=== design 1 ===
==> config.mk <==
export PLATFORM = sky130hd
export DESIGN_NAME = systolic_ctrl_4x4
export DESIGN_NICKNAME = d
export VERILOG_FILES = /design/src/rtl/systolic_ctrl_4x4_pkg.sv /design/src/rtl/systolic_ctrl_addr_gen.sv /design/src/rtl/systolic_ctrl_4x4.sv
export SDC_FILE = /design/constraint.sdc
export NUM_CORES = 1
export LEC_CHECK = 0
export CORE_AREA = 2 2 473 475
export DETAILED_ROUTE_END_ITERATION = 10
export DIE_AREA = 0 0 475 477
export PLACE_DENSITY = 0.3
export SLEW_MARGIN = 25
export SYNTH_ARGS = -nofsm -noshare
export SYNTH_HDL_FRONTEND = slang
export SYNTH_SLANG_ARGS = --single-unit
==> constraint.sdc <==
create_clock -name clk -period 8 [get_ports clk]
set_input_delay 1.2 -clock clk [delete_from_list [all_inputs] [get_ports clk]]
set_output_delay 1.2 -clock clk [all_outputs]
set_load 0.1 [all_outputs]
==> src/rtl/systolic_ctrl_4x4_pkg.sv <==
`default_nettype none
// +--------------------------------------------------------------------+
// | systolic_ctrl_4x4_pkg : shared constants and FSM encoding for the  |
// |                         4x4 systolic array sequencer               |
// | Rev 1.0                                                            |
// +--------------------------------------------------------------------+
package systolic_ctrl_4x4_pkg;

   localparam int SA_DIM        = 4;
   localparam int A_BUS_W       = 32;
   localparam int B_BUS_W       = 36;
   localparam int C_BUS_W       = 512;
   // Operand skew plus propagation until PE(3,3) has consumed its last pair
   localparam int FLUSH_CYC_DEF = 2 * (SA_DIM - 1);

   typedef logic [2:0] state_t;

   localparam logic [2:0] ST_IDLE   = 3'd0;
   localparam logic [2:0] ST_CLEAR  = 3'd1;
   localparam logic [2:0] ST_STREAM = 3'd2;
   localparam logic [2:0] ST_FLUSH  = 3'd3;
   localparam logic [2:0] ST_DONE   = 3'd4;

endpackage
`default_nettype wire

==> src/rtl/systolic_ctrl_addr_gen.sv <==
`default_nettype none
// +--------------------------------------------------------------------+
// | systolic_ctrl_addr_gen : latched bases, k counter, read addressing |
// | Rev 1.0                                                            |
// +--------------------------------------------------------------------+
module systolic_ctrl_addr_gen
   import systolic_ctrl_4x4_pkg::*;
#(
   parameter int KW = 8,
   parameter int AW = 9
) (
   input  logic          clk,
   input  logic          rst,
   input  logic          load,
   input  logic [KW-1:0] cmd_k,
   input  logic [AW-1:0] cmd_a_base,
   input  logic [AW-1:0] cmd_b_base,
   input  logic          clear_phase,
   input  logic          stream_phase,
   output logic          rd_en,
   output logic [AW-1:0] a_addr,
   output logic [AW-1:0] b_addr,
   output logic          last,
   output logic          k_zero
);

   logic [KW-1:0] k_len_q, k_len_d;
   logic [KW-1:0] k_q, k_d;
   logic [AW-1:0] a_base_q, a_base_d;
   logic [AW-1:0] b_base_q, b_base_d;
   logic [AW-1:0] offset;

   always_comb begin
      k_len_d  = k_len_q;
      k_d      = k_q;
      a_base_d = a_base_q;
      b_base_d = b_base_q;
      if (load) begin
         k_len_d  = cmd_k;
         k_d      = '0;
         a_base_d = cmd_a_base;
         b_base_d = cmd_b_base;
      end else if (stream_phase) begin
         k_d = k_q + KW'(1);
      end
   end

   always_ff @(posedge clk) begin
      if (rst) begin
         k_len_q  <= '0;
         k_q      <= '0;
         a_base_q <= '0;
         b_base_q <= '0;
      end else begin
         k_len_q  <= k_len_d;
         k_q      <= k_d;
         a_base_q <= a_base_d;
         b_base_q <= b_base_d;
      end
   end

   assign k_zero = (k_len_q == '0);
   assign last   = (k_q == k_len_q - KW'(1));

   // CLEAR prefetches word 0; STREAM at step k prefetches word k+1 (mod 2^AW)
   assign offset = clear_phase ? '0 : (AW'(k_q) + AW'(1));
   assign rd_en  = (clear_phase && !k_zero) || (stream_phase && !last);
   assign a_addr = rd_en ? (a_base_q + offset) : '0;
   assign b_addr = rd_en ? (b_base_q + offset) : '0;

endmodule
`default_nettype wire

==> src/rtl/systolic_ctrl_4x4.sv <==
`default_nettype none
// +--------------------------------------------------------------------+
// | systolic_ctrl_4x4 : command sequencer for the 4x4 systolic array;  |
// |                     SA_CTRL_PERF_EN adds perf_cycles/perf_cmds     |
// | Rev 1.0                                                            |
// +--------------------------------------------------------------------+
module systolic_ctrl_4x4
   import systolic_ctrl_4x4_pkg::*;
#(
   parameter int KW        = 8,
   parameter int AW        = 9,
   parameter int FLUSH_CYC = FLUSH_CYC_DEF
) (
   input  logic               clk,
   input  logic               rst,
   input  logic               cmd_valid,
   output logic               cmd_ready,
   input  logic [KW-1:0]      cmd_k,
   input  logic [AW-1:0]      cmd_a_base,
   input  logic [AW-1:0]      cmd_b_base,
   output logic               buf_a_rd_en,
   output logic [AW-1:0]      buf_a_addr,
   input  logic [A_BUS_W-1:0] buf_a_rdata,
   output logic               buf_b_rd_en,
   output logic [AW-1:0]      buf_b_addr,
   input  logic [B_BUS_W-1:0] buf_b_rdata,
   output logic               sa_start,
   output logic               sa_vld,
   output logic [A_BUS_W-1:0] sa_a_bus,
   output logic [B_BUS_W-1:0] sa_b_bus,
   input  logic [C_BUS_W-1:0] sa_c_bus,
   output logic               res_valid,
   input  logic               res_ready,
   output logic [C_BUS_W-1:0] res_data,
   output logic               busy
`ifdef SA_CTRL_PERF_EN
   ,
   output logic [31:0]        perf_cycles,
   output logic [15:0]        perf_cmds
`endif
);

   localparam int FCW = (FLUSH_CYC > 1) ? $clog2(FLUSH_CYC) : 1;

   state_t         state_q, state_d;
   logic [FCW-1:0] flush_cnt_q, flush_cnt_d;
   logic           load;
   logic           clear_phase;
   logic           stream_phase;
   logic           rd_en;
   logic           last;
   logic           k_zero;
   logic [AW-1:0]  a_addr;
   logic [AW-1:0]  b_addr;

   systolic_ctrl_addr_gen #(
      .KW (KW),
      .AW (AW)
   ) u_addr_gen (
      .clk          (clk),
      .rst          (rst),
      .load         (load),
      .cmd_k        (cmd_k),
      .cmd_a_base   (cmd_a_base),
      .cmd_b_base   (cmd_b_base),
      .clear_phase  (clear_phase),
      .stream_phase (stream_phase),
      .rd_en        (rd_en),
      .a_addr       (a_addr),
      .b_addr       (b_addr),
      .last         (last),
      .k_zero       (k_zero)
   );

   always_comb begin
      state_d      = state_q;
      flush_cnt_d  = flush_cnt_q;
      cmd_ready    = 1'b0;
      sa_start     = 1'b0;
      sa_vld       = 1'b0;
      res_valid    = 1'b0;
      load         = 1'b0;
      clear_phase  = 1'b0;
      stream_phase = 1'b0;
      case (state_q)
         ST_IDLE: begin
            cmd_ready = 1'b1;
            if (cmd_valid) begin
               load    = 1'b1;
               state_d = ST_CLEAR;
            end
         end
         ST_CLEAR: begin
            sa_start    = 1'b1;
            clear_phase = 1'b1;
            // K=0 skips straight to DONE, presenting the freshly cleared array
            state_d     = k_zero ? ST_DONE : ST_STREAM;
         end
         ST_STREAM: begin
            sa_vld       = 1'b1;
            stream_phase = 1'b1;
            if (last) begin
               state_d     = ST_FLUSH;
               flush_cnt_d = '0;
            end
         end
         ST_FLUSH: begin
            sa_vld = 1'b1;
            if (flush_cnt_q == FCW'(FLUSH_CYC - 1)) begin
               state_d = ST_DONE;
            end else begin
               flush_cnt_d = flush_cnt_q + FCW'(1);
            end
         end
         ST_DONE: begin
            res_valid = 1'b1;
            if (res_ready) begin
               state_d = ST_IDLE;
            end
         end
         default: state_d = ST_IDLE;
      endcase
   end

   always_ff @(posedge clk) begin
      if (rst) begin
         state_q     <= ST_IDLE;
         flush_cnt_q <= '0;
      end else begin
         state_q     <= state_d;
         flush_cnt_q <= flush_cnt_d;
      end
   end

   assign buf_a_rd_en = rd_en;
   assign buf_b_rd_en = rd_en;
   assign buf_a_addr  = a_addr;
   assign buf_b_addr  = b_addr;
   assign sa_a_bus    = (state_q == ST_STREAM) ? buf_a_rdata : '0;
   assign sa_b_bus    = (state_q == ST_STREAM) ? buf_b_rdata : '0;
   assign res_data    = res_valid ? sa_c_bus : '0;
   assign busy        = (state_q != ST_IDLE);

`ifdef SA_CTRL_PERF_EN
   logic [31:0] perf_cycles_q, perf_cycles_d;
   logic [15:0] perf_cmds_q, perf_cmds_d;

   always_comb begin
      perf_cycles_d = perf_cycles_q;
      perf_cmds_d   = perf_cmds_q;
      if (busy && (perf_cycles_q != '1)) begin
         perf_cycles_d = perf_cycles_q + 32'd1;
      end
      if (res_valid && res_ready) begin
         perf_cmds_d = perf_cmds_q + 16'd1;
      end
   end

   always_ff @(posedge clk) begin
      if (rst) begin
         perf_cycles_q <= '0;
         perf_cmds_q   <= '0;
      end else begin
         perf_cycles_q <= perf_cycles_d;
         perf_cmds_q   <= perf_cmds_d;
      end
   end

   assign perf_cycles = perf_cycles_q;
   assign perf_cmds   = perf_cmds_q;
`else
   // Default build carries no performance counters.
`endif

endmodule
`default_nettype wire

==> design_1/m1.png <==
The bar under the picture is 100 um long. Supply wires on this layer in grey.
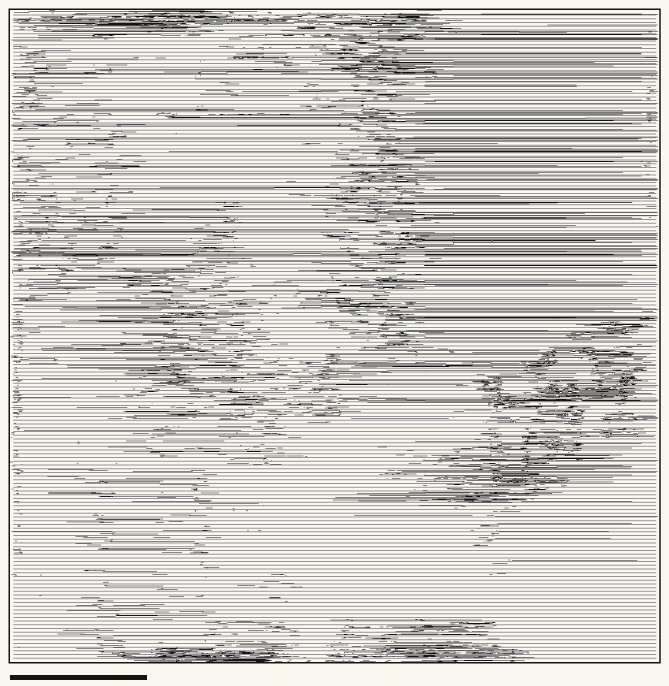
main direction	horizontal
longest straight run	275 um
Via Count: 13,800
met1 global-route usage: 16.3%

==> ds_physical_params.txt <==
Physical implementation characteristics

Parameter                              Value

Global route
  Global routing usage on met3 .................. 15.2%
  Number of antenna violations at the first check in global routing .................. 408
  Vias in the first global route .................. 12,800
  Total congestion overflow .................. 0

Synthesis
  Post-synthesis share of cell area spent on full adders, half adders and majority gates .................. 4.05%
  List of most frequent post-synthesis cells .................. 586 x sky130_fd_sc_hd__and2_1, 79 x sky130_fd_sc_hd__clkbuf_1, 73 x sky130_fd_sc_hd__nand2_1
  Cell type contributing the most total cell area after synthesis .................. sky130_fd_sc_hd__and2_1
  Post-synth tally of flip-flops with integrated enable .................. 0
  Cell types occupying the most area after synthesis .................. sky130_fd_sc_hd__and2_1 54%, sky130_fd_sc_hd__dfxtp_1 12%, sky130_fd_sc_hd__clkbuf_1 4.4%
  Chip Area, Yosys .................. 6800 um2
  Gate count after technology mapping .................. 1,029
  AND-OR/OR-AND share of the synthesized area .................. 9.70%
  Largest combinational cell category by area .................. simple AND/OR/NAND/NOR gates

Placed design
  Cell area after placement .................. 21,600 um2
  Number of instances in the placed design .................. 5,137
  Post-placement worst setup slack .................. 2600 ps

CTS
  Number of clock sinks .................. 40
  Insertion delay at the late pin of the worst-skew pair .................. 300 ps
  Clock transition at the register clock pins on the worst setup and hold paths after CTS .................. 70 ps
  H-tree lvl count .................. 2
  CTS root buf .................. sky130_fd_sc_hd__clkbuf_16
  Number of CTS-inserted buffers .................. 5

Critical path
  Arrival time at the worst endpoint .................. 4560 ps
  Depth of the critical timing path with buffers and inverters included .................. 13
  Top Family by Delay on Critical Path .................. buffers and inverters
  Launch instance of the worst register-to-register path .................. u_addr_gen.k_len_q[0]$_SDFFE_PP0P_
  Required @ worst endpoint .................. 6800 ps
  Worst-path maximum fanout .................. 12

Finish
  Non-clock buffer area fraction after layout .................. 51.9%
  Dominant kind of cell by area .................. non-clock buffers
  Count of plain and timing-repair buffers in the layout .................. 1,223
  Layout cells sized above 1 .................. 15.9%
  Post-route cell area .................. 21,800 um2

Power
  Portion of total power attributed to combinational logic .................. 83.1%
  Top power consumer group .................. combinational cells
  Reg power frac .................. 8.5%
  Total leakage power .................. 0.00805 uW
  Sw Ratio .................. 65.8%
  Comb group .................. 2410 uW

STA
  Setup tns final .................. 0 ps
  Unrepaired setup endpoints after global routing .................. false

Outcome
  Outcome .................. finished, final reports clean

Detailed routing
  Vias per Instance .................. 2.65
-- sequential cells by signal, indices dropped and copies added (netlist names) --
name                 flops
u_addr_gen.a_base_q      9
u_addr_gen.b_base_q      9
u_addr_gen.k_len_q       8
u_addr_gen.k_q           8
flush_cnt_q              3
state_q                  3
-- path summary, 6_finish.rpt --
check,to
worst min register to register,u_addr_gen.b_base_q[4]$_SDFFE_PP0P_
worst min-delay path,u_addr_gen.b_base_q[4]$_SDFFE_PP0P_
worst max register to register,flush_cnt_q[0]$_SDFFE_PP0P_
worst max-delay path,buf_a_addr[8]

=== design 2 ===
==> design_2/m1.png <==
The bar under the picture is 50 um long. Supply wires on this layer in grey.
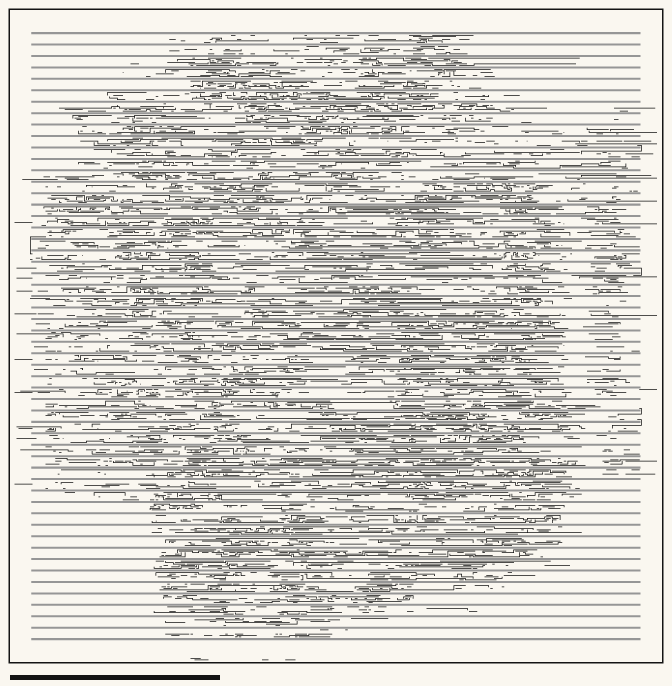
==> design_2/m2.png <==
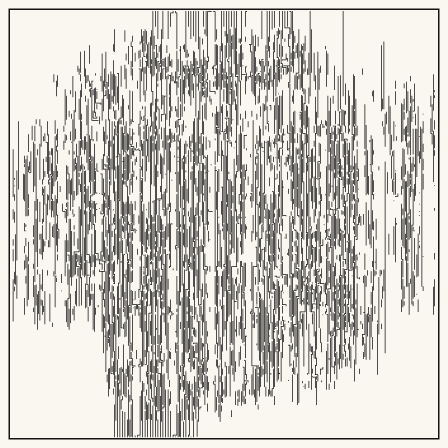
<file path="config.mk">
export PLATFORM = sky130hd
export DESIGN_NAME = iap_sram_crc_snoop
export DESIGN_NICKNAME = d
export VERILOG_FILES = /design/src/rtl/iap_sram_crc_snoop.sv
export SDC_FILE = /design/constraint.sdc
export NUM_CORES = 1
export LEC_CHECK = 0
export CORE_MARGIN = 5
export CORE_UTILIZATION = 56
export DETAILED_ROUTE_END_ITERATION = 7
export PLACE_DENSITY = 0.93
export SLEW_MARGIN = 20
export SYNTH_ARGS = -nofsm -noshare
export SYNTH_HDL_FRONTEND = slang
export SYNTH_SLANG_ARGS = --single-unit
</file>
<file path="constraint.sdc">
create_clock -name CLK -period 7.85 [get_ports CLK]
set_input_delay 1.1775 -clock CLK [delete_from_list [all_inputs] [get_ports CLK]]
set_output_delay 1.1775 -clock CLK [all_outputs]
set_load 0.005 [all_outputs]
</file>
<file path="src/rtl/iap_sram_crc_snoop.sv">
// Passive AHB-Lite write snooper: folds image bytes written into an SRAM window
// into a CRC-32 and reports done / match / sequencing error for restart gating.
module iap_sram_crc_snoop #(
  parameter logic [27:0] BASE_ADDR   = 28'h0000000,
  parameter logic [31:0] IMAGE_BYTES = 32'd1024
) (
  input  logic        CLK,
  input  logic        RESETn,
  input  logic [27:0] HADDR,
  input  logic [1:0]  HTRANS,
  input  logic        HWRITE,
  input  logic [2:0]  HSIZE,
  input  logic [31:0] HWDATA,
  input  logic        HSEL,
  input  logic        HREADYIN,
  input  logic [1:0]  HRESP,
  input  logic        ARM,
  input  logic [31:0] EXPECTED_CRC,
  output logic [31:0] CRC_OUT,
  output logic [24:0] BYTE_COUNT,
  output logic        BUSY,
  output logic        DONE,
  output logic        MATCH,
  output logic        SEQ_ERR
);

  typedef enum logic [1:0] {S_IDLE, S_ARMED, S_DONE, S_ERROR} state_t;

  // 29-bit bounds so a window ending at the top of the address space never wraps
  localparam logic [28:0] WIN_LO = {1'b0, BASE_ADDR};
  localparam logic [28:0] WIN_HI = WIN_LO + IMAGE_BYTES[28:0];

  state_t      state_q, state_d;
  logic [31:0] crc_q, crc_d, crc_out_q;
  logic [24:0] cnt_q, cnt_d;
  logic [27:0] exp_q, exp_d;
  logic        pend_q, pend_d;
  logic [27:0] paddr_q, paddr_d;
  logic [2:0]  psize_q, psize_d;

  logic        addr_ok, dphase, bad_size;
  logic [2:0]  nbytes;
  logic [31:0] lanes, sum;

  logic unused_bits;
  assign unused_bits = &{1'b0, HTRANS[0], HRESP[1]};

  function automatic logic [31:0] crc_fold(input logic [31:0] crc,
                                           input logic [31:0] data,
                                           input logic [2:0]  n);
    logic [31:0] c;
    c = crc;
    for (int i = 0; i < 4; i++) begin
      if (3'(i) < n) begin
        c = c ^ {24'h000000, data[8*i +: 8]};
        for (int b = 0; b < 8; b++)
          c = c[0] ? ((c >> 1) ^ 32'hEDB88320) : (c >> 1);
      end
    end
    return c;
  endfunction

  always_comb begin
    addr_ok = HSEL & HREADYIN & HTRANS[1] & HWRITE &
              ({1'b0, HADDR} >= WIN_LO) & ({1'b0, HADDR} < WIN_HI);
    dphase  = pend_q & HREADYIN & ~HRESP[0];

    bad_size = 1'b0;
    case (psize_q)
      3'd0:    nbytes = 3'd1;
      3'd1:    nbytes = 3'd2;
      3'd2:    nbytes = 3'd4;
      default: begin nbytes = 3'd0; bad_size = 1'b1; end
    endcase

    // lowest-addressed byte of the transfer moved down to lane 0
    lanes = HWDATA >> {paddr_q[1:0], 3'b000};
    sum   = 32'(cnt_q) + 32'(nbytes);

    state_d = state_q;
    crc_d   = crc_q;
    cnt_d   = cnt_q;
    exp_d   = exp_q;
    pend_d  = pend_q;
    paddr_d = paddr_q;
    psize_d = psize_q;

    // a completing bus cycle retires the old data phase and opens the next one
    if (HREADYIN) begin
      pend_d = addr_ok;
      if (addr_ok) begin
        paddr_d = HADDR;
        psize_d = HSIZE;
      end
    end

    if (state_q == S_ARMED && dphase) begin
      if (bad_size || paddr_q != exp_q || sum > IMAGE_BYTES) begin
        state_d = S_ERROR;
      end else begin
        crc_d = crc_fold(crc_q, lanes, nbytes);
        cnt_d = sum[24:0];
        exp_d = exp_q + 28'(nbytes);
        if (sum == IMAGE_BYTES) state_d = S_DONE;
      end
    end

    if (ARM) begin
      state_d = S_ARMED;
      crc_d   = 32'hFFFFFFFF;
      cnt_d   = '0;
      exp_d   = BASE_ADDR;
      pend_d  = 1'b0;
    end
  end

  always_ff @(posedge CLK) begin
    if (!RESETn) begin
      state_q   <= S_IDLE;
      crc_q     <= 32'hFFFFFFFF;
      crc_out_q <= 32'h00000000;
      cnt_q     <= '0;
      exp_q     <= BASE_ADDR;
      pend_q    <= 1'b0;
      paddr_q   <= '0;
      psize_q   <= '0;
    end else begin
      state_q   <= state_d;
      crc_q     <= crc_d;
      crc_out_q <= ~crc_d;
      cnt_q     <= cnt_d;
      exp_q     <= exp_d;
      pend_q    <= pend_d;
      paddr_q   <= paddr_d;
      psize_q   <= psize_d;
    end
  end

  assign CRC_OUT    = crc_out_q;
  assign BYTE_COUNT = cnt_q;
  assign BUSY       = (state_q == S_ARMED);
  assign DONE       = (state_q == S_DONE);
  assign SEQ_ERR    = (state_q == S_ERROR);
  assign MATCH      = DONE && (crc_out_q == EXPECTED_CRC);

endmodule
</file>
==> ds_physical_params.txt <==
Physical implementation characteristics

Parameter                              Value

STA
  Setup tns final .................. 0 ps
  Worst hold slack .................. 481 ps
  Worst-Margin Slew .................. 815 ps
  Unrepaired setup endpoints after global routing .................. false
  Max Clk Rate .................. 0.142 GHz

Synthesis
  Post-synth tally of flip-flops with integrated enable .................. 0
  Simple-Gate Fraction of Synth Area .................. 16.9%
  Sequential share of the synthesized area .................. 25.6%
  Library cell with the highest instance count after synthesis .................. sky130_fd_sc_hd__xnor2_1

Finish
  Proportion of cell area occupied by registers .................. 21.0%
  Post-route cell area .................. 14,400 um2
  Area growth from synthesis to layout .................. 22.1%
  Clock network contribution to total cell area .................. 3.89%
  Layout cells sized above 1 .................. 10.2%

Die
  Top-level port count .................. 166
  Die H .................. 155 um
  Row count .................. 53

Detailed routing
  Wirelength per Cell .................. 21.0 um
  DRC errors left .................. 1
  First-pass iteration count of the detailed router .................. 8

CTS
  Maximum number of buffers from clock root to sink .................. 2
  Post-CTS repair timing setup buffer count .................. 0
  CTS root buf .................. sky130_fd_sc_hd__clkbuf_16
  Number of clock sinks .................. 151
  Clock tree from TritonCTS .................. done

Critical path
  Reg-to-Reg End .................. CRC_OUT[1]$_SDFF_PN0_
  Slack of the worst reg-to-reg path .................. 1130 ps
  Required @ worst endpoint .................. 8130 ps
  Launch point of the critical path .................. HWDATA[25]
  Destination of the critical timing path .................. CRC_OUT[20]$_SDFF_PN0_

Flow run
  Stage-log warning count .................. 28

Placed design
  Cell area after placement .................. 13,800 um2
  Final estimated routing congestion in global placement .................. 1.01
  Post-placement worst setup slack .................. 450 ps

Outcome
  Outcome .................. complete, but fails checks
  Failing checks .................. DRC

Global route
  Global-route wire length before repair .................. 55,800 um

Min path
  Type of the worst min-delay path .................. flip-flop to flip-flop

Power
  Worst voltage drop across the vdd grid .................. 184 uV
## Picture notes: design_2/m1.png
nets with wire on the layer	1,421
share of all routed wire	39%
Via Count: 10,200
met1 global-route usage: 34.8%
WL final: 36,000 um

## Picture notes: design_2/m2.png
nets with wire on the layer	1,375
main direction	vertical
longest straight run	69.4 um
wire length on this layer	17,600 um
met2 demand-to-capacity share in global routing: 51.7%

[where the power goes]
group	switching [uW]	total, uW	internal (uW)	leakage [uW]
Combinational	807	1600	789	0.00401
Sequential	0.349	767	766	0.00122
Clock	335	781	446	0.000273
Total	1140	3140	2000	0.00550
[metal layers]
layer	vias to the layer above	global-route usage (%)	part of all wire [%]
met4	0	14.4	5.4
met2	498	51.7	49
li1	4693	-	-
met1	4906	34.8	39
met5	-	0	0
met3	124	4.51	7.0

=== design 3 ===
==> design_3/m1.png <==
The bar under the picture is 50 um long. Supply wires on this layer in grey.
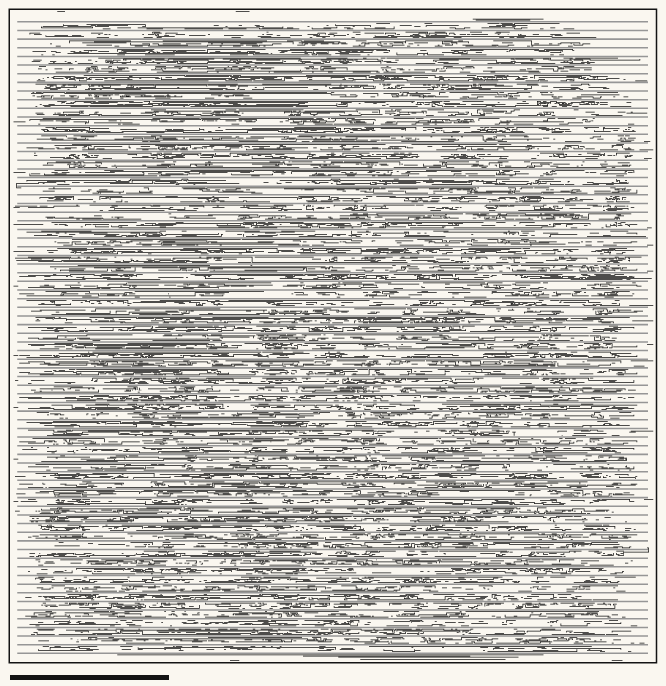
==> design_3/m2.png <==
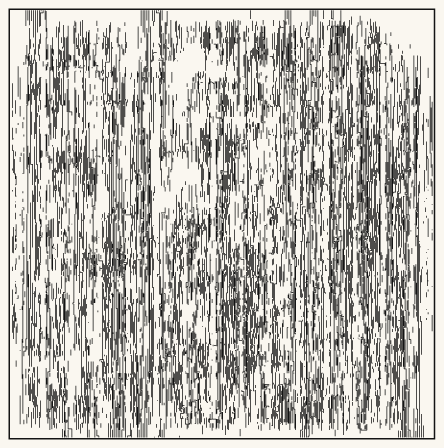
File: src/rtl/dup_csa_pkg.sv
`default_nettype none
// ============================================================================
//  Module      : dup_csa_pkg
//  Description : Shared types, constants and helper functions for the
//                duplicated, self-checking carry-select adder pipeline.
//                - STAGE_MAX_W : widest sum a pipeline stage record can hold
//                - DEF_CNT_W   : default error-counter width
//                - stage_t     : one pipeline stage (valid, both chains,
//                                predicted parity, input-parity error)
//                - nseg()      : number of carry-select segments
//                - parity()    : XOR reduction (even parity bit)
//  Revision    : 1.0 - initial release
// ============================================================================
package dup_csa_pkg;

   // Stage records are sized for the widest supported adder. Bits above W
   // carry constants (s = 0, s_n = 1), so they are transparent to the
   // duplication and parity checks and are removed by synthesis.
   localparam int STAGE_MAX_W = 256;
   localparam int DEF_CNT_W   = 16;

   typedef struct packed {
      logic                   valid;
      logic [STAGE_MAX_W-1:0] s;
      logic [STAGE_MAX_W-1:0] s_n;
      logic                   cout;
      logic                   cout_n;
      logic                   ps;
      logic                   err_in;
   } stage_t;

   function automatic int nseg(input int w, input int seg);
      return w / seg;
   endfunction

   function automatic logic parity(input logic [STAGE_MAX_W-1:0] v);
      return ^v;
   endfunction

endpackage
`default_nettype wire

File: src/rtl/csa_segment.sv
`default_nettype none
// ============================================================================
//  Module      : csa_segment
//  Description : One SEG-bit carry-select segment computed twice: once in
//                true logic and once in complemented logic.
//  Ports       : a, b      - operand slices
//                c_in      - carry into the segment (true chain)
//                c_in_n    - inverted carry into the segment (compl. chain)
//                s, c_out  - true-chain sum and carry out
//                s_n       - complemented-chain sum (~sum)
//                c_out_n   - complemented-chain carry out (~carry)
//                carries   - carry into each bit, taken from the
//                            complemented chain and inverted back
//  Revision    : 1.0 - initial release
// ============================================================================
module csa_segment #(
   parameter int SEG = 8
) (
   input  logic [SEG-1:0] a,
   input  logic [SEG-1:0] b,
   input  logic           c_in,
   input  logic           c_in_n,
   output logic [SEG-1:0] s,
   output logic [SEG-1:0] s_n,
   output logic           c_out,
   output logic           c_out_n,
   output logic [SEG-1:0] carries
);

   // ---------------- true chain: both carry-in hypotheses ----------------
   logic [SEG-1:0] w_s0;
   logic [SEG-1:0] w_s1;
   logic           w_c0;
   logic           w_c1;

   assign {w_c0, w_s0} = {1'b0, a} + {1'b0, b};
   assign {w_c1, w_s1} = {1'b0, a} + {1'b0, b} + (SEG+1)'(1);

   assign s     = c_in ? w_s1 : w_s0;
   assign c_out = c_in ? w_c1 : w_c0;

   // ------------- complemented chain: both carry-in hypotheses -----------
   // Majority is self-dual and a 3-input XOR of inverted inputs is the
   // inverted XOR, so the ripple below produces ~sum and ~carry directly
   // from ~a, ~b and ~carry without ever touching true-polarity values.
   logic [SEG-1:0] w_na;
   logic [SEG-1:0] w_nb;
   logic [SEG:0]   w_nc0;   // hypothesis: true carry-in 0 (~carry-in 1)
   logic [SEG:0]   w_nc1;   // hypothesis: true carry-in 1 (~carry-in 0)
   logic [SEG-1:0] w_ns0;
   logic [SEG-1:0] w_ns1;

   assign w_na = ~a;
   assign w_nb = ~b;

   always_comb begin
      w_nc0    = '0;
      w_nc1    = '0;
      w_ns0    = '0;
      w_ns1    = '0;
      w_nc0[0] = 1'b1;
      w_nc1[0] = 1'b0;
      for (int i = 0; i < SEG; i++) begin
         w_ns0[i]   = w_na[i] ^ w_nb[i] ^ w_nc0[i];
         w_nc0[i+1] = (w_na[i] & w_nb[i]) | (w_na[i] & w_nc0[i]) | (w_nb[i] & w_nc0[i]);
         w_ns1[i]   = w_na[i] ^ w_nb[i] ^ w_nc1[i];
         w_nc1[i+1] = (w_na[i] & w_nb[i]) | (w_na[i] & w_nc1[i]) | (w_nb[i] & w_nc1[i]);
      end
   end

   // c_in_n = 1 means the true carry-in is 0
   assign s_n     = c_in_n ? w_ns0      : w_ns1;
   assign c_out_n = c_in_n ? w_nc0[SEG] : w_nc1[SEG];
   assign carries = ~(c_in_n ? w_nc0[SEG-1:0] : w_nc1[SEG-1:0]);

endmodule
`default_nettype wire

File: src/rtl/dup_csa_checked_pipe.sv
`default_nettype none
// ============================================================================
//  Module      : dup_csa_checked_pipe
//  Description : Pipelined W-bit duplicated carry-select adder with parity
//                prediction, chain comparison and sticky error counting.
//  Ports       : clk, rst_n (async, active-low)
//                in_valid/in_ready, a, b, pa, pb, cin  - operand side
//                out_valid/out_ready, s, cout, ps      - result side
//                err_dup, err_par, err_in               - per-result flags
//                err_sticky, err_cnt, clr_err           - error accounting
//  Options     : DUP_CSA_FAULT_INJECT_EN adds inj_en / inj_bit, which flip
//                one bit of the complemented-chain sum on accept.
//  Revision    : 1.0 - initial release
// ============================================================================
module dup_csa_checked_pipe
   import dup_csa_pkg::*;
#(
   parameter int W     = 64,
   parameter int SEG   = 8,
   parameter int PIPE  = 2,
   parameter int CNT_W = DEF_CNT_W
) (
   input  logic             clk,
   input  logic             rst_n,
   input  logic             in_valid,
   output logic             in_ready,
   input  logic [W-1:0]     a,
   input  logic [W-1:0]     b,
   input  logic             pa,
   input  logic             pb,
   input  logic             cin,
   output logic             out_valid,
   input  logic             out_ready,
   output logic [W-1:0]     s,
   output logic             cout,
   output logic             ps,
   output logic             err_dup,
   output logic             err_par,
   output logic             err_in,
   output logic             err_sticky,
   output logic [CNT_W-1:0] err_cnt,
   input  logic             clr_err
`ifdef DUP_CSA_FAULT_INJECT_EN
   ,
   input  logic                 inj_en,
   input  logic [$clog2(W)-1:0] inj_bit
`endif
);

   localparam int               NSEG    = nseg(W, SEG);
   localparam logic [CNT_W-1:0] CNT_MAX = '1;

   // ---------------------------- elaboration checks ----------------------
   if ((W % SEG) != 0) begin : g_bad_w_seg
      $error("dup_csa_checked_pipe: W must be a multiple of SEG");
   end
   if (PIPE < 1) begin : g_bad_pipe
      $error("dup_csa_checked_pipe: PIPE must be at least 1");
   end
   if (W > STAGE_MAX_W) begin : g_bad_w_max
      $error("dup_csa_checked_pipe: W exceeds STAGE_MAX_W");
   end

   // ----------------------------- duplicated datapath --------------------
   logic [NSEG:0] w_ct;     // true-chain segment carries
   logic [NSEG:0] w_cn;     // complemented-chain segment carries
   logic [W-1:0]  w_sum;
   logic [W-1:0]  w_sum_n;
   logic [W-1:0]  w_carry;  // carry into each bit, from the compl. chain

   assign w_ct[0] = cin;
   assign w_cn[0] = ~cin;

   for (genvar k = 0; k < NSEG; k++) begin : g_seg
      csa_segment #(.SEG(SEG)) u_seg (
         .a       (a[k*SEG +: SEG]),
         .b       (b[k*SEG +: SEG]),
         .c_in    (w_ct[k]),
         .c_in_n  (w_cn[k]),
         .s       (w_sum[k*SEG +: SEG]),
         .s_n     (w_sum_n[k*SEG +: SEG]),
         .c_out   (w_ct[k+1]),
         .c_out_n (w_cn[k+1]),
         .carries (w_carry[k*SEG +: SEG])
      );
   end

   logic [W-1:0] w_inj_mask;
`ifdef DUP_CSA_FAULT_INJECT_EN
   assign w_inj_mask = inj_en ? (W'(1) << inj_bit) : '0;
`else
   assign w_inj_mask = '0;
`endif

   // ----------------------------- stage-1 record -------------------------
   stage_t w_st1;

   always_comb begin
      w_st1            = '0;
      w_st1.valid      = in_valid;
      w_st1.s[W-1:0]   = w_sum;
      w_st1.s_n        = '1;
      w_st1.s_n[W-1:0] = w_sum_n ^ w_inj_mask;
      w_st1.cout       = w_ct[NSEG];
      w_st1.cout_n     = w_cn[NSEG];
      w_st1.ps         = pa ^ pb ^ (^w_carry);
      w_st1.err_in     = (pa != parity(STAGE_MAX_W'(a))) | (pb != parity(STAGE_MAX_W'(b)));
   end

   // ------------------------------- pipeline -----------------------------
   // A single global enable moves every stage together; bubbles are kept.
   stage_t r_pipe [1:PIPE];
   stage_t w_last;
   logic   w_en;

   assign w_last   = r_pipe[PIPE];
   assign w_en     = !w_last.valid || out_ready;
   assign in_ready = w_en;

   always_ff @(posedge clk or negedge rst_n) begin
      if (!rst_n) begin
         for (int i = 1; i <= PIPE; i++) begin
            r_pipe[i] <= '0;
         end
      end else if (w_en) begin
         r_pipe[1] <= w_st1;
         for (int j = 2; j <= PIPE; j++) begin
            r_pipe[j] <= r_pipe[j-1];
         end
      end
   end

   // ------------------------------ result side ---------------------------
   assign out_valid = w_last.valid;
   assign s         = w_last.s[W-1:0];
   assign cout      = w_last.cout;
   assign ps        = w_last.ps;
   assign err_dup   = w_last.valid & ((w_last.s != ~w_last.s_n) | (w_last.cout != ~w_last.cout_n));
   assign err_par   = w_last.valid & (parity(w_last.s) != w_last.ps);
   assign err_in    = w_last.valid & w_last.err_in;

   // ---------------------------- error accounting ------------------------
   logic             w_cnt_evt;
   logic             r_sticky;
   logic [CNT_W-1:0] r_cnt;

   assign w_cnt_evt = out_valid && out_ready && (err_dup || err_par || err_in);

   // A clear coinciding with a counted error clears first, then counts it.
   always_ff @(posedge clk or negedge rst_n) begin
      if (!rst_n) begin
         r_sticky <= 1'b0;
         r_cnt    <= '0;
      end else if (clr_err) begin
         r_sticky <= w_cnt_evt;
         r_cnt    <= w_cnt_evt ? CNT_W'(1) : '0;
      end else if (w_cnt_evt) begin
         r_sticky <= 1'b1;
         if (r_cnt != CNT_MAX) begin
            r_cnt <= r_cnt + CNT_W'(1);
         end
      end
   end

   assign err_sticky = r_sticky;
   assign err_cnt    = r_cnt;

endmodule
`default_nettype wire

File: config.mk
export PLATFORM = sky130hd
export DESIGN_NAME = dup_csa_checked_pipe
export DESIGN_NICKNAME = d
export VERILOG_FILES = /design/src/rtl/dup_csa_pkg.sv /design/src/rtl/csa_segment.sv /design/src/rtl/dup_csa_checked_pipe.sv
export SDC_FILE = /design/constraint.sdc
export NUM_CORES = 1
export LEC_CHECK = 0
export CORE_AREA = 2 2 201 203
export DETAILED_ROUTE_END_ITERATION = 8
export DIE_AREA = 0 0 203 205
export PLACE_DENSITY = 0.77
export SYNTH_ARGS = -nofsm -noshare
export SYNTH_HDL_FRONTEND = slang
export SYNTH_SLANG_ARGS = --single-unit
File: constraint.sdc
create_clock -name clk -period 4.05 [get_ports clk]
set_input_delay 0.405 -clock clk [delete_from_list [all_inputs] [get_ports clk]]
set_output_delay 0.405 -clock clk [all_outputs]
set_load 0.01 [all_outputs]
==> ds_physical_params.txt <==
Physical implementation characteristics

Parameter                              Value

Synthesis
  Library cell with the highest instance count after synthesis .................. sky130_fd_sc_hd__nand2_1
  Post-synth tally of flip-flops with integrated enable .................. 0

Die
  Chip Width .................. 203 um

Finish
  Layout cells sized above 1 .................. 21.4%
  Filler instances .................. 2,920

Critical path
  Category of the most critical setup path .................. primary input to flip-flop
  Slack of the worst reg-to-reg path .................. 600 ps

STA
  Worst hold slack .................. -51.8 ps
  Tcrit/Tclk final .................. 109%
  Setup slack after layout .................. -361 ps
  Total setup violations reported at the end of the flow .................. 14
  Final Hold Fails .................. 26

Detailed routing
  Met1 WL .................. 32,900 um

Outcome
  Failing checks .................. hold timing, setup timing
  Outcome .................. complete, but fails checks
Notes on design_3/m1.png above:
longest straight run	134 um
wire length on this layer	32.9 mm
WL final: 70,600 um
Via Count: 19,700
met1 global-route usage: 50.4%

Notes on design_3/m2.png above:
wire length on this layer	31.3 mm
nets with wire on the layer	2,830
met2 demand-to-capacity share in global routing: 52.3%

cell families after synthesis:
logic type / share of synthesized area [%]
and+or+nand+nor: 17.6
xor gates and xnor gates: 19.3
AOI/OAI and AO/OA: 12.1
buffers and inverters: 6.36
DFF: 33.3
adders and majority gates: 8.74
muxes: 2.70
power groups by stage:
stage	Combinational (uW)	Clock, uW	Sequential [uW]
floorplan	4810	0	4220
global placement	7370	0	4480
detailed placement	7520	0	4510
CTS	7670	2530	4470
global route	8460	2620	4580
finish	7870	2500	4500

=== design 4 ===
==> design_4/m1.png <==
The bar under the picture is 20 um long. Supply wires on this layer in grey.
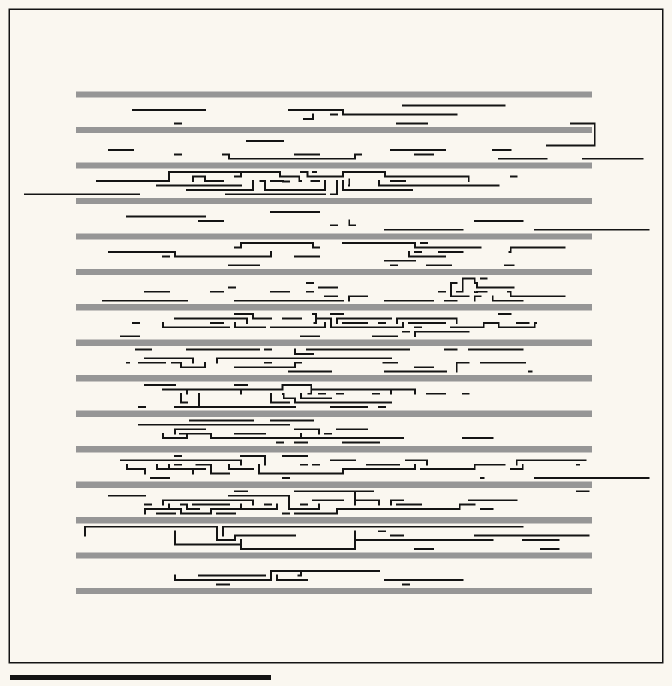
==> design_4/m2.png <==
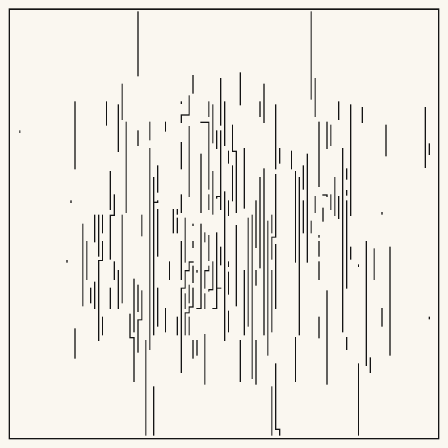
[config.mk]
export PLATFORM = sky130hd
export DESIGN_NAME = tap_controller_flat
export DESIGN_NICKNAME = d
export VERILOG_FILES = /design/src/rtl/tap_controller_if.sv /design/src/rtl/tap_controller.sv /design/src/flat_wrapper.sv
export SDC_FILE = /design/constraint.sdc
export NUM_CORES = 1
export LEC_CHECK = 0
export ABC_AREA = 1
export CAP_MARGIN = 10
export CORE_MARGIN = 5
export CORE_UTILIZATION = 43
export CTS_CLUSTER_DIAMETER = 120
export DETAILED_ROUTE_END_ITERATION = 8
export GPL_ROUTABILITY_DRIVEN = 0
export HOLD_SLACK_MARGIN = 0.15
export PLACE_DENSITY_LB_ADDON = 0.12
export SYNTH_ARGS = -nofsm -noshare
export SYNTH_HDL_FRONTEND = slang
export SYNTH_SLANG_ARGS = --single-unit
[constraint.sdc]
create_clock -name TCK -period 3.3 [get_ports TCK]
set_clock_uncertainty 0.1 [all_clocks]
set_input_delay 0.33 -clock TCK [delete_from_list [all_inputs] [get_ports TCK]]
set_output_delay 0.33 -clock TCK [all_outputs]
set_load 0.02 [all_outputs]
[src/rtl/tap_controller_if.sv]
// Signal bundle between an IEEE 1149.1 TAP controller and its test host / scan chain.
// TMS/TDI are sampled on rising TCK; TDO, Enable and the Update strobes change on falling TCK.
interface tap_controller_if;
    logic       TMS;
    logic       TDI;
    logic       TDO_BR;
    logic       TDO_BSR;
    logic       TDO;
    logic       Enable;
    logic       CaptureDR;
    logic       ShiftDR;
    logic       UpdateDR;
    logic       ClockDR;
    logic       ShiftIR;
    logic       UpdateIR;
    logic       Mode;
    logic       SelBR;
    logic       SelBSR;
    logic       TLReset_n;
    logic [3:0] State;

    modport master (
        output TMS, TDI, TDO_BR, TDO_BSR,
        input  TDO, Enable, CaptureDR, ShiftDR, UpdateDR, ClockDR,
        input  ShiftIR, UpdateIR, Mode, SelBR, SelBSR, TLReset_n, State
    );

    modport slave (
        input  TMS, TDI, TDO_BR, TDO_BSR,
        output TDO, Enable, CaptureDR, ShiftDR, UpdateDR, ClockDR,
        output ShiftIR, UpdateIR, Mode, SelBR, SelBSR, TLReset_n, State
    );
endinterface

[src/rtl/tap_controller.sv]
// IEEE 1149.1 TAP controller with 2-bit IR (EXTEST/SAMPLE/IDCODE/BYPASS).
// Optional 32-bit IDCODE register enabled by defining TAP_IDCODE_EN; otherwise IR 10 acts as BYPASS.
module tap_controller #(
    parameter logic [31:0] IDCODE_VALUE = 32'h1000_0001
) (
    input  logic           TCK,
    input  logic           TRST,
    tap_controller_if.slave jtag
);

    typedef enum logic [3:0] {
        S_EX2DR = 4'h0,
        S_EX1DR = 4'h1,
        S_SHDR  = 4'h2,
        S_PAUDR = 4'h3,
        S_SELIR = 4'h4,
        S_UPDDR = 4'h5,
        S_CAPDR = 4'h6,
        S_SELDR = 4'h7,
        S_EX2IR = 4'h8,
        S_EX1IR = 4'h9,
        S_SHIR  = 4'hA,
        S_PAUIR = 4'hB,
        S_RTI   = 4'hC,
        S_UPDIR = 4'hD,
        S_CAPIR = 4'hE,
        S_TLR   = 4'hF
    } tap_state_t;

    localparam logic [1:0] IR_EXTEST = 2'b00;
    localparam logic [1:0] IR_SAMPLE = 2'b01;
    localparam logic [1:0] IR_IDCODE = 2'b10;
`ifdef TAP_IDCODE_EN
    localparam logic [1:0] IR_RESET  = IR_IDCODE;
`else
    localparam logic [1:0] IR_RESET  = 2'b11;
`endif

    tap_state_t r_state;
    tap_state_t w_next;

    logic       w_tlr;
    logic       w_cap_dr;
    logic       w_sh_dr;
    logic       w_upd_dr_st;
    logic       w_sh_ir;
    logic       w_upd_ir_st;

    logic [1:0] r_ir_sh;
    logic [1:0] r_ir;
    logic [1:0] w_ir;

    logic       w_sel_br;
    logic       w_sel_bsr;
    logic       w_sel_id;
    logic       w_mode;
    logic       w_id_tdo;
    logic       w_tdo_d;

    logic       r_upd_dr;
    logic       r_upd_ir;
    logic       r_clk_en;
    logic       r_en;
    logic       r_tdo;

    always_ff @(posedge TCK or negedge TRST) begin
        if (!TRST) begin
            r_state <= S_TLR;
        end else begin
            r_state <= w_next;
        end
    end

    always_comb begin
        w_next = S_TLR;
        case (r_state)
            S_TLR:   w_next = jtag.TMS ? S_TLR   : S_RTI;
            S_RTI:   w_next = jtag.TMS ? S_SELDR : S_RTI;
            S_SELDR: w_next = jtag.TMS ? S_SELIR : S_CAPDR;
            S_CAPDR: w_next = jtag.TMS ? S_EX1DR : S_SHDR;
            S_SHDR:  w_next = jtag.TMS ? S_EX1DR : S_SHDR;
            S_EX1DR: w_next = jtag.TMS ? S_UPDDR : S_PAUDR;
            S_PAUDR: w_next = jtag.TMS ? S_EX2DR : S_PAUDR;
            S_EX2DR: w_next = jtag.TMS ? S_UPDDR : S_SHDR;
            S_UPDDR: w_next = jtag.TMS ? S_SELDR : S_RTI;
            S_SELIR: w_next = jtag.TMS ? S_TLR   : S_CAPIR;
            S_CAPIR: w_next = jtag.TMS ? S_EX1IR : S_SHIR;
            S_SHIR:  w_next = jtag.TMS ? S_EX1IR : S_SHIR;
            S_EX1IR: w_next = jtag.TMS ? S_UPDIR : S_PAUIR;
            S_PAUIR: w_next = jtag.TMS ? S_EX2IR : S_PAUIR;
            S_EX2IR: w_next = jtag.TMS ? S_UPDIR : S_SHIR;
            S_UPDIR: w_next = jtag.TMS ? S_SELDR : S_RTI;
            default: w_next = S_TLR;
        endcase
    end

    always_comb begin
        w_tlr       = (r_state == S_TLR);
        w_cap_dr    = (r_state == S_CAPDR);
        w_sh_dr     = (r_state == S_SHDR);
        w_upd_dr_st = (r_state == S_UPDDR);
        w_sh_ir     = (r_state == S_SHIR);
        w_upd_ir_st = (r_state == S_UPDIR);
    end

    always_ff @(posedge TCK or negedge TRST) begin
        if (!TRST) begin
            r_ir_sh <= 2'b01;
        end else if (r_state == S_CAPIR) begin
            r_ir_sh <= 2'b01;
        end else if (w_sh_ir) begin
            r_ir_sh <= {jtag.TDI, r_ir_sh[1]};
        end
    end

    always_ff @(negedge TCK or negedge TRST) begin
        if (!TRST) begin
            r_ir <= IR_RESET;
        end else if (w_tlr) begin
            r_ir <= IR_RESET;
        end else if (w_upd_ir_st) begin
            r_ir <= r_ir_sh;
        end
    end

    // The latch itself updates on falling TCK; the override makes the reset
    // instruction effective on the very rising edge that enters Test-Logic-Reset.
    assign w_ir = w_tlr ? IR_RESET : r_ir;

    always_comb begin
        w_sel_br  = 1'b0;
        w_sel_bsr = 1'b0;
        w_sel_id  = 1'b0;
        w_mode    = 1'b0;
        case (w_ir)
            IR_EXTEST: begin
                w_sel_bsr = 1'b1;
                w_mode    = 1'b1;
            end
            IR_SAMPLE: w_sel_bsr = 1'b1;
`ifdef TAP_IDCODE_EN
            IR_IDCODE: w_sel_id  = 1'b1;
`else
            IR_IDCODE: w_sel_br  = 1'b1;
`endif
            default:   w_sel_br  = 1'b1;
        endcase
    end

`ifdef TAP_IDCODE_EN
    logic [31:0] r_idcode;

    always_ff @(posedge TCK or negedge TRST) begin
        if (!TRST) begin
            r_idcode <= IDCODE_VALUE;
        end else if (w_sel_id && w_cap_dr) begin
            r_idcode <= IDCODE_VALUE;
        end else if (w_sel_id && w_sh_dr) begin
            r_idcode <= {jtag.TDI, r_idcode[31:1]};
        end
    end

    assign w_id_tdo = r_idcode[0];
`else
    logic w_unused_idcode;

    assign w_unused_idcode = ^IDCODE_VALUE;
    assign w_id_tdo        = 1'b0;
`endif

    always_comb begin
        w_tdo_d = 1'b0;
        if (w_sh_ir) begin
            w_tdo_d = r_ir_sh[0];
        end else if (w_sh_dr) begin
            if (w_sel_id) begin
                w_tdo_d = w_id_tdo;
            end else if (w_sel_bsr) begin
                w_tdo_d = jtag.TDO_BSR;
            end else begin
                w_tdo_d = jtag.TDO_BR;
            end
        end
    end

    always_ff @(negedge TCK or negedge TRST) begin
        if (!TRST) begin
            r_upd_dr <= 1'b0;
            r_upd_ir <= 1'b0;
            r_clk_en <= 1'b0;
            r_en     <= 1'b0;
            r_tdo    <= 1'b0;
        end else begin
            r_upd_dr <= w_upd_dr_st;
            r_upd_ir <= w_upd_ir_st;
            r_clk_en <= w_cap_dr | w_sh_dr;
            r_en     <= w_sh_dr | w_sh_ir;
            r_tdo    <= w_tdo_d;
        end
    end

    // Enable changes only while TCK is low, so the AND cannot glitch.
    assign jtag.ClockDR   = TCK & r_clk_en;
    // Qualified by the state so the strobe drops on the rising edge leaving Update.
    assign jtag.UpdateDR  = r_upd_dr & w_upd_dr_st;
    assign jtag.UpdateIR  = r_upd_ir & w_upd_ir_st;
    assign jtag.CaptureDR = w_cap_dr;
    assign jtag.ShiftDR   = w_sh_dr;
    assign jtag.ShiftIR   = w_sh_ir;
    assign jtag.Enable    = r_en;
    assign jtag.TDO       = r_tdo;
    assign jtag.Mode      = w_mode;
    assign jtag.SelBR     = w_sel_br;
    assign jtag.SelBSR    = w_sel_bsr;
    assign jtag.TLReset_n = ~w_tlr;
    assign jtag.State     = r_state;

endmodule

[src/flat_wrapper.sv]
// flat-port wrapper written by rule: the top's interface ports become plain ports
module tap_controller_flat 
#(
    parameter logic [31:0] IDCODE_VALUE = 32'h1000_0001
)
  (TCK, TRST, jtag_TMS, jtag_TDI, jtag_TDO_BR, jtag_TDO_BSR, jtag_TDO, jtag_Enable, jtag_CaptureDR, jtag_ShiftDR, jtag_UpdateDR, jtag_ClockDR, jtag_ShiftIR, jtag_UpdateIR, jtag_Mode, jtag_SelBR, jtag_SelBSR, jtag_TLReset_n, jtag_State);
  tap_controller_if jtag_i ();
  input  logic TCK;
  input  logic TRST;
  input wire logic [$bits(jtag_i.TMS)-1:0] jtag_TMS;
  input wire logic [$bits(jtag_i.TDI)-1:0] jtag_TDI;
  input wire logic [$bits(jtag_i.TDO_BR)-1:0] jtag_TDO_BR;
  input wire logic [$bits(jtag_i.TDO_BSR)-1:0] jtag_TDO_BSR;
  output wire logic [$bits(jtag_i.TDO)-1:0] jtag_TDO;
  output wire logic [$bits(jtag_i.Enable)-1:0] jtag_Enable;
  output wire logic [$bits(jtag_i.CaptureDR)-1:0] jtag_CaptureDR;
  output wire logic [$bits(jtag_i.ShiftDR)-1:0] jtag_ShiftDR;
  output wire logic [$bits(jtag_i.UpdateDR)-1:0] jtag_UpdateDR;
  output wire logic [$bits(jtag_i.ClockDR)-1:0] jtag_ClockDR;
  output wire logic [$bits(jtag_i.ShiftIR)-1:0] jtag_ShiftIR;
  output wire logic [$bits(jtag_i.UpdateIR)-1:0] jtag_UpdateIR;
  output wire logic [$bits(jtag_i.Mode)-1:0] jtag_Mode;
  output wire logic [$bits(jtag_i.SelBR)-1:0] jtag_SelBR;
  output wire logic [$bits(jtag_i.SelBSR)-1:0] jtag_SelBSR;
  output wire logic [$bits(jtag_i.TLReset_n)-1:0] jtag_TLReset_n;
  output wire logic [$bits(jtag_i.State)-1:0] jtag_State;
  assign jtag_i.TMS = jtag_TMS;
  assign jtag_i.TDI = jtag_TDI;
  assign jtag_i.TDO_BR = jtag_TDO_BR;
  assign jtag_i.TDO_BSR = jtag_TDO_BSR;
  assign jtag_TDO = jtag_i.TDO;
  assign jtag_Enable = jtag_i.Enable;
  assign jtag_CaptureDR = jtag_i.CaptureDR;
  assign jtag_ShiftDR = jtag_i.ShiftDR;
  assign jtag_UpdateDR = jtag_i.UpdateDR;
  assign jtag_ClockDR = jtag_i.ClockDR;
  assign jtag_ShiftIR = jtag_i.ShiftIR;
  assign jtag_UpdateIR = jtag_i.UpdateIR;
  assign jtag_Mode = jtag_i.Mode;
  assign jtag_SelBR = jtag_i.SelBR;
  assign jtag_SelBSR = jtag_i.SelBSR;
  assign jtag_TLReset_n = jtag_i.TLReset_n;
  assign jtag_State = jtag_i.State;
  tap_controller #(.IDCODE_VALUE(IDCODE_VALUE)) u_core (.TCK(TCK), .TRST(TRST), .jtag(jtag_i));
endmodule
==> ds_physical_params.txt <==
Physical implementation characteristics

Parameter                              Value

Outcome
  Outcome .................. complete, but fails checks
  Failing checks .................. setup timing

Critical path
  Worst-path maximum fanout .................. 3
  Launch point of the critical path .................. u_core.r_ir[1]$_DFFE_NN1P_
  Critical path startpoint category .................. flip-flop
  Launch instance of the worst register-to-register path .................. u_core.jtag.State[2]$_DFF_PN1_

Min path
  Min-Delay Endpoint .................. u_core.r_ir[0]$_DFFE_NN1P_
  Startpoint of the lowest-slack hold path .................. u_core.r_ir[0]$_DFFE_NN1P_
  Hold path depth .................. 2

Placed design
  Number of buffer cells added on primary ports .................. 21

Detailed routing
  Routed length on met2 .................. 825 um
  Met3 wire len .................. 149 um
  DRC errors left .................. 0

Synthesis
  Simple-Gate Fraction of Synth Area .................. 31.8%
  Dominant register cell in the synthesized netlist .................. sky130_fd_sc_hd__dfstp_2
  Synth mux share .................. 0%
  Xor-xnor portion of the synthesized cell area .................. 0%
  Share of synthesized registers carrying an async set or reset .................. 100%
  Library cell with the highest instance count after synthesis .................. sky130_fd_sc_hd__nand2_1

STA
  Setup slack after layout .................. -130 ps
  Total setup violations reported at the end of the flow .................. 3
  Worst-case headroom to the max-slew limit .................. 74.8%

Die
  Core area .................. 1510 um2

Finish
  Final Core Density .................. 68.1%
  Final sequential cell count .................. 13
  Multi-input combinational cell area .................. 284 um2
  Non-clock inverter count .................. 18
  Non-clock buffer area fraction after layout .................. 24.9%
  Top cells excl fill/tap .................. 30 x sky130_fd_sc_hd__nand2_1, 17 x sky130_fd_sc_hd__inv_1, 14 x sky130_fd_sc_hd__nor2_1, 13 x sky130_fd_sc_hd__clkdlybuf4s50_1, 7 x sky130_fd_sc_hd__dfstp_2
  Proportion of cell area occupied by registers .................. 32.6%

Global route
  Global-route wire length before repair .................. 3150 um
  Vias in the first global route .................. 762

Power
  Total leakage power .................. 0.000575 uW
  Comb group .................. 548 uW
About design_4/m1.png:
share of all routed wire	45%
main direction	horizontal
nets with wire on the layer	118
wire length on this layer	805 um
longest straight run	23.0 um
Via Count: 719
WL final: 1790 um
met1 global-route usage: 18.5%

About design_4/m2.png:
nets with wire on the layer	115
main direction	vertical
longest straight run	23.5 um
share of all routed wire	46%
wire length on this layer	825 um
met2 demand-to-capacity share in global routing: 25.1%

==> flip-flops by register name, indices dropped and copies added (netlist names) <==
name / flops
u_core.jtag.TDO: 1
u_core.r_ir_sh: 2
u_core.r_ir: 2
u_core.jtag.State: 4
u_core.r_upd_dr: 1
u_core.r_upd_ir: 1
u_core.r_clk_en: 1
u_core.jtag.Enable: 1
==> metrics by stage <==
step / setup slack [ps] / total power [uW] / instance area [um2]
floorplan: 47.0 / 644 / 688
global placement: -23.9 / 843 / 936
detailed placement: -41.5 / 855 / 936
CTS: -151 / 1030 / 1020
global route: -170 / 1140 / 1030
finish: -130 / 1050 / 1030

=== design 5 ===
==> design_5/m3.png <==
The bar under the picture is 50 um long.
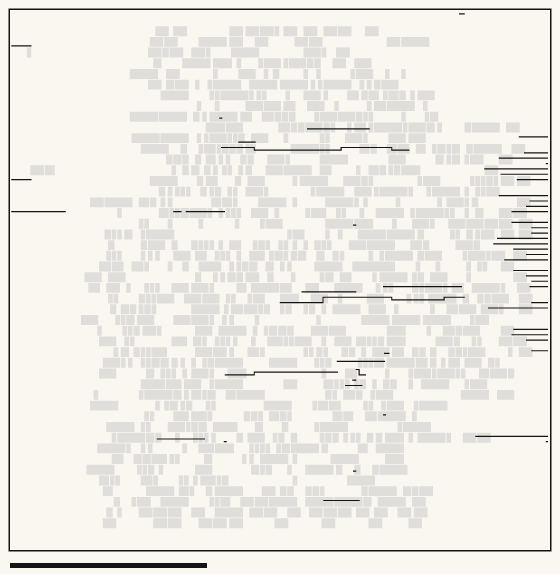
==> design_5/m2.png <==
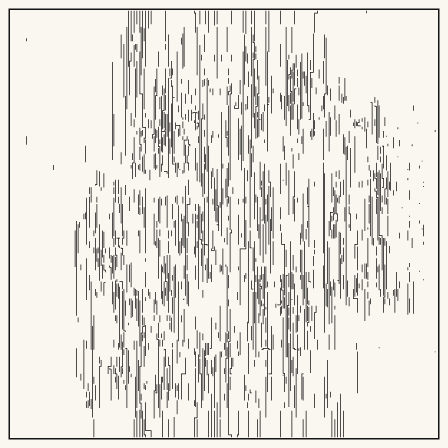
[config.mk]
export PLATFORM = sky130hd
export DESIGN_NAME = parking_zoned_flat
export DESIGN_NICKNAME = d
export VERILOG_FILES = /design/src/rtl/parking_zoned_if.sv /design/src/rtl/parking_zoned.sv /design/src/flat_wrapper.sv
export SDC_FILE = /design/constraint.sdc
export NUM_CORES = 1
export LEC_CHECK = 0
export ABC_AREA = 1
export CAP_MARGIN = 25
export CORE_MARGIN = 4
export CORE_UTILIZATION = 35
export CTS_BUF_LIST = sky130_fd_sc_hd__clkbuf_8
export DETAILED_ROUTE_END_ITERATION = 8
export SLEW_MARGIN = 20
export SYNTH_ARGS = -nofsm -noshare
export SYNTH_HDL_FRONTEND = slang
export SYNTH_SLANG_ARGS = --single-unit
[constraint.sdc]
create_clock -name clk -period 7.45 [get_ports clk]
set_clock_uncertainty 0.2 [all_clocks]
set_input_delay 1.1175 -clock clk [delete_from_list [all_inputs] [get_ports clk]]
set_output_delay 1.1175 -clock clk [all_outputs]
set_load 0.01 [all_outputs]
[src/rtl/parking_zoned_if.sv]
// Gate-sensor / display bus of the zoned parking controller.
// Optional macro PARKING_WAITQ_EN adds the per-zone waiting-queue depth outputs.
interface parking_zoned_if #(
    parameter int unsigned CNT_W = 10
);
    logic             enable;
    logic             enable_cnt;
    logic             car_entered;
    logic             is_uni_car_entered;
    logic             car_exited;
    logic             is_uni_car_exited;

    logic [4:0]       h;
    logic [5:0]       m;
    logic [6:0]       d;
    logic [CNT_W-1:0] uni_parked_cars;
    logic [CNT_W-1:0] parked_cars;
    logic [CNT_W-1:0] uni_vacated_space;
    logic [CNT_W-1:0] vacated_space;
    logic             uni_is_vacated_space;
    logic             is_vacated_space;
    logic [CNT_W-1:0] uni_cap_now;
    logic [CNT_W-1:0] gen_cap_now;
    logic             no_car_error;
    logic             entry_reject;
    logic             uni_capacity_error;
    logic             capacity_error;
`ifdef PARKING_WAITQ_EN
    logic [3:0]       uni_waiting;
    logic [3:0]       waiting;
`endif

    // Sensor side: drives strobes, observes status.
    modport master (
        output enable, enable_cnt, car_entered, is_uni_car_entered, car_exited, is_uni_car_exited,
        input  h, m, d, uni_parked_cars, parked_cars, uni_vacated_space, vacated_space,
               uni_is_vacated_space, is_vacated_space, uni_cap_now, gen_cap_now,
               no_car_error, entry_reject, uni_capacity_error, capacity_error
`ifdef PARKING_WAITQ_EN
               , uni_waiting, waiting
`endif
    );

    // Controller side.
    modport slave (
        input  enable, enable_cnt, car_entered, is_uni_car_entered, car_exited, is_uni_car_exited,
        output h, m, d, uni_parked_cars, parked_cars, uni_vacated_space, vacated_space,
               uni_is_vacated_space, is_vacated_space, uni_cap_now, gen_cap_now,
               no_car_error, entry_reject, uni_capacity_error, capacity_error
`ifdef PARKING_WAITQ_EN
               , uni_waiting, waiting
`endif
    );
endinterface

[src/rtl/parking_zoned.sv]
// Two-zone (university / general) parking controller with time-of-day clock
// and scheduled university capacity. Every output is a flop; capacity and
// vacancy registers are loaded from next-state values so they move in the
// same cycle as the hour and the counts.
// Optional macro PARKING_WAITQ_EN: rejected entries queue (depth 15 per zone).
module parking_zoned #(
    parameter int unsigned CNT_W         = 10,
    parameter int unsigned TOTAL_CAP     = 700,
    parameter int unsigned UNI_CAP_MAX   = 500,
    parameter int unsigned UNI_CAP_STEP  = 50,
    parameter int unsigned RELEASE_STEPS = 6,
    parameter int unsigned OPEN_HOUR     = 8,
    parameter int unsigned RELEASE_HOUR  = 13,
    parameter int unsigned MIN_TICKS     = 1,
    parameter int unsigned START_HOUR    = 0
) (
    input  logic           clk,
    input  logic           reset_cnt,
    parking_zoned_if.slave bus
);
    localparam int unsigned TICK_W      = (MIN_TICKS > 1) ? $clog2(MIN_TICKS) : 1;
    localparam int unsigned UNI_CAP_MIN = UNI_CAP_MAX - RELEASE_STEPS * UNI_CAP_STEP;

    // Elaboration-time sanity checks on the parameter set.
    if (CNT_W < 32 && TOTAL_CAP > (2 ** CNT_W) - 1) begin : g_cnt_w_check
        $error("CNT_W too narrow for TOTAL_CAP");
    end
    if (RELEASE_STEPS * UNI_CAP_STEP > UNI_CAP_MAX || UNI_CAP_MAX > TOTAL_CAP) begin : g_cap_check
        $error("inconsistent capacity parameters");
    end
    if (MIN_TICKS < 1 || START_HOUR > 23) begin : g_time_check
        $error("MIN_TICKS must be >= 1 and START_HOUR <= 23");
    end

    // Scheduled university capacity for a given hour.
    function automatic logic [CNT_W-1:0] sched_cap(input logic [4:0] hr);
        int unsigned hv;
        int unsigned cap;
        hv = 32'(hr);
        if (hv < OPEN_HOUR)
            cap = UNI_CAP_MIN;
        else if (hv < RELEASE_HOUR)
            cap = UNI_CAP_MAX;
        else if (hv < RELEASE_HOUR + RELEASE_STEPS)
            cap = UNI_CAP_MAX - (hv - RELEASE_HOUR + 1) * UNI_CAP_STEP;
        else
            cap = UNI_CAP_MIN;
        return CNT_W'(cap);
    endfunction

    logic [TICK_W-1:0] tick_q, tick_n;
    logic [5:0]        m_q, m_n;
    logic [4:0]        h_q, h_n;
    logic [6:0]        d_q, d_n;
    logic [CNT_W-1:0]  uni_q, uni_n, gen_q, gen_n;
    logic [CNT_W-1:0]  ucap_q, ucap_n, gcap_q, gcap_n;
    logic [CNT_W-1:0]  uvac_q, uvac_n, gvac_q, gvac_n;
    logic              uerr_q, uerr_n, gerr_q, gerr_n;
    logic              nce_q, nce_n, rej_q, rej_n;
    logic [CNT_W-1:0]  rst_ucap, rst_gcap;

    logic u_exit_req, g_exit_req, u_exit_ok, g_exit_ok;
    logic u_entry_req, g_entry_req, u_entry_ok, g_entry_ok;
    logic u_rej, g_rej, u_inc, g_inc;

    assign rst_ucap = sched_cap(5'(START_HOUR));
    assign rst_gcap = CNT_W'(TOTAL_CAP) - rst_ucap;

`ifdef PARKING_WAITQ_EN
    logic [3:0] uwait_q, uwait_n, gwait_q, gwait_n;
    logic       u_admit, g_admit;
`endif

    // Next-state: time of day, zone events, then derived capacity/vacancy.
    always_comb begin
        tick_n = tick_q;
        m_n    = m_q;
        h_n    = h_q;
        d_n    = d_q;
        if (bus.enable_cnt) begin
            if (tick_q == TICK_W'(MIN_TICKS - 1)) begin
                tick_n = '0;
                if (m_q == 6'd59) begin
                    m_n = '0;
                    if (h_q == 5'd23) begin
                        h_n = '0;
                        d_n = d_q + 7'd1;
                    end else begin
                        h_n = h_q + 5'd1;
                    end
                end else begin
                    m_n = m_q + 6'd1;
                end
            end else begin
                tick_n = tick_q + TICK_W'(1);
            end
        end

        u_exit_req  = bus.enable && bus.car_exited && bus.is_uni_car_exited;
        g_exit_req  = bus.enable && bus.car_exited && !bus.is_uni_car_exited;
        u_entry_req = bus.enable && bus.car_entered && bus.is_uni_car_entered;
        g_entry_req = bus.enable && bus.car_entered && !bus.is_uni_car_entered;

        u_exit_ok  = u_exit_req && (uni_q != '0);
        g_exit_ok  = g_exit_req && (gen_q != '0);
        u_entry_ok = u_entry_req && ((uni_q < ucap_q) || u_exit_ok);
        g_entry_ok = g_entry_req && ((gen_q < gcap_q) || g_exit_ok);
        u_rej      = u_entry_req && !u_entry_ok;
        g_rej      = g_entry_req && !g_entry_ok;

        nce_n = (u_exit_req && !u_exit_ok) || (g_exit_req && !g_exit_ok);

`ifdef PARKING_WAITQ_EN
        // A queued car moves in when the zone had room and no direct entry used it.
        u_admit = (uwait_q != 4'd0) && (uni_q < ucap_q) && !u_entry_ok;
        g_admit = (gwait_q != 4'd0) && (gen_q < gcap_q) && !g_entry_ok;
        uwait_n = uwait_q;
        gwait_n = gwait_q;
        if (u_rej && uwait_q != 4'd15) uwait_n = uwait_q + 4'd1;
        if (u_admit)                   uwait_n = uwait_q - 4'd1;
        if (g_rej && gwait_q != 4'd15) gwait_n = gwait_q + 4'd1;
        if (g_admit)                   gwait_n = gwait_q - 4'd1;
        rej_n = (u_rej && uwait_q == 4'd15) || (g_rej && gwait_q == 4'd15);
        u_inc = u_entry_ok || u_admit;
        g_inc = g_entry_ok || g_admit;
`else
        rej_n = u_rej || g_rej;
        u_inc = u_entry_ok;
        g_inc = g_entry_ok;
`endif

        uni_n = uni_q + CNT_W'(u_inc) - CNT_W'(u_exit_ok);
        gen_n = gen_q + CNT_W'(g_inc) - CNT_W'(g_exit_ok);

        ucap_n = sched_cap(h_n);
        gcap_n = CNT_W'(TOTAL_CAP) - ucap_n;
        uvac_n = (uni_n < ucap_n) ? (ucap_n - uni_n) : '0;
        gvac_n = (gen_n < gcap_n) ? (gcap_n - gen_n) : '0;
        uerr_n = uni_n > ucap_n;
        gerr_n = gen_n > gcap_n;
    end

    // State and output registers with synchronous reset.
    always_ff @(posedge clk) begin
        if (reset_cnt) begin
            tick_q <= '0;
            m_q    <= '0;
            h_q    <= 5'(START_HOUR);
            d_q    <= '0;
            uni_q  <= '0;
            gen_q  <= '0;
            ucap_q <= rst_ucap;
            gcap_q <= rst_gcap;
            uvac_q <= rst_ucap;
            gvac_q <= rst_gcap;
            uerr_q <= 1'b0;
            gerr_q <= 1'b0;
            nce_q  <= 1'b0;
            rej_q  <= 1'b0;
`ifdef PARKING_WAITQ_EN
            uwait_q <= '0;
            gwait_q <= '0;
`endif
        end else begin
            tick_q <= tick_n;
            m_q    <= m_n;
            h_q    <= h_n;
            d_q    <= d_n;
            uni_q  <= uni_n;
            gen_q  <= gen_n;
            ucap_q <= ucap_n;
            gcap_q <= gcap_n;
            uvac_q <= uvac_n;
            gvac_q <= gvac_n;
            uerr_q <= uerr_n;
            gerr_q <= gerr_n;
            nce_q  <= nce_n;
            rej_q  <= rej_n;
`ifdef PARKING_WAITQ_EN
            uwait_q <= uwait_n;
            gwait_q <= gwait_n;
`endif
        end
    end

    assign bus.h                    = h_q;
    assign bus.m                    = m_q;
    assign bus.d                    = d_q;
    assign bus.uni_parked_cars      = uni_q;
    assign bus.parked_cars          = gen_q;
    assign bus.uni_vacated_space    = uvac_q;
    assign bus.vacated_space        = gvac_q;
    assign bus.uni_is_vacated_space = (uvac_q != '0);
    assign bus.is_vacated_space     = (gvac_q != '0);
    assign bus.uni_cap_now          = ucap_q;
    assign bus.gen_cap_now          = gcap_q;
    assign bus.no_car_error         = nce_q;
    assign bus.entry_reject         = rej_q;
    assign bus.uni_capacity_error   = uerr_q;
    assign bus.capacity_error       = gerr_q;
`ifdef PARKING_WAITQ_EN
    assign bus.uni_waiting          = uwait_q;
    assign bus.waiting              = gwait_q;
`endif
endmodule

[src/flat_wrapper.sv]
// flat-port wrapper written by rule: the top's interface ports become plain ports
module parking_zoned_flat 
#(
    parameter int unsigned CNT_W         = 10,
    parameter int unsigned TOTAL_CAP     = 700,
    parameter int unsigned UNI_CAP_MAX   = 500,
    parameter int unsigned UNI_CAP_STEP  = 50,
    parameter int unsigned RELEASE_STEPS = 6,
    parameter int unsigned OPEN_HOUR     = 8,
    parameter int unsigned RELEASE_HOUR  = 13,
    parameter int unsigned MIN_TICKS     = 1,
    parameter int unsigned START_HOUR    = 0
)
  (clk, reset_cnt, bus_enable, bus_enable_cnt, bus_car_entered, bus_is_uni_car_entered, bus_car_exited, bus_is_uni_car_exited, bus_h, bus_m, bus_d, bus_uni_parked_cars, bus_parked_cars, bus_uni_vacated_space, bus_vacated_space, bus_uni_is_vacated_space, bus_is_vacated_space, bus_uni_cap_now, bus_gen_cap_now, bus_no_car_error, bus_entry_reject, bus_uni_capacity_error, bus_capacity_error);
  parking_zoned_if #(.CNT_W(CNT_W)) bus_i ();
  input  logic clk;
  input  logic reset_cnt;
  input wire logic [$bits(bus_i.enable)-1:0] bus_enable;
  input wire logic [$bits(bus_i.enable_cnt)-1:0] bus_enable_cnt;
  input wire logic [$bits(bus_i.car_entered)-1:0] bus_car_entered;
  input wire logic [$bits(bus_i.is_uni_car_entered)-1:0] bus_is_uni_car_entered;
  input wire logic [$bits(bus_i.car_exited)-1:0] bus_car_exited;
  input wire logic [$bits(bus_i.is_uni_car_exited)-1:0] bus_is_uni_car_exited;
  output wire logic [$bits(bus_i.h)-1:0] bus_h;
  output wire logic [$bits(bus_i.m)-1:0] bus_m;
  output wire logic [$bits(bus_i.d)-1:0] bus_d;
  output wire logic [$bits(bus_i.uni_parked_cars)-1:0] bus_uni_parked_cars;
  output wire logic [$bits(bus_i.parked_cars)-1:0] bus_parked_cars;
  output wire logic [$bits(bus_i.uni_vacated_space)-1:0] bus_uni_vacated_space;
  output wire logic [$bits(bus_i.vacated_space)-1:0] bus_vacated_space;
  output wire logic [$bits(bus_i.uni_is_vacated_space)-1:0] bus_uni_is_vacated_space;
  output wire logic [$bits(bus_i.is_vacated_space)-1:0] bus_is_vacated_space;
  output wire logic [$bits(bus_i.uni_cap_now)-1:0] bus_uni_cap_now;
  output wire logic [$bits(bus_i.gen_cap_now)-1:0] bus_gen_cap_now;
  output wire logic [$bits(bus_i.no_car_error)-1:0] bus_no_car_error;
  output wire logic [$bits(bus_i.entry_reject)-1:0] bus_entry_reject;
  output wire logic [$bits(bus_i.uni_capacity_error)-1:0] bus_uni_capacity_error;
  output wire logic [$bits(bus_i.capacity_error)-1:0] bus_capacity_error;
  assign bus_i.enable = bus_enable;
  assign bus_i.enable_cnt = bus_enable_cnt;
  assign bus_i.car_entered = bus_car_entered;
  assign bus_i.is_uni_car_entered = bus_is_uni_car_entered;
  assign bus_i.car_exited = bus_car_exited;
  assign bus_i.is_uni_car_exited = bus_is_uni_car_exited;
  assign bus_h = bus_i.h;
  assign bus_m = bus_i.m;
  assign bus_d = bus_i.d;
  assign bus_uni_parked_cars = bus_i.uni_parked_cars;
  assign bus_parked_cars = bus_i.parked_cars;
  assign bus_uni_vacated_space = bus_i.uni_vacated_space;
  assign bus_vacated_space = bus_i.vacated_space;
  assign bus_uni_is_vacated_space = bus_i.uni_is_vacated_space;
  assign bus_is_vacated_space = bus_i.is_vacated_space;
  assign bus_uni_cap_now = bus_i.uni_cap_now;
  assign bus_gen_cap_now = bus_i.gen_cap_now;
  assign bus_no_car_error = bus_i.no_car_error;
  assign bus_entry_reject = bus_i.entry_reject;
  assign bus_uni_capacity_error = bus_i.uni_capacity_error;
  assign bus_capacity_error = bus_i.capacity_error;
  parking_zoned #(.CNT_W(CNT_W), .TOTAL_CAP(TOTAL_CAP), .UNI_CAP_MAX(UNI_CAP_MAX), .UNI_CAP_STEP(UNI_CAP_STEP), .RELEASE_STEPS(RELEASE_STEPS), .OPEN_HOUR(OPEN_HOUR), .RELEASE_HOUR(RELEASE_HOUR), .MIN_TICKS(MIN_TICKS), .START_HOUR(START_HOUR)) u_core (.clk(clk), .reset_cnt(reset_cnt), .bus(bus_i));
endmodule
==> ds_physical_params.txt <==
Physical implementation characteristics

Parameter                              Value

Outcome
  Outcome .................. finished, final reports clean

Finish
  Multi-input comb cells .................. 553
  Layout cells sized above 1 .................. 7.39%
  Non-clock buffer area fraction after layout .................. 12.8%

Die
  Floorplan-stage core utilization .................. 35.5%
  Row count .................. 47

Power
  Sw Ratio .................. 47.3%
  Worst voltage drop across the vdd grid .................. 195 uV

Synthesis
  Gate count after technology mapping .................. 794
  Post-synth tally of flip-flops with integrated enable .................. 0
  Chip Area, Yosys .................. 5850 um2
  Synthesized area per cell .................. 7.37 um2

Global route
  Vias in the first global route .................. 5,042
  Global-route wire length before repair .................. 24,000 um

CTS
  Post-CTS repair timing setup buffer count .................. 0
  Clock transition at the register clock pins on the worst setup and hold paths after CTS .................. 90 ps
  Maximum number of buffers from clock root to sink .................. 2
  H-tree lvl count .................. 3

Placed design
  Number of buffer cells added on primary ports .................. 89
  Final estimated routing congestion in global placement .................. 0.834

STA
  Final Hold Fails .................. 0
  Worst hold slack .................. 272 ps
  Worst-Margin Slew .................. 816 ps
  Total setup violations reported at the end of the flow .................. 0
  Unrepaired setup endpoints after global routing .................. false

Critical path
  Worst-path maximum fanout .................. 7
  Category of the most critical setup path .................. primary input to flip-flop
  Critical path startpoint category .................. primary input
About design_5/m3.png:
main direction	horizontal
longest straight run	22.1 um
wire length on this layer	506 um
nets with wire on the layer	45
WL final: 14,300 um
Via Count: 5,117
global routing usage on met3: 2.70%

About design_5/m2.png:
longest straight run	51.0 um
nets with wire on the layer	780
met2 demand-to-capacity share in global routing: 27.1%

worst max-delay path, delay by kind of cell:
family / cells / cell delay [ps]
simple gates: 18 / 1920
xor+xnor: 1 / 210
buf+inv: 11 / 1350
fa+ha+maj: 5 / 1480
compound gates: 6 / 710
per-stage QoR:
step	util, %	instances	worst slack, ps	cell area [um2]
finish	43.9	1113	769	7220
global placement	42.5	1097	507	6990
CTS	43.7	1113	708	7200
floorplan	-	795	979	5860
detailed placement	42.5	1097	329	6990
global route	43.9	1113	49.2	7220

=== design 6 ===
==> design_6/m1.png <==
The bar under the picture is 10 um long. Supply wires on this layer in grey.
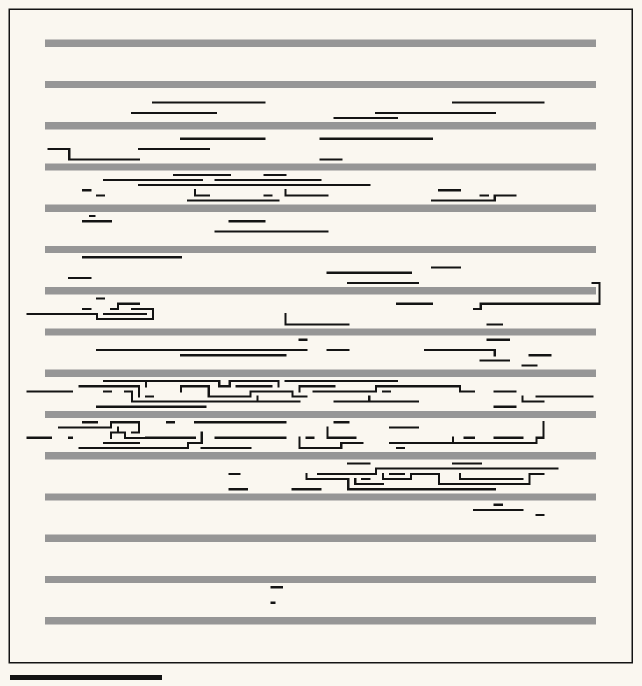
==> design_6/clock_nets.png <==
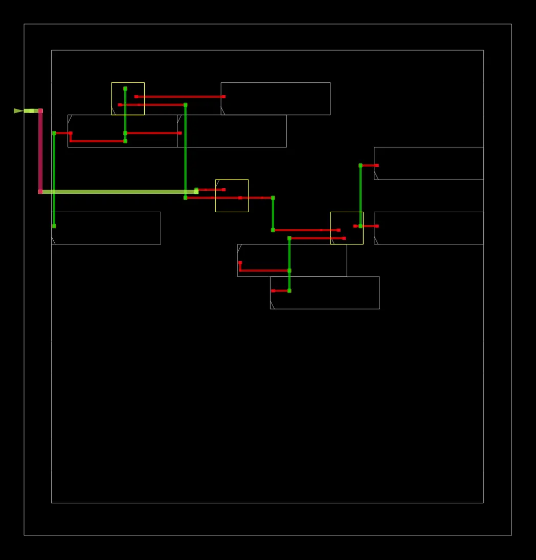
### src/rtl/registrador_pkg.sv
// registrador_pkg: shared state, mode and seven-segment constants for the register slice
package registrador_pkg;
  typedef enum logic [1:0] {IDLE = 2'd0, SHIFT = 2'd1, DONE = 2'd2} state_t;
  localparam logic MODE_SERIAL = 1'b0;
  localparam logic MODE_PAR = 1'b1;
  localparam logic [7:0] NUM_0 = 8'h3F;
  localparam logic [7:0] NUM_1 = 8'h06;
  localparam logic [7:0] NUM_2 = 8'h5B;
  localparam logic [7:0] NUM_3 = 8'h4F;
  localparam logic [7:0] NUM_4 = 8'h66;
  localparam logic [7:0] NUM_5 = 8'h6D;
  localparam logic [7:0] NUM_6 = 8'h7D;
  localparam logic [7:0] NUM_7 = 8'h07;
  localparam logic [7:0] NUM_8 = 8'h7F;
  localparam logic [7:0] NUM_9 = 8'h6F;
endpackage

### src/rtl/registrador_dp.sv
// registrador_dp: load/shift register with clear, parallel load and MSB-first shift-in
module registrador_dp #(
  parameter int NBITS_REG = 4,
  parameter logic [NBITS_REG-1:0] RESET_REG = '0
) (
  input  logic                 clk_2,
  input  logic                 reset,
  input  logic                 clr,
  input  logic                 load,
  input  logic                 shift,
  input  logic                 serial_in,
  input  logic [NBITS_REG-1:0] par_in,
  output logic [NBITS_REG-1:0] q
);
  always_ff @(posedge clk_2 or negedge reset)
    if (!reset) q <= RESET_REG;
    else q <= clr ? RESET_REG : load ? par_in : shift ? {q[NBITS_REG-2:0], serial_in} : q;
endmodule

### src/rtl/registrador_seq_ctrl.sv
// registrador_seq_ctrl: start/mode sequencer driving the load/shift register through load or serial shift
module registrador_seq_ctrl import registrador_pkg::*; #(
  parameter int NBITS_REG = 4,
  parameter logic [NBITS_REG-1:0] RESET_REG = '0,
  localparam int CNT_W = $clog2(NBITS_REG)
) (
  input  logic                 clk_2,
  input  logic                 reset,
  input  logic                 start,
  input  logic                 mode,
  input  logic                 abort,
  input  logic                 clr,
  input  logic                 shift_en,
  input  logic                 serial_in,
  input  logic [NBITS_REG-1:0] par_in,
  output logic [NBITS_REG-1:0] q,
  output logic                 ser_out,
  output logic                 busy,
  output logic                 done,
  output logic [CNT_W-1:0]     bit_cnt,
  output logic [1:0]           state_o
);
  state_t state, state_n;
  logic [CNT_W-1:0] cnt_n;
  logic load, shift;
  registrador_dp #(.NBITS_REG(NBITS_REG), .RESET_REG(RESET_REG)) u_dp (
    .clk_2(clk_2), .reset(reset), .clr(clr), .load(load), .shift(shift),
    .serial_in(serial_in), .par_in(par_in), .q(q)
  );
  always_ff @(posedge clk_2 or negedge reset)
    if (!reset) begin
      state <= IDLE;
      bit_cnt <= '0;
    end else begin
      state <= state_n;
      bit_cnt <= cnt_n;
    end
  // clr outranks abort and shifting: in SHIFT it freezes state and counter for that cycle
  always_comb begin
    state_n = IDLE;
    cnt_n = '0;
    load = 1'b0;
    shift = 1'b0;
    case (state)
      IDLE: begin
        load = start && !clr && mode == MODE_PAR;
        state_n = (start && !clr) ? (mode == MODE_PAR ? DONE : SHIFT) : IDLE;
      end
      SHIFT: begin
        shift = !clr && !abort && shift_en;
        state_n = clr ? SHIFT : abort ? IDLE :
                  (shift_en && bit_cnt == CNT_W'(NBITS_REG-1)) ? DONE : SHIFT;
        cnt_n = clr ? bit_cnt : abort ? '0 :
                shift_en ? (bit_cnt == CNT_W'(NBITS_REG-1) ? '0 : bit_cnt + 1'b1) : bit_cnt;
      end
      default: state_n = IDLE;
    endcase
  end
  assign ser_out = q[NBITS_REG-1];
  assign busy = state != IDLE;
  assign done = state == DONE;
  assign state_o = state;
endmodule

### config.mk
export PLATFORM = sky130hd
export DESIGN_NAME = registrador_seq_ctrl
export DESIGN_NICKNAME = d
export VERILOG_FILES = /design/src/rtl/registrador_pkg.sv /design/src/rtl/registrador_dp.sv /design/src/rtl/registrador_seq_ctrl.sv
export SDC_FILE = /design/constraint.sdc
export NUM_CORES = 1
export LEC_CHECK = 0
export CORE_AREA = 2 2 39 41
export DETAILED_ROUTE_END_ITERATION = 8
export DIE_AREA = 0 0 41 43
export DONT_BUFFER_PORTS = 1
export SYNTH_ARGS = -nofsm -noshare
export SYNTH_HDL_FRONTEND = slang
export SYNTH_SLANG_ARGS = --single-unit
### constraint.sdc
create_clock -name clk_2 -period 2.15 [get_ports clk_2]
set_input_delay 0.3225 -clock clk_2 [delete_from_list [all_inputs] [get_ports clk_2]]
set_output_delay 0.3225 -clock clk_2 [all_outputs]
set_load 0.01 [all_outputs]
==> ds_physical_params.txt <==
Physical implementation characteristics

Parameter                              Value

Outcome
  Outcome .................. finished, final reports clean

Flow run
  Max Cap Violations .................. 0

Power
  Portion of total power attributed to combinational logic .................. 13.8%
  Power Total .................. 329 uW

STA
  Final Critical Period .................. 1490 ps
  Final Hold Fails .................. 0
  Total setup violations reported at the end of the flow .................. 0

Critical path
  Depth of the worst register-to-register path .................. 3
  Slowest stage cell, crit path .................. sky130_fd_sc_hd__dfrtp_1
  Top Family by Delay on Critical Path .................. flip-flops
  Cell-by-cell trace of the critical path .................. nor2_1 > inv_1
  Launch point of the critical path .................. state_o[0]$_DFF_PN0_
  Destination of the critical timing path .................. busy

Finish
  Diodes inserted .................. 0
  Final Core Density .................. 37.6%
  Final cell count without fillers .................. 67
  Filler instances .................. 151

Global route
  Maximum number of pins on one net before global-route repair .................. 13
  Global routing usage on met3 .................. 7.33%

Synthesis
  AND-OR/OR-AND share of the synthesized area .................. 22.2%
  Simple-Gate Fraction of Synth Area .................. 18.3%
  Number of nets at floorplan .................. 63
  Share of synthesized registers carrying an async set or reset .................. 100%
  Chip Area, Yosys .................. 485 um2
  Dominant cell area share .................. 41.2%
  Sequential share of the synthesized area .................. 41.2%
  Post-synthesis sequential element count .................. 8

Min path
  Type of the worst min-delay path .................. primary input to flip-flop
  Startpoint of the lowest-slack hold path .................. clr

Detailed routing
  DRC errors left .................. 0
  Met3 wire len .................. 94 um
  Routed length on met2 .................. 444 um

Placed design
  Post-placement worst setup slack .................. 799 ps

CTS
  Maximum number of buffers from clock root to sink .................. 2

Die
  Total die area .................. 1760 um2
## Picture notes: design_6/m1.png
share of all routed wire	44%
longest straight run	15.2 um
met1 global-route usage: 15.5%
WL final: 972 um
Via Count: 380

## Picture notes: design_6/clock_nets.png
insertion delay at the late pin of the worst-skew pair: 240 ps
power in the clock group: 109 uW
number of CTS-inserted buffers: 3

-- cell families after synthesis --
family,count (synthesis)
fa+ha+maj,1
simple gates,13
compound gates,16
buf+inv,8
mux,4
flops,8
-- area by class of cell --
type,instances,area [um2],share of cell area [%]
timing repair buffer,1,10.0,1.92
inverter,5,18.8,3.61
tap,16,20.0,3.85
sequential,8,200,38.5
multi-input combinational,34,249,47.8
clock buffer,3,22.5,4.33
-- repair_timing --
action                                 in CTS  in global routing
buffers inserted                            0                  0
endpoints found under the hold margin       8                  0
hold buffers                                1                  0

=== design 7 ===
==> config.mk <==
export PLATFORM = sky130hd
export DESIGN_NAME = io_wr_arbiter_flat
export DESIGN_NICKNAME = d
export VERILOG_FILES = /design/src/rtl/io_pkg.sv /design/src/rtl/io_wr_arbiter_if.sv /design/src/rtl/io_rr_picker.sv /design/src/rtl/io_wr_arbiter.sv /design/src/flat_wrapper.sv
export SDC_FILE = /design/constraint.sdc
export NUM_CORES = 1
export LEC_CHECK = 0
export CAP_MARGIN = 5
export CORE_MARGIN = 3
export CORE_UTILIZATION = 32
export CTS_CLUSTER_DIAMETER = 50
export DETAILED_ROUTE_END_ITERATION = 12
export PLACE_DENSITY = 0.69
export SYNTH_ARGS = -nofsm -noshare
export SYNTH_HDL_FRONTEND = slang
export SYNTH_SLANG_ARGS = --single-unit
export TNS_END_PERCENT = 50
==> constraint.sdc <==
create_clock -name clk -period 3.3 [get_ports clk]
set_input_delay 0.33 -clock clk [delete_from_list [all_inputs] [get_ports clk]]
set_output_delay 0.33 -clock clk [all_outputs]
set_load 0.01 [all_outputs]
==> src/rtl/io_pkg.sv <==
// io_pkg: FSM state type and default parameters shared by the IO write arbiter and bridge
package io_pkg;
  typedef enum logic [1:0] {
    IDLE  = 2'd0,
    GRANT = 2'd1,
    DRAIN = 2'd2
  } io_state_e;
  localparam int IO_NUM_REQ    = 4;
  localparam int IO_DATA_WIDTH = 8;
  localparam int IO_MAX_BURST  = 4;
  localparam int IO_DRAIN_CYC  = 2;
endpackage

==> src/rtl/io_wr_arbiter_if.sv <==
// io_wr_arbiter_if: requester and bridge write signals seen by the IO write arbiter
interface io_wr_arbiter_if
  import io_pkg::*;
#(
  parameter int NUM_REQ    = IO_NUM_REQ,
  parameter int DATA_WIDTH = IO_DATA_WIDTH
);
  logic [NUM_REQ-1:0]            req_i;
  logic [NUM_REQ*DATA_WIDTH-1:0] data_i;
  logic [NUM_REQ-1:0]            gnt_o;
  logic [NUM_REQ-1:0]            ack_o;
  logic                          io_req_w_o;
  logic [DATA_WIDTH-1:0]         io_data_o;
  logic                          io_ack_w_i;
  modport slave (
    input  req_i, data_i, io_ack_w_i,
    output gnt_o, ack_o, io_req_w_o, io_data_o
  );
  modport master (
    output req_i, data_i, io_ack_w_i,
    input  gnt_o, ack_o, io_req_w_o, io_data_o
  );
endinterface

==> src/rtl/io_rr_picker.sv <==
// io_rr_picker: combinational round-robin pick, one-hot winner searching upward from last owner + 1
module io_rr_picker #(
  parameter int NUM_REQ = 4
) (
  input  logic [NUM_REQ-1:0]         req_i,
  input  logic [$clog2(NUM_REQ)-1:0] last_i,
  output logic [NUM_REQ-1:0]         win_o
);
  localparam int IW = $clog2(NUM_REQ);
  logic [IW-1:0] k;
  logic          found;
  // first set request after last_i, wrapping around, wins
  always_comb begin
    win_o = '0;
    found = 1'b0;
    k     = '0;
    for (int i = 1; i <= NUM_REQ; i++) begin
      k = IW'((int'(last_i) + i) % NUM_REQ);
      if (!found && req_i[k]) begin
        win_o[k] = 1'b1;
        found    = 1'b1;
      end
    end
  end
endmodule

==> src/rtl/io_wr_arbiter.sv <==
// io_wr_arbiter: round-robin write arbiter to the IO bridge; define IO_ARB_BURST_LIMIT_EN for forced release after MAX_BURST acks
module io_wr_arbiter
  import io_pkg::*;
#(
  parameter int NUM_REQ    = IO_NUM_REQ,
  parameter int DATA_WIDTH = IO_DATA_WIDTH,
  parameter int MAX_BURST  = IO_MAX_BURST,
  parameter int DRAIN_CYC  = IO_DRAIN_CYC
) (
  input logic            clk,
  input logic            reset,
  io_wr_arbiter_if.slave bus
);
  localparam int IW = $clog2(NUM_REQ);
  if (NUM_REQ < 2 || NUM_REQ > 8 || MAX_BURST < 1 || MAX_BURST > 255 || DRAIN_CYC < 1 || DRAIN_CYC > 7)
    $error("io_wr_arbiter: parameter out of range");
  io_state_e             state_q, state_d;
  logic [NUM_REQ-1:0]    gnt_q, gnt_d, win;
  logic [IW-1:0]         last_q, last_d, owner;
  logic [2:0]            dcnt_q, dcnt_d;
  logic [DATA_WIDTH-1:0] hold_q, hold_d, owner_data;
  logic                  own_req, grant_done, active;
  io_rr_picker #(.NUM_REQ(NUM_REQ)) u_picker (
    .req_i  (bus.req_i),
    .last_i (last_q),
    .win_o  (win)
  );
  // index of the one-hot grant
  always_comb begin
    owner = '0;
    for (int i = 0; i < NUM_REQ; i++)
      if (gnt_q[i]) owner = IW'(i);
  end
  assign owner_data     = bus.data_i[owner*DATA_WIDTH +: DATA_WIDTH];
  assign own_req        = |(bus.req_i & gnt_q);
  assign active         = (state_q == GRANT) || (state_q == DRAIN);
  assign bus.gnt_o      = gnt_q;
  assign bus.ack_o      = (active && bus.io_ack_w_i) ? gnt_q : '0;
  assign bus.io_req_w_o = (state_q == GRANT) && own_req;
  assign bus.io_data_o  = (state_q == GRANT) ? owner_data : hold_q;
`ifdef IO_ARB_BURST_LIMIT_EN
  logic [7:0] cnt_q, cnt_d;
  assign cnt_d      = (state_q == GRANT) ? cnt_q + {7'd0, bus.io_ack_w_i} : 8'd0;
  assign grant_done = !own_req || (cnt_d == 8'(MAX_BURST));
  // burst counter, zero outside GRANT so every grant starts from 0
  always_ff @(posedge clk)
    cnt_q <= reset ? 8'd0 : cnt_d;
`else
  assign grant_done = !own_req;
`endif
  // next state: pick in IDLE, hold owner through GRANT, timed DRAIN then release
  always_comb begin
    state_d = state_q;
    gnt_d   = gnt_q;
    last_d  = last_q;
    hold_d  = hold_q;
    dcnt_d  = '0;
    case (state_q)
      IDLE: begin
        gnt_d   = win;
        state_d = |bus.req_i ? GRANT : IDLE;
      end
      GRANT: begin
        hold_d  = owner_data;
        state_d = grant_done ? DRAIN : GRANT;
      end
      DRAIN: begin
        dcnt_d = dcnt_q + 3'd1;
        if (dcnt_q == 3'(DRAIN_CYC - 1)) begin
          state_d = IDLE;
          gnt_d   = '0;
          last_d  = owner;
          dcnt_d  = '0;
        end
      end
      default: begin
        state_d = IDLE;
        gnt_d   = '0;
      end
    endcase
  end
  // state registers; reset aborts any grant with no drain
  always_ff @(posedge clk) begin
    if (reset) begin
      state_q <= IDLE;
      gnt_q   <= '0;
      last_q  <= IW'(NUM_REQ - 1);
      dcnt_q  <= '0;
      hold_q  <= '0;
    end else begin
      state_q <= state_d;
      gnt_q   <= gnt_d;
      last_q  <= last_d;
      dcnt_q  <= dcnt_d;
      hold_q  <= hold_d;
    end
  end
endmodule

==> src/flat_wrapper.sv <==
// flat-port wrapper written by rule: the top's interface ports become plain ports
module io_wr_arbiter_flat import io_pkg::*;
#(
  parameter int NUM_REQ    = IO_NUM_REQ,
  parameter int DATA_WIDTH = IO_DATA_WIDTH,
  parameter int MAX_BURST  = IO_MAX_BURST,
  parameter int DRAIN_CYC  = IO_DRAIN_CYC
)
  (clk, reset, bus_req_i, bus_data_i, bus_io_ack_w_i, bus_gnt_o, bus_ack_o, bus_io_req_w_o, bus_io_data_o);
  io_wr_arbiter_if #(.NUM_REQ(NUM_REQ), .DATA_WIDTH(DATA_WIDTH)) bus_i ();
  input logic clk;
  input logic reset;
  input wire logic [$bits(bus_i.req_i)-1:0] bus_req_i;
  input wire logic [$bits(bus_i.data_i)-1:0] bus_data_i;
  input wire logic [$bits(bus_i.io_ack_w_i)-1:0] bus_io_ack_w_i;
  output wire logic [$bits(bus_i.gnt_o)-1:0] bus_gnt_o;
  output wire logic [$bits(bus_i.ack_o)-1:0] bus_ack_o;
  output wire logic [$bits(bus_i.io_req_w_o)-1:0] bus_io_req_w_o;
  output wire logic [$bits(bus_i.io_data_o)-1:0] bus_io_data_o;
  assign bus_i.req_i = bus_req_i;
  assign bus_i.data_i = bus_data_i;
  assign bus_i.io_ack_w_i = bus_io_ack_w_i;
  assign bus_gnt_o = bus_i.gnt_o;
  assign bus_ack_o = bus_i.ack_o;
  assign bus_io_req_w_o = bus_i.io_req_w_o;
  assign bus_io_data_o = bus_i.io_data_o;
  io_wr_arbiter #(.NUM_REQ(NUM_REQ), .DATA_WIDTH(DATA_WIDTH), .MAX_BURST(MAX_BURST), .DRAIN_CYC(DRAIN_CYC)) u_core (.clk(clk), .reset(reset), .bus(bus_i));
endmodule
==> design_7/m1.png <==
The bar under the picture is 20 um long. Supply wires on this layer in grey.
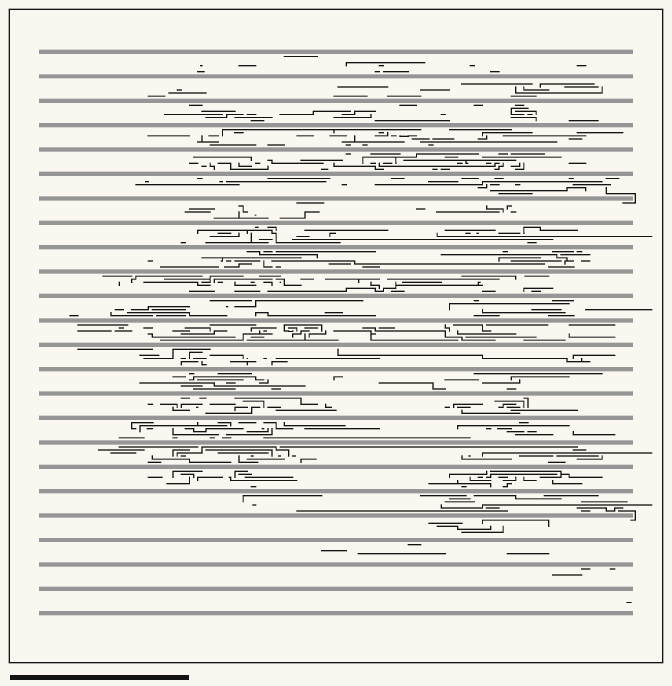
longest straight run	33.1 um
nets with wire on the layer	210
Via Count: 1,368
met1 global-route usage: 20.3%

==> design_7/m2.png <==
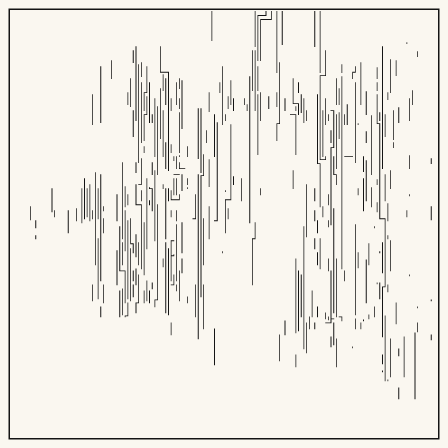
main direction	vertical
share of all routed wire	40%
wire length on this layer	1,540 um
met2 demand-to-capacity share in global routing: 23.6%
WL final: 3800 um

==> ds_physical_params.txt <==
Physical implementation characteristics

Parameter                              Value

Outcome
  Outcome .................. finished, final reports clean

Die
  Die H .................. 72.7 um
  Total die area .................. 5280 um2
  Top-level port count .................. 56
  Chip Width .................. 72.7 um
  Tap cell count .................. 50

Finish
  Proportion of cell area occupied by registers .................. 18.6%
  Sequential cell area in the final layout .................. 380 um2
  Net count, final .................. 265
  Clock buf count .................. 4

STA
  Final Hold Fails .................. 0
  Max Clk Rate .................. 0.397 GHz
  Total setup violations reported at the end of the flow .................. 0

Power
  Total power density per cell area .................. 450 nW/um2
  Switching power summed over all nets .................. 314 uW

Synthesis
  Dominant cell area share .................. 26.7%
  Simple-Gate Fraction of Synth Area .................. 22.4%
  Number of nets at floorplan .................. 212
  Number of standard cells reported by yosys .................. 160
  Gate count after technology mapping .................. 160
  Xor-xnor portion of the synthesized cell area .................. 0.616%
  Post-synthesis share of cell area spent on full adders, half adders and majority gates .................. 11.4%

Detailed routing
  First-pass iteration count of the detailed router .................. 4
  Remaining antenna violation count after routing .................. 0
  Wirelength per Cell .................. 14.5 um

Critical path
  Worst path max stage delay .................. 700 ps
  Critical path startpoint category .................. flip-flop
  Depth of the critical timing path with buffers and inverters included .................. 4
  Category of the most critical setup path .................. flip-flop to output pin
  Destination of the critical timing path .................. bus_io_data_o[1]
  Launch point of the critical path .................. u_core.bus.gnt_o[1]$_SDFFE_PP0P_
  Arrival time at the worst endpoint .................. 2190 ps
  Count of buffer and inverter cells on the critical path .................. 1

Global route
  Number of antenna violations at the first check in global routing .................. 0
  Maximum number of pins on one net before global-route repair .................. 23
  Overall track demand over capacity in global routing .................. 15.0%
  Global-route wire length before repair .................. 6230 um

CTS
  Clock tree from TritonCTS .................. done
  Number of hold buffers added after CTS .................. 0
  Post-CTS repair timing setup buffer count .................. 0
  Maximum number of buffers from clock root to sink .................. 2

Min path
  Type of the worst min-delay path .................. flip-flop to flip-flop

Placed design
  Post-placement worst setup slack .................. 1080 ps
-- metal layers --
metal / part of all wire, % / wire length, um / GRT usage [%]
met3: 11 / 406 / 4.13
met1: 48 / 1820 / 20.3
met2: 40 / 1540 / 23.6
met5: 0 / 0 / 0
met4: 0.95 / 36 / 3.69
-- power by group through the flow --
stage	Clock (uW)	Sequential (uW)	Combinational (uW)
6_report	160	315	446
5_1_grt	175	322	498
4_1_cts	167	315	449
3_3_place_gp	0	319	447
3_5_place_dp	0	321	446
2_1_floorplan	0	297	258

=== design 8 ===
==> design_8/m1.png <==
The bar under the picture is 20 um long. Supply wires on this layer in grey.
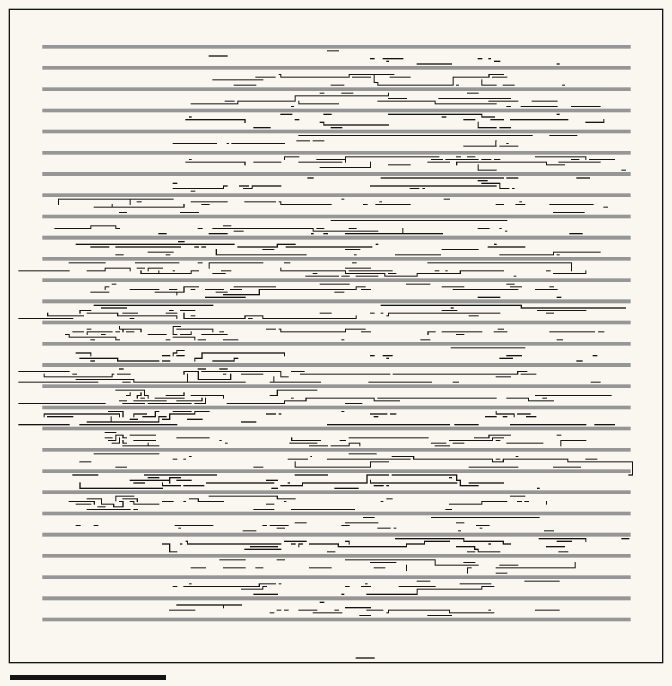
File: config.mk
export PLATFORM = sky130hd
export DESIGN_NAME = word_fifo16_flat
export DESIGN_NICKNAME = d
export VERILOG_FILES = /design/src/rtl/word_fifo16_pkg.sv /design/src/rtl/word_fifo16_if.sv /design/src/rtl/word_fifo16_regfile.sv /design/src/rtl/word_fifo16.sv /design/src/flat_wrapper.sv
export SDC_FILE = /design/constraint.sdc
export NUM_CORES = 1
export LEC_CHECK = 0
export CAP_MARGIN = 20
export CORE_MARGIN = 4
export CORE_UTILIZATION = 54
export CTS_BUF_LIST = sky130_fd_sc_hd__clkbuf_8 sky130_fd_sc_hd__clkbuf_16
export CTS_CLUSTER_DIAMETER = 120
export DETAILED_ROUTE_END_ITERATION = 8
export PLACE_DENSITY = 0.79
export RECOVER_POWER = 50
export SYNTH_ARGS = -nofsm -noshare
export SYNTH_HDL_FRONTEND = slang
export SYNTH_SLANG_ARGS = --single-unit
File: constraint.sdc
create_clock -name clk -period 2.65 [get_ports clk]
set_input_delay 0.3975 -clock clk [delete_from_list [all_inputs] [get_ports clk]]
set_output_delay 0.3975 -clock clk [all_outputs]
set_load 0.01 [all_outputs]
File: src/rtl/word_fifo16_pkg.sv
// Shared types and constants for the word_fifo16 buffer.
package word_fifo16_pkg;

  // Datapath word width, common to the CPU datapath.
  localparam int unsigned WORD_W = 16;

  // Default number of entries.
  localparam int unsigned DEFAULT_DEPTH = 4;

  typedef logic [WORD_W-1:0] word_t;

  // Pointer increment with natural power-of-two wrap.
  function automatic logic [7:0] ptr_inc(input logic [7:0] ptr);
    return ptr + 8'd1;
  endfunction

endpackage

File: src/rtl/word_fifo16_if.sv
// Handshake and status bundle between a word producer/reader and word_fifo16.
interface word_fifo16_if
  import word_fifo16_pkg::*;
#(
  parameter int unsigned DEPTH = DEFAULT_DEPTH
);
  localparam int unsigned CNT_W = $clog2(DEPTH + 1);

  logic             clear;
  logic             in_valid;
  word_t            in_data;
  logic             in_ready;
  logic             out_valid;
  word_t            out_data;
  logic             out_ready;
  logic [CNT_W-1:0] count;
  logic             full;
  logic             empty;

  // Environment side: drives words in and consumes them.
  modport master (
    output clear, in_valid, in_data, out_ready,
    input  in_ready, out_valid, out_data, count, full, empty
  );

  // Buffer side.
  modport slave (
    input  clear, in_valid, in_data, out_ready,
    output in_ready, out_valid, out_data, count, full, empty
  );

endinterface

File: src/rtl/word_fifo16_regfile.sv
// DEPTH x WORD_W storage: one synchronous write port, one asynchronous read port.
// Contents are deliberately not reset.
module word_regfile
  import word_fifo16_pkg::*;
#(
  parameter int unsigned DEPTH = DEFAULT_DEPTH,
  localparam int unsigned PTR_W = $clog2(DEPTH)
) (
  input  logic             clk,
  input  logic             i_we,
  input  logic [PTR_W-1:0] i_waddr,
  input  word_t            i_wdata,
  input  logic [PTR_W-1:0] i_raddr,
  output word_t            o_rdata
);

  word_t r_mem [DEPTH];

  // Write the addressed entry on an accepted push.
  always_ff @(posedge clk) begin
    if (i_we) begin
      r_mem[i_waddr] <= i_wdata;
    end
  end

  assign o_rdata = r_mem[i_raddr];

endmodule

File: src/rtl/word_fifo16.sv
// Registered first-word-fall-through 16-bit word buffer with valid/ready on both
// sides. Full/empty come from the occupancy count, not from pointer compare.
module word_fifo16
  import word_fifo16_pkg::*;
#(
  parameter int unsigned DEPTH = DEFAULT_DEPTH
) (
  input  logic         clk,
  input  logic         rst_n,
  word_fifo16_if.slave bus
);

  localparam int unsigned CNT_W = $clog2(DEPTH + 1);
  localparam int unsigned PTR_W = $clog2(DEPTH);

  logic [PTR_W-1:0] r_rd_ptr;
  logic [PTR_W-1:0] r_wr_ptr;
  logic [CNT_W-1:0] r_count;

  logic [PTR_W-1:0] w_rd_ptr_nxt;
  logic [PTR_W-1:0] w_wr_ptr_nxt;
  logic [CNT_W-1:0] w_count_nxt;

  logic  w_full;
  logic  w_empty;
  logic  w_in_ready;
  logic  w_out_valid;
  logic  w_push;
  logic  w_pop;
  word_t w_rdata;

  assign w_full      = (r_count == CNT_W'(DEPTH));
  assign w_empty     = (r_count == '0);
  assign w_in_ready  = !w_full && !bus.clear;
  assign w_out_valid = !w_empty && !bus.clear;
  assign w_push      = bus.in_valid && w_in_ready;
  assign w_pop       = w_out_valid && bus.out_ready;

  // Next pointer/count: clear wins, otherwise advance on push and/or pop.
  always_comb begin
    w_rd_ptr_nxt = r_rd_ptr;
    w_wr_ptr_nxt = r_wr_ptr;
    w_count_nxt  = r_count;
    if (bus.clear) begin
      w_rd_ptr_nxt = '0;
      w_wr_ptr_nxt = '0;
      w_count_nxt  = '0;
    end else begin
      if (w_push) begin
        w_wr_ptr_nxt = r_wr_ptr + PTR_W'(1);
      end
      if (w_pop) begin
        w_rd_ptr_nxt = r_rd_ptr + PTR_W'(1);
      end
      if (w_push && !w_pop) begin
        w_count_nxt = r_count + CNT_W'(1);
      end else if (w_pop && !w_push) begin
        w_count_nxt = r_count - CNT_W'(1);
      end
    end
  end

  // Pointer and count registers, cleared asynchronously.
  always_ff @(posedge clk or negedge rst_n) begin
    if (!rst_n) begin
      r_rd_ptr <= '0;
      r_wr_ptr <= '0;
      r_count  <= '0;
    end else begin
      r_rd_ptr <= w_rd_ptr_nxt;
      r_wr_ptr <= w_wr_ptr_nxt;
      r_count  <= w_count_nxt;
    end
  end

  word_regfile #(
    .DEPTH (DEPTH)
  ) u_regfile (
    .clk     (clk),
    .i_we    (w_push),
    .i_waddr (r_wr_ptr),
    .i_wdata (bus.in_data),
    .i_raddr (r_rd_ptr),
    .o_rdata (w_rdata)
  );

  assign bus.in_ready  = w_in_ready;
  assign bus.out_valid = w_out_valid;
  // Gate the head word so unwritten storage never leaks X downstream.
  assign bus.out_data  = w_out_valid ? w_rdata : '0;
  assign bus.count     = r_count;
  assign bus.full      = w_full;
  assign bus.empty     = w_empty;

endmodule
File: src/flat_wrapper.sv
// flat-port wrapper written by rule: the top's interface ports become plain ports
module word_fifo16_flat import word_fifo16_pkg::*;
#(
  parameter int unsigned DEPTH = DEFAULT_DEPTH
)
  (clk, rst_n, bus_clear, bus_in_valid, bus_in_data, bus_out_ready, bus_in_ready, bus_out_valid, bus_out_data, bus_count, bus_full, bus_empty);
  word_fifo16_if #(.DEPTH(DEPTH)) bus_i ();
  input  logic clk;
  input  logic rst_n;
  input wire logic [$bits(bus_i.clear)-1:0] bus_clear;
  input wire logic [$bits(bus_i.in_valid)-1:0] bus_in_valid;
  input wire logic [$bits(bus_i.in_data)-1:0] bus_in_data;
  input wire logic [$bits(bus_i.out_ready)-1:0] bus_out_ready;
  output wire logic [$bits(bus_i.in_ready)-1:0] bus_in_ready;
  output wire logic [$bits(bus_i.out_valid)-1:0] bus_out_valid;
  output wire logic [$bits(bus_i.out_data)-1:0] bus_out_data;
  output wire logic [$bits(bus_i.count)-1:0] bus_count;
  output wire logic [$bits(bus_i.full)-1:0] bus_full;
  output wire logic [$bits(bus_i.empty)-1:0] bus_empty;
  assign bus_i.clear = bus_clear;
  assign bus_i.in_valid = bus_in_valid;
  assign bus_i.in_data = bus_in_data;
  assign bus_i.out_ready = bus_out_ready;
  assign bus_in_ready = bus_i.in_ready;
  assign bus_out_valid = bus_i.out_valid;
  assign bus_out_data = bus_i.out_data;
  assign bus_count = bus_i.count;
  assign bus_full = bus_i.full;
  assign bus_empty = bus_i.empty;
  word_fifo16 #(.DEPTH(DEPTH)) u_core (.clk(clk), .rst_n(rst_n), .bus(bus_i));
endmodule
==> ds_physical_params.txt <==
Physical implementation characteristics

Parameter                              Value

Critical path
  Slowest stage cell, crit path .................. sky130_fd_sc_hd__dfrtp_2
  Reg-to-Reg End .................. u_core.bus.count[2]$_DFFE_PN0P_
  Arrival time at the worst endpoint .................. 2160 ps

STA
  Worst-Margin Slew .................. 449 ps

Synthesis
  Simple-Gate Fraction of Synth Area .................. 10.7%
  Warning count from the yosys run .................. 0
  Netlist area before placement .................. 3090 um2

Placed design
  Final estimated routing congestion in global placement .................. 0.771
  Final HPWL DP .................. 3590 um

Outcome
  Outcome .................. finished, final reports clean

CTS
  H-tree lvl count .................. 3

Finish
  Sequential cell area in the final layout .................. 2100 um2
  Multi-input comb cells .................. 77
  Max reg flops .................. 64
  Net count, final .................. 244

Detailed routing
  Vias per Instance .................. 5.35
  Remaining antenna violation count after routing .................. 0
  DRC errors left .................. 0

Power
  Worst voltage drop across the vdd grid .................. 463 uV
Notes on design_8/m1.png above:
wire length on this layer	2,070 um
nets with wire on the layer	216
main direction	horizontal
Via Count: 1,578
WL final: 5330 um

[report_power, final]
part | internal, uW | leakage (uW) | switching (uW)
registers | 1300 | 0.000670 | 65.9
logic | 505 | 0.000544 | 372
clock network | 522 | 0.000106 | 374
[stage by stage]
stage	setup TNS, ps	hold WS, ps	instances
final	0	413	295
after global routing	-0.648	397	295
after CTS	0	324	295
after detailed placement	-34.2	570	279
after global placement	0	522	279
after floorplan	0	102	163
[timing repair]
item                                   4_1_cts  5_1_grt
setup endpoints to repair                    0        3
endpoints found under the hold margin        0        0
gates resized                                0        4

=== design 9 ===
$ cat src/rtl/ht_vertical.sv
// Vertical 8-point Hadamard stage: buffers eight horizontal-transform rows, then emits one transformed column per beat.
// Optional HT_VERTICAL_PINGPONG_EN: two banks so one fills while the other drains.
module ht_vertical #(
  parameter int WIDTH   = 8,
  parameter int SAMPLES = 8
) (
  input  logic                    clk,
  input  logic                    rst,
  input  logic                    in_valid,
  output logic                    in_ready,
  input  logic signed [WIDTH+4:0] hth_0,
  input  logic signed [WIDTH+4:0] hth_1,
  input  logic signed [WIDTH+4:0] hth_2,
  input  logic signed [WIDTH+4:0] hth_3,
  input  logic signed [WIDTH+4:0] hth_4,
  input  logic signed [WIDTH+4:0] hth_5,
  input  logic signed [WIDTH+4:0] hth_6,
  input  logic signed [WIDTH+4:0] hth_7,
  output logic                    out_valid,
  input  logic                    out_ready,
  output logic signed [WIDTH+7:0] htv_0,
  output logic signed [WIDTH+7:0] htv_1,
  output logic signed [WIDTH+7:0] htv_2,
  output logic signed [WIDTH+7:0] htv_3,
  output logic signed [WIDTH+7:0] htv_4,
  output logic signed [WIDTH+7:0] htv_5,
  output logic signed [WIDTH+7:0] htv_6,
  output logic signed [WIDTH+7:0] htv_7,
  output logic                    out_last,
  output logic [1:0]              dbg_state
);

  localparam int IW = WIDTH + 5;
  localparam int OW = WIDTH + 8;
  localparam logic [2:0] LAST = 3'(SAMPLES - 1);

  // Handshake: a transfer happens on a rising edge where valid and ready are both 1;
  // valid never depends on ready, and data is held stable while valid is high and ready is low.

  logic signed [IW-1:0] hth_a [SAMPLES];
  logic signed [IW-1:0] col_v [SAMPLES];
  logic signed [OW-1:0] htv_a [SAMPLES];
  logic signed [OW-1:0] term;

  logic [2:0] row_q, row_d;
  logic [2:0] col_q, col_d;
  logic       wr_en;

  assign hth_a[0] = hth_0;
  assign hth_a[1] = hth_1;
  assign hth_a[2] = hth_2;
  assign hth_a[3] = hth_3;
  assign hth_a[4] = hth_4;
  assign hth_a[5] = hth_5;
  assign hth_a[6] = hth_6;
  assign hth_a[7] = hth_7;

`ifdef HT_VERTICAL_PINGPONG_EN
  logic signed [IW-1:0] mem_q [2][SAMPLES][SAMPLES];
  logic [1:0] full_q, full_d;
  logic       wr_bank_q, wr_bank_d;
  logic       rd_bank_q, rd_bank_d;

  always_ff @(posedge clk) begin
    if (rst) begin
      full_q    <= 2'b00;
      wr_bank_q <= 1'b0;
      rd_bank_q <= 1'b0;
      row_q     <= 3'd0;
      col_q     <= 3'd0;
    end else begin
      full_q    <= full_d;
      wr_bank_q <= wr_bank_d;
      rd_bank_q <= rd_bank_d;
      row_q     <= row_d;
      col_q     <= col_d;
    end
  end

  // Banks fill and drain in strict alternation, so the write bank being full means both are full.
  always_comb begin
    full_d    = full_q;
    wr_bank_d = wr_bank_q;
    rd_bank_d = rd_bank_q;
    row_d     = row_q;
    col_d     = col_q;
    in_ready  = ~full_q[wr_bank_q];
    out_valid = full_q[rd_bank_q];
    wr_en     = in_valid & ~full_q[wr_bank_q];
    if (wr_en) begin
      row_d = row_q + 3'd1;
      if (row_q == LAST) begin
        full_d[wr_bank_q] = 1'b1;
        wr_bank_d         = ~wr_bank_q;
      end
    end
    if (out_valid && out_ready) begin
      col_d = col_q + 3'd1;
      if (col_q == LAST) begin
        full_d[rd_bank_q] = 1'b0;
        rd_bank_d         = ~rd_bank_q;
      end
    end
  end

  always_ff @(posedge clk) begin
    if (wr_en) begin
      for (int j = 0; j < SAMPLES; j++) mem_q[wr_bank_q][row_q][j] <= hth_a[j];
    end
  end

  always_comb begin
    for (int r = 0; r < SAMPLES; r++) col_v[r] = mem_q[rd_bank_q][r][col_q];
  end

  assign dbg_state = full_q;
`else
  typedef enum logic {FILL = 1'b0, DRAIN = 1'b1} state_t;

  logic signed [IW-1:0] mem_q [SAMPLES][SAMPLES];
  state_t state_q, state_d;

  always_ff @(posedge clk) begin
    if (rst) begin
      state_q <= FILL;
      row_q   <= 3'd0;
      col_q   <= 3'd0;
    end else begin
      state_q <= state_d;
      row_q   <= row_d;
      col_q   <= col_d;
    end
  end

  always_comb begin
    state_d   = state_q;
    row_d     = row_q;
    col_d     = col_q;
    in_ready  = 1'b0;
    out_valid = 1'b0;
    wr_en     = 1'b0;
    case (state_q)
      FILL: begin
        in_ready = 1'b1;
        if (in_valid) begin
          wr_en = 1'b1;
          row_d = row_q + 3'd1;
          if (row_q == LAST) state_d = DRAIN;
        end
      end
      DRAIN: begin
        out_valid = 1'b1;
        if (out_ready) begin
          col_d = col_q + 3'd1;
          if (col_q == LAST) state_d = FILL;
        end
      end
      default: state_d = FILL;
    endcase
  end

  always_ff @(posedge clk) begin
    if (wr_en) begin
      for (int j = 0; j < SAMPLES; j++) mem_q[row_q][j] <= hth_a[j];
    end
  end

  always_comb begin
    for (int r = 0; r < SAMPLES; r++) col_v[r] = mem_q[r][col_q];
  end

  assign dbg_state = {1'b0, state_q};
`endif

  assign out_last = out_valid & (col_q == LAST);

  // Sylvester-order Hadamard: sign of row r in coefficient k is the parity of (k & r).
  always_comb begin
    term = '0;
    for (int k = 0; k < SAMPLES; k++) begin
      htv_a[k] = '0;
      for (int r = 0; r < SAMPLES; r++) begin
        term = {{(OW - IW){col_v[r][IW-1]}}, col_v[r]};
        if (^(3'(k) & 3'(r))) htv_a[k] = htv_a[k] - term;
        else                  htv_a[k] = htv_a[k] + term;
      end
    end
  end

  assign htv_0 = htv_a[0];
  assign htv_1 = htv_a[1];
  assign htv_2 = htv_a[2];
  assign htv_3 = htv_a[3];
  assign htv_4 = htv_a[4];
  assign htv_5 = htv_a[5];
  assign htv_6 = htv_a[6];
  assign htv_7 = htv_a[7];

endmodule

$ cat config.mk
export PLATFORM = sky130hd
export DESIGN_NAME = ht_vertical
export DESIGN_NICKNAME = d
export VERILOG_FILES = /design/src/rtl/ht_vertical.sv
export SDC_FILE = /design/constraint.sdc
export NUM_CORES = 2
export LEC_CHECK = 0
export ABC_AREA = 1
export CAP_MARGIN = 10
export CORE_ASPECT_RATIO = 1.4
export CORE_UTILIZATION = 55
export DETAILED_ROUTE_END_ITERATION = 16
export GPL_TIMING_DRIVEN = 1
export PLACE_DENSITY = 0.78
export SLEW_MARGIN = 20
export SYNTH_ARGS = -nofsm -noshare
export SYNTH_HDL_FRONTEND = slang
export SYNTH_SLANG_ARGS = --single-unit
$ cat constraint.sdc
create_clock -name clk -period 9.52 [get_ports clk]
set_input_delay 1.904 -clock clk [delete_from_list [all_inputs] [get_ports clk]]
set_output_delay 1.904 -clock clk [all_outputs]
set_load 0.01 [all_outputs]
==> design_9/m1.png <==
The bar under the picture is 100 um long. Supply wires on this layer in grey.
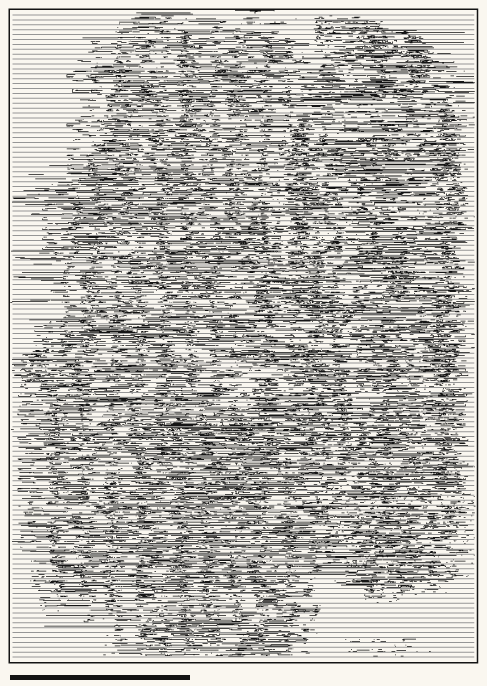
nets with wire on the layer	5,268
wire length on this layer	53.4 mm
share of all routed wire	33%
main direction	horizontal
longest straight run	93.6 um
WL final: 161,000 um
met1 global-route usage: 38.6%
Via Count: 37,000

==> ds_physical_params.txt <==
Physical implementation characteristics

Parameter                              Value

Outcome
  Outcome .................. complete, but fails checks
  Failing checks .................. setup timing

Power
  Worst voltage drop across the vdd grid .................. 360 uV

Critical path
  Count of buffer and inverter cells on the critical path .................. 12
  Reg-to-Reg End .................. mem_q[4][77]$_DFFE_PP_

Finish
  Final Core Density .................. 66.1%
  Final cell count without fillers .................. 6,203
  Most instantiated logic cell after routing .................. sky130_fd_sc_hd__edfxtp_1
  Final sequential cell count .................. 839
  Diodes inserted .................. 8

Detailed routing
  First-iteration detailed-routing DRC count .................. 4,053
  DRC errors left .................. 0
  First-pass iteration count of the detailed router .................. 6
  Met3 wire len .................. 12,200 um

Synthesis
  Dominant register cell in the synthesized netlist .................. sky130_fd_sc_hd__edfxtp_1
  Post-synthesis share of cell area spent on full adders, half adders and majority gates .................. 21.0%

Placed design
  Final HPWL DP .................. 117,000 um

CTS
  Insertion delay at the late pin of the worst-skew pair .................. 640 ps
  Clock transition at the register clock pins on the worst setup and hold paths after CTS .................. 70 ps
  Clock tree from TritonCTS .................. done

STA
  Setup slack after layout .................. -98.4 ps
  Worst-Margin Slew .................. 1060 ps
  Final number of max-transition violations .................. 0
  Total setup violations reported at the end of the flow .................. 2
  Unrepaired setup endpoints after global routing .................. true

Min path
  Min-Delay Endpoint .................. row_q[0]$_SDFFE_PP0P_

Global route
  Global-route wire length before repair .................. 232,000 um
==> design_9/m2.png <==
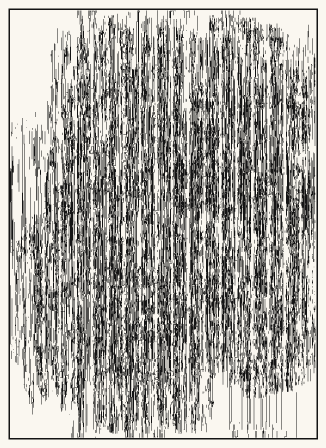
wire length on this layer	81.1 mm
main direction	vertical
met2 demand-to-capacity share in global routing: 59.0%

power by group:
part	internal, uW	switching, uW
registers	4160	21.2
clock network	1560	1300
logic	6090	7210
repair_timing:
action | 4_1_cts | 5_1_grt
gates resized | 182 | 221
setup endpoints to repair | 57 | 65
cloned | 11 | 6
setup buffers | 20 | 16
pin swaps | 40 | 41
registers in the layout, indices dropped and copies added (netlist names):
name	count
row_q	3
col_q	3
mem_q	832
state_q	1
per-stage QoR:
step	area [um2]	setup TNS, ps
floorplan	50900	0
global placement	55400	-134
detailed placement	55400	-329
CTS	59100	0
global route	60400	-1740
finish	60400	-108


==> notes/layouts.md <==
Pictures saved along the way, in no particular order.

M2 wires.
panel A
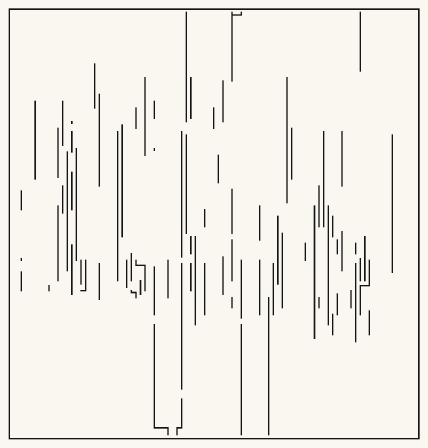
panel B
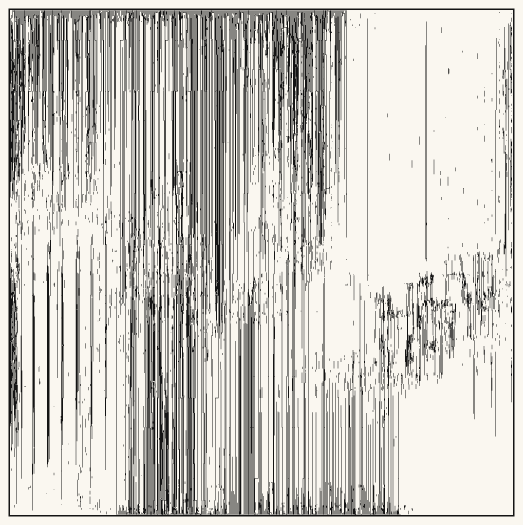
panel C
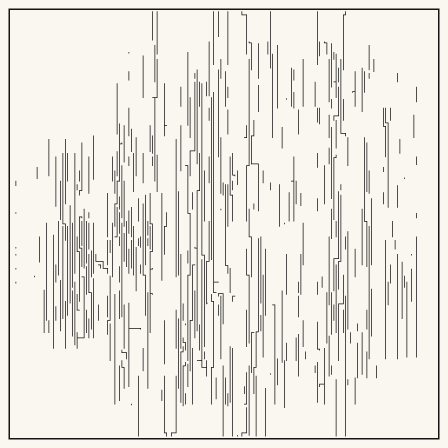
- design 6 = panel A
- design 8 = panel C
- design 1 = panel B


==> screenshots <==
Clock nets.
(a)
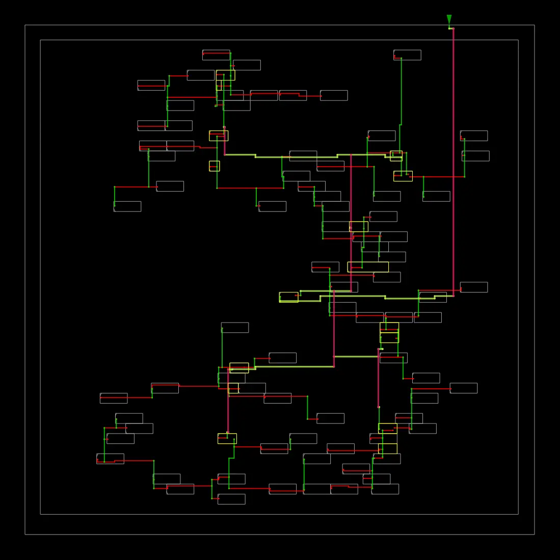
(b)
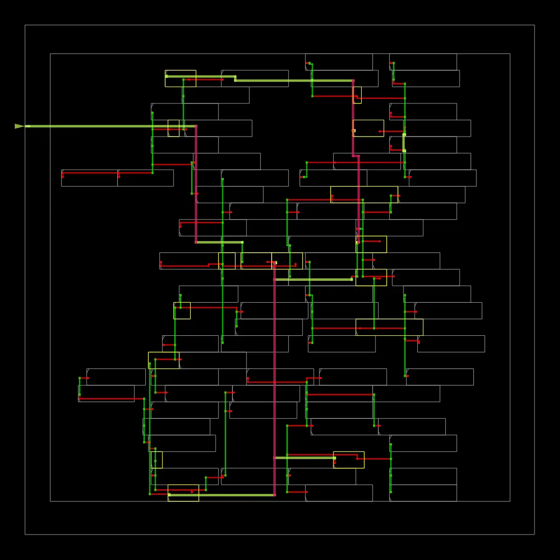
(c)
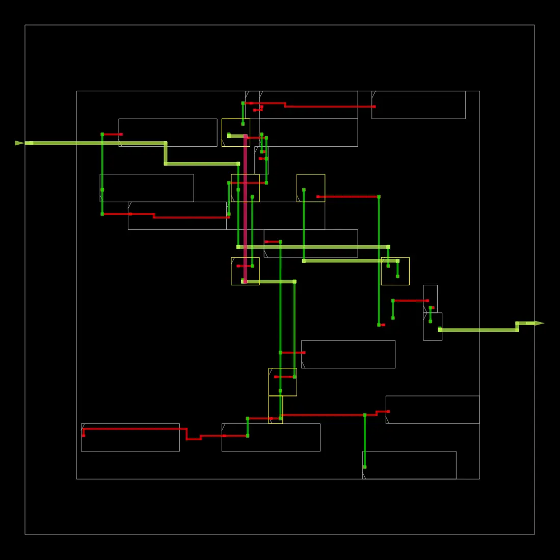
(d)
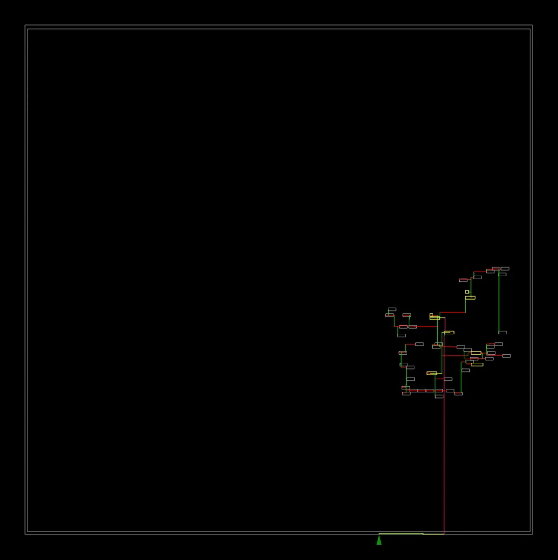
(e)
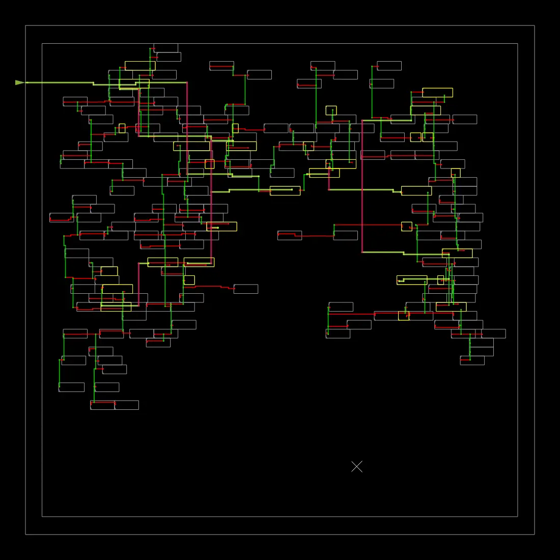
(f)
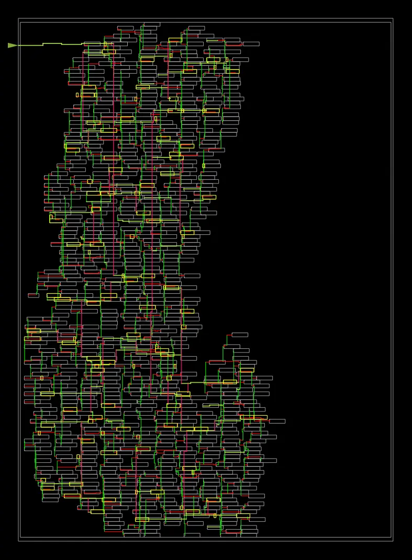
(a) is design 5.
(d) is design 1.
(c) is design 4.
(e) is design 2.
(f) is design 9.
(b) is design 8.

Power and IR drop assume default switching activity.
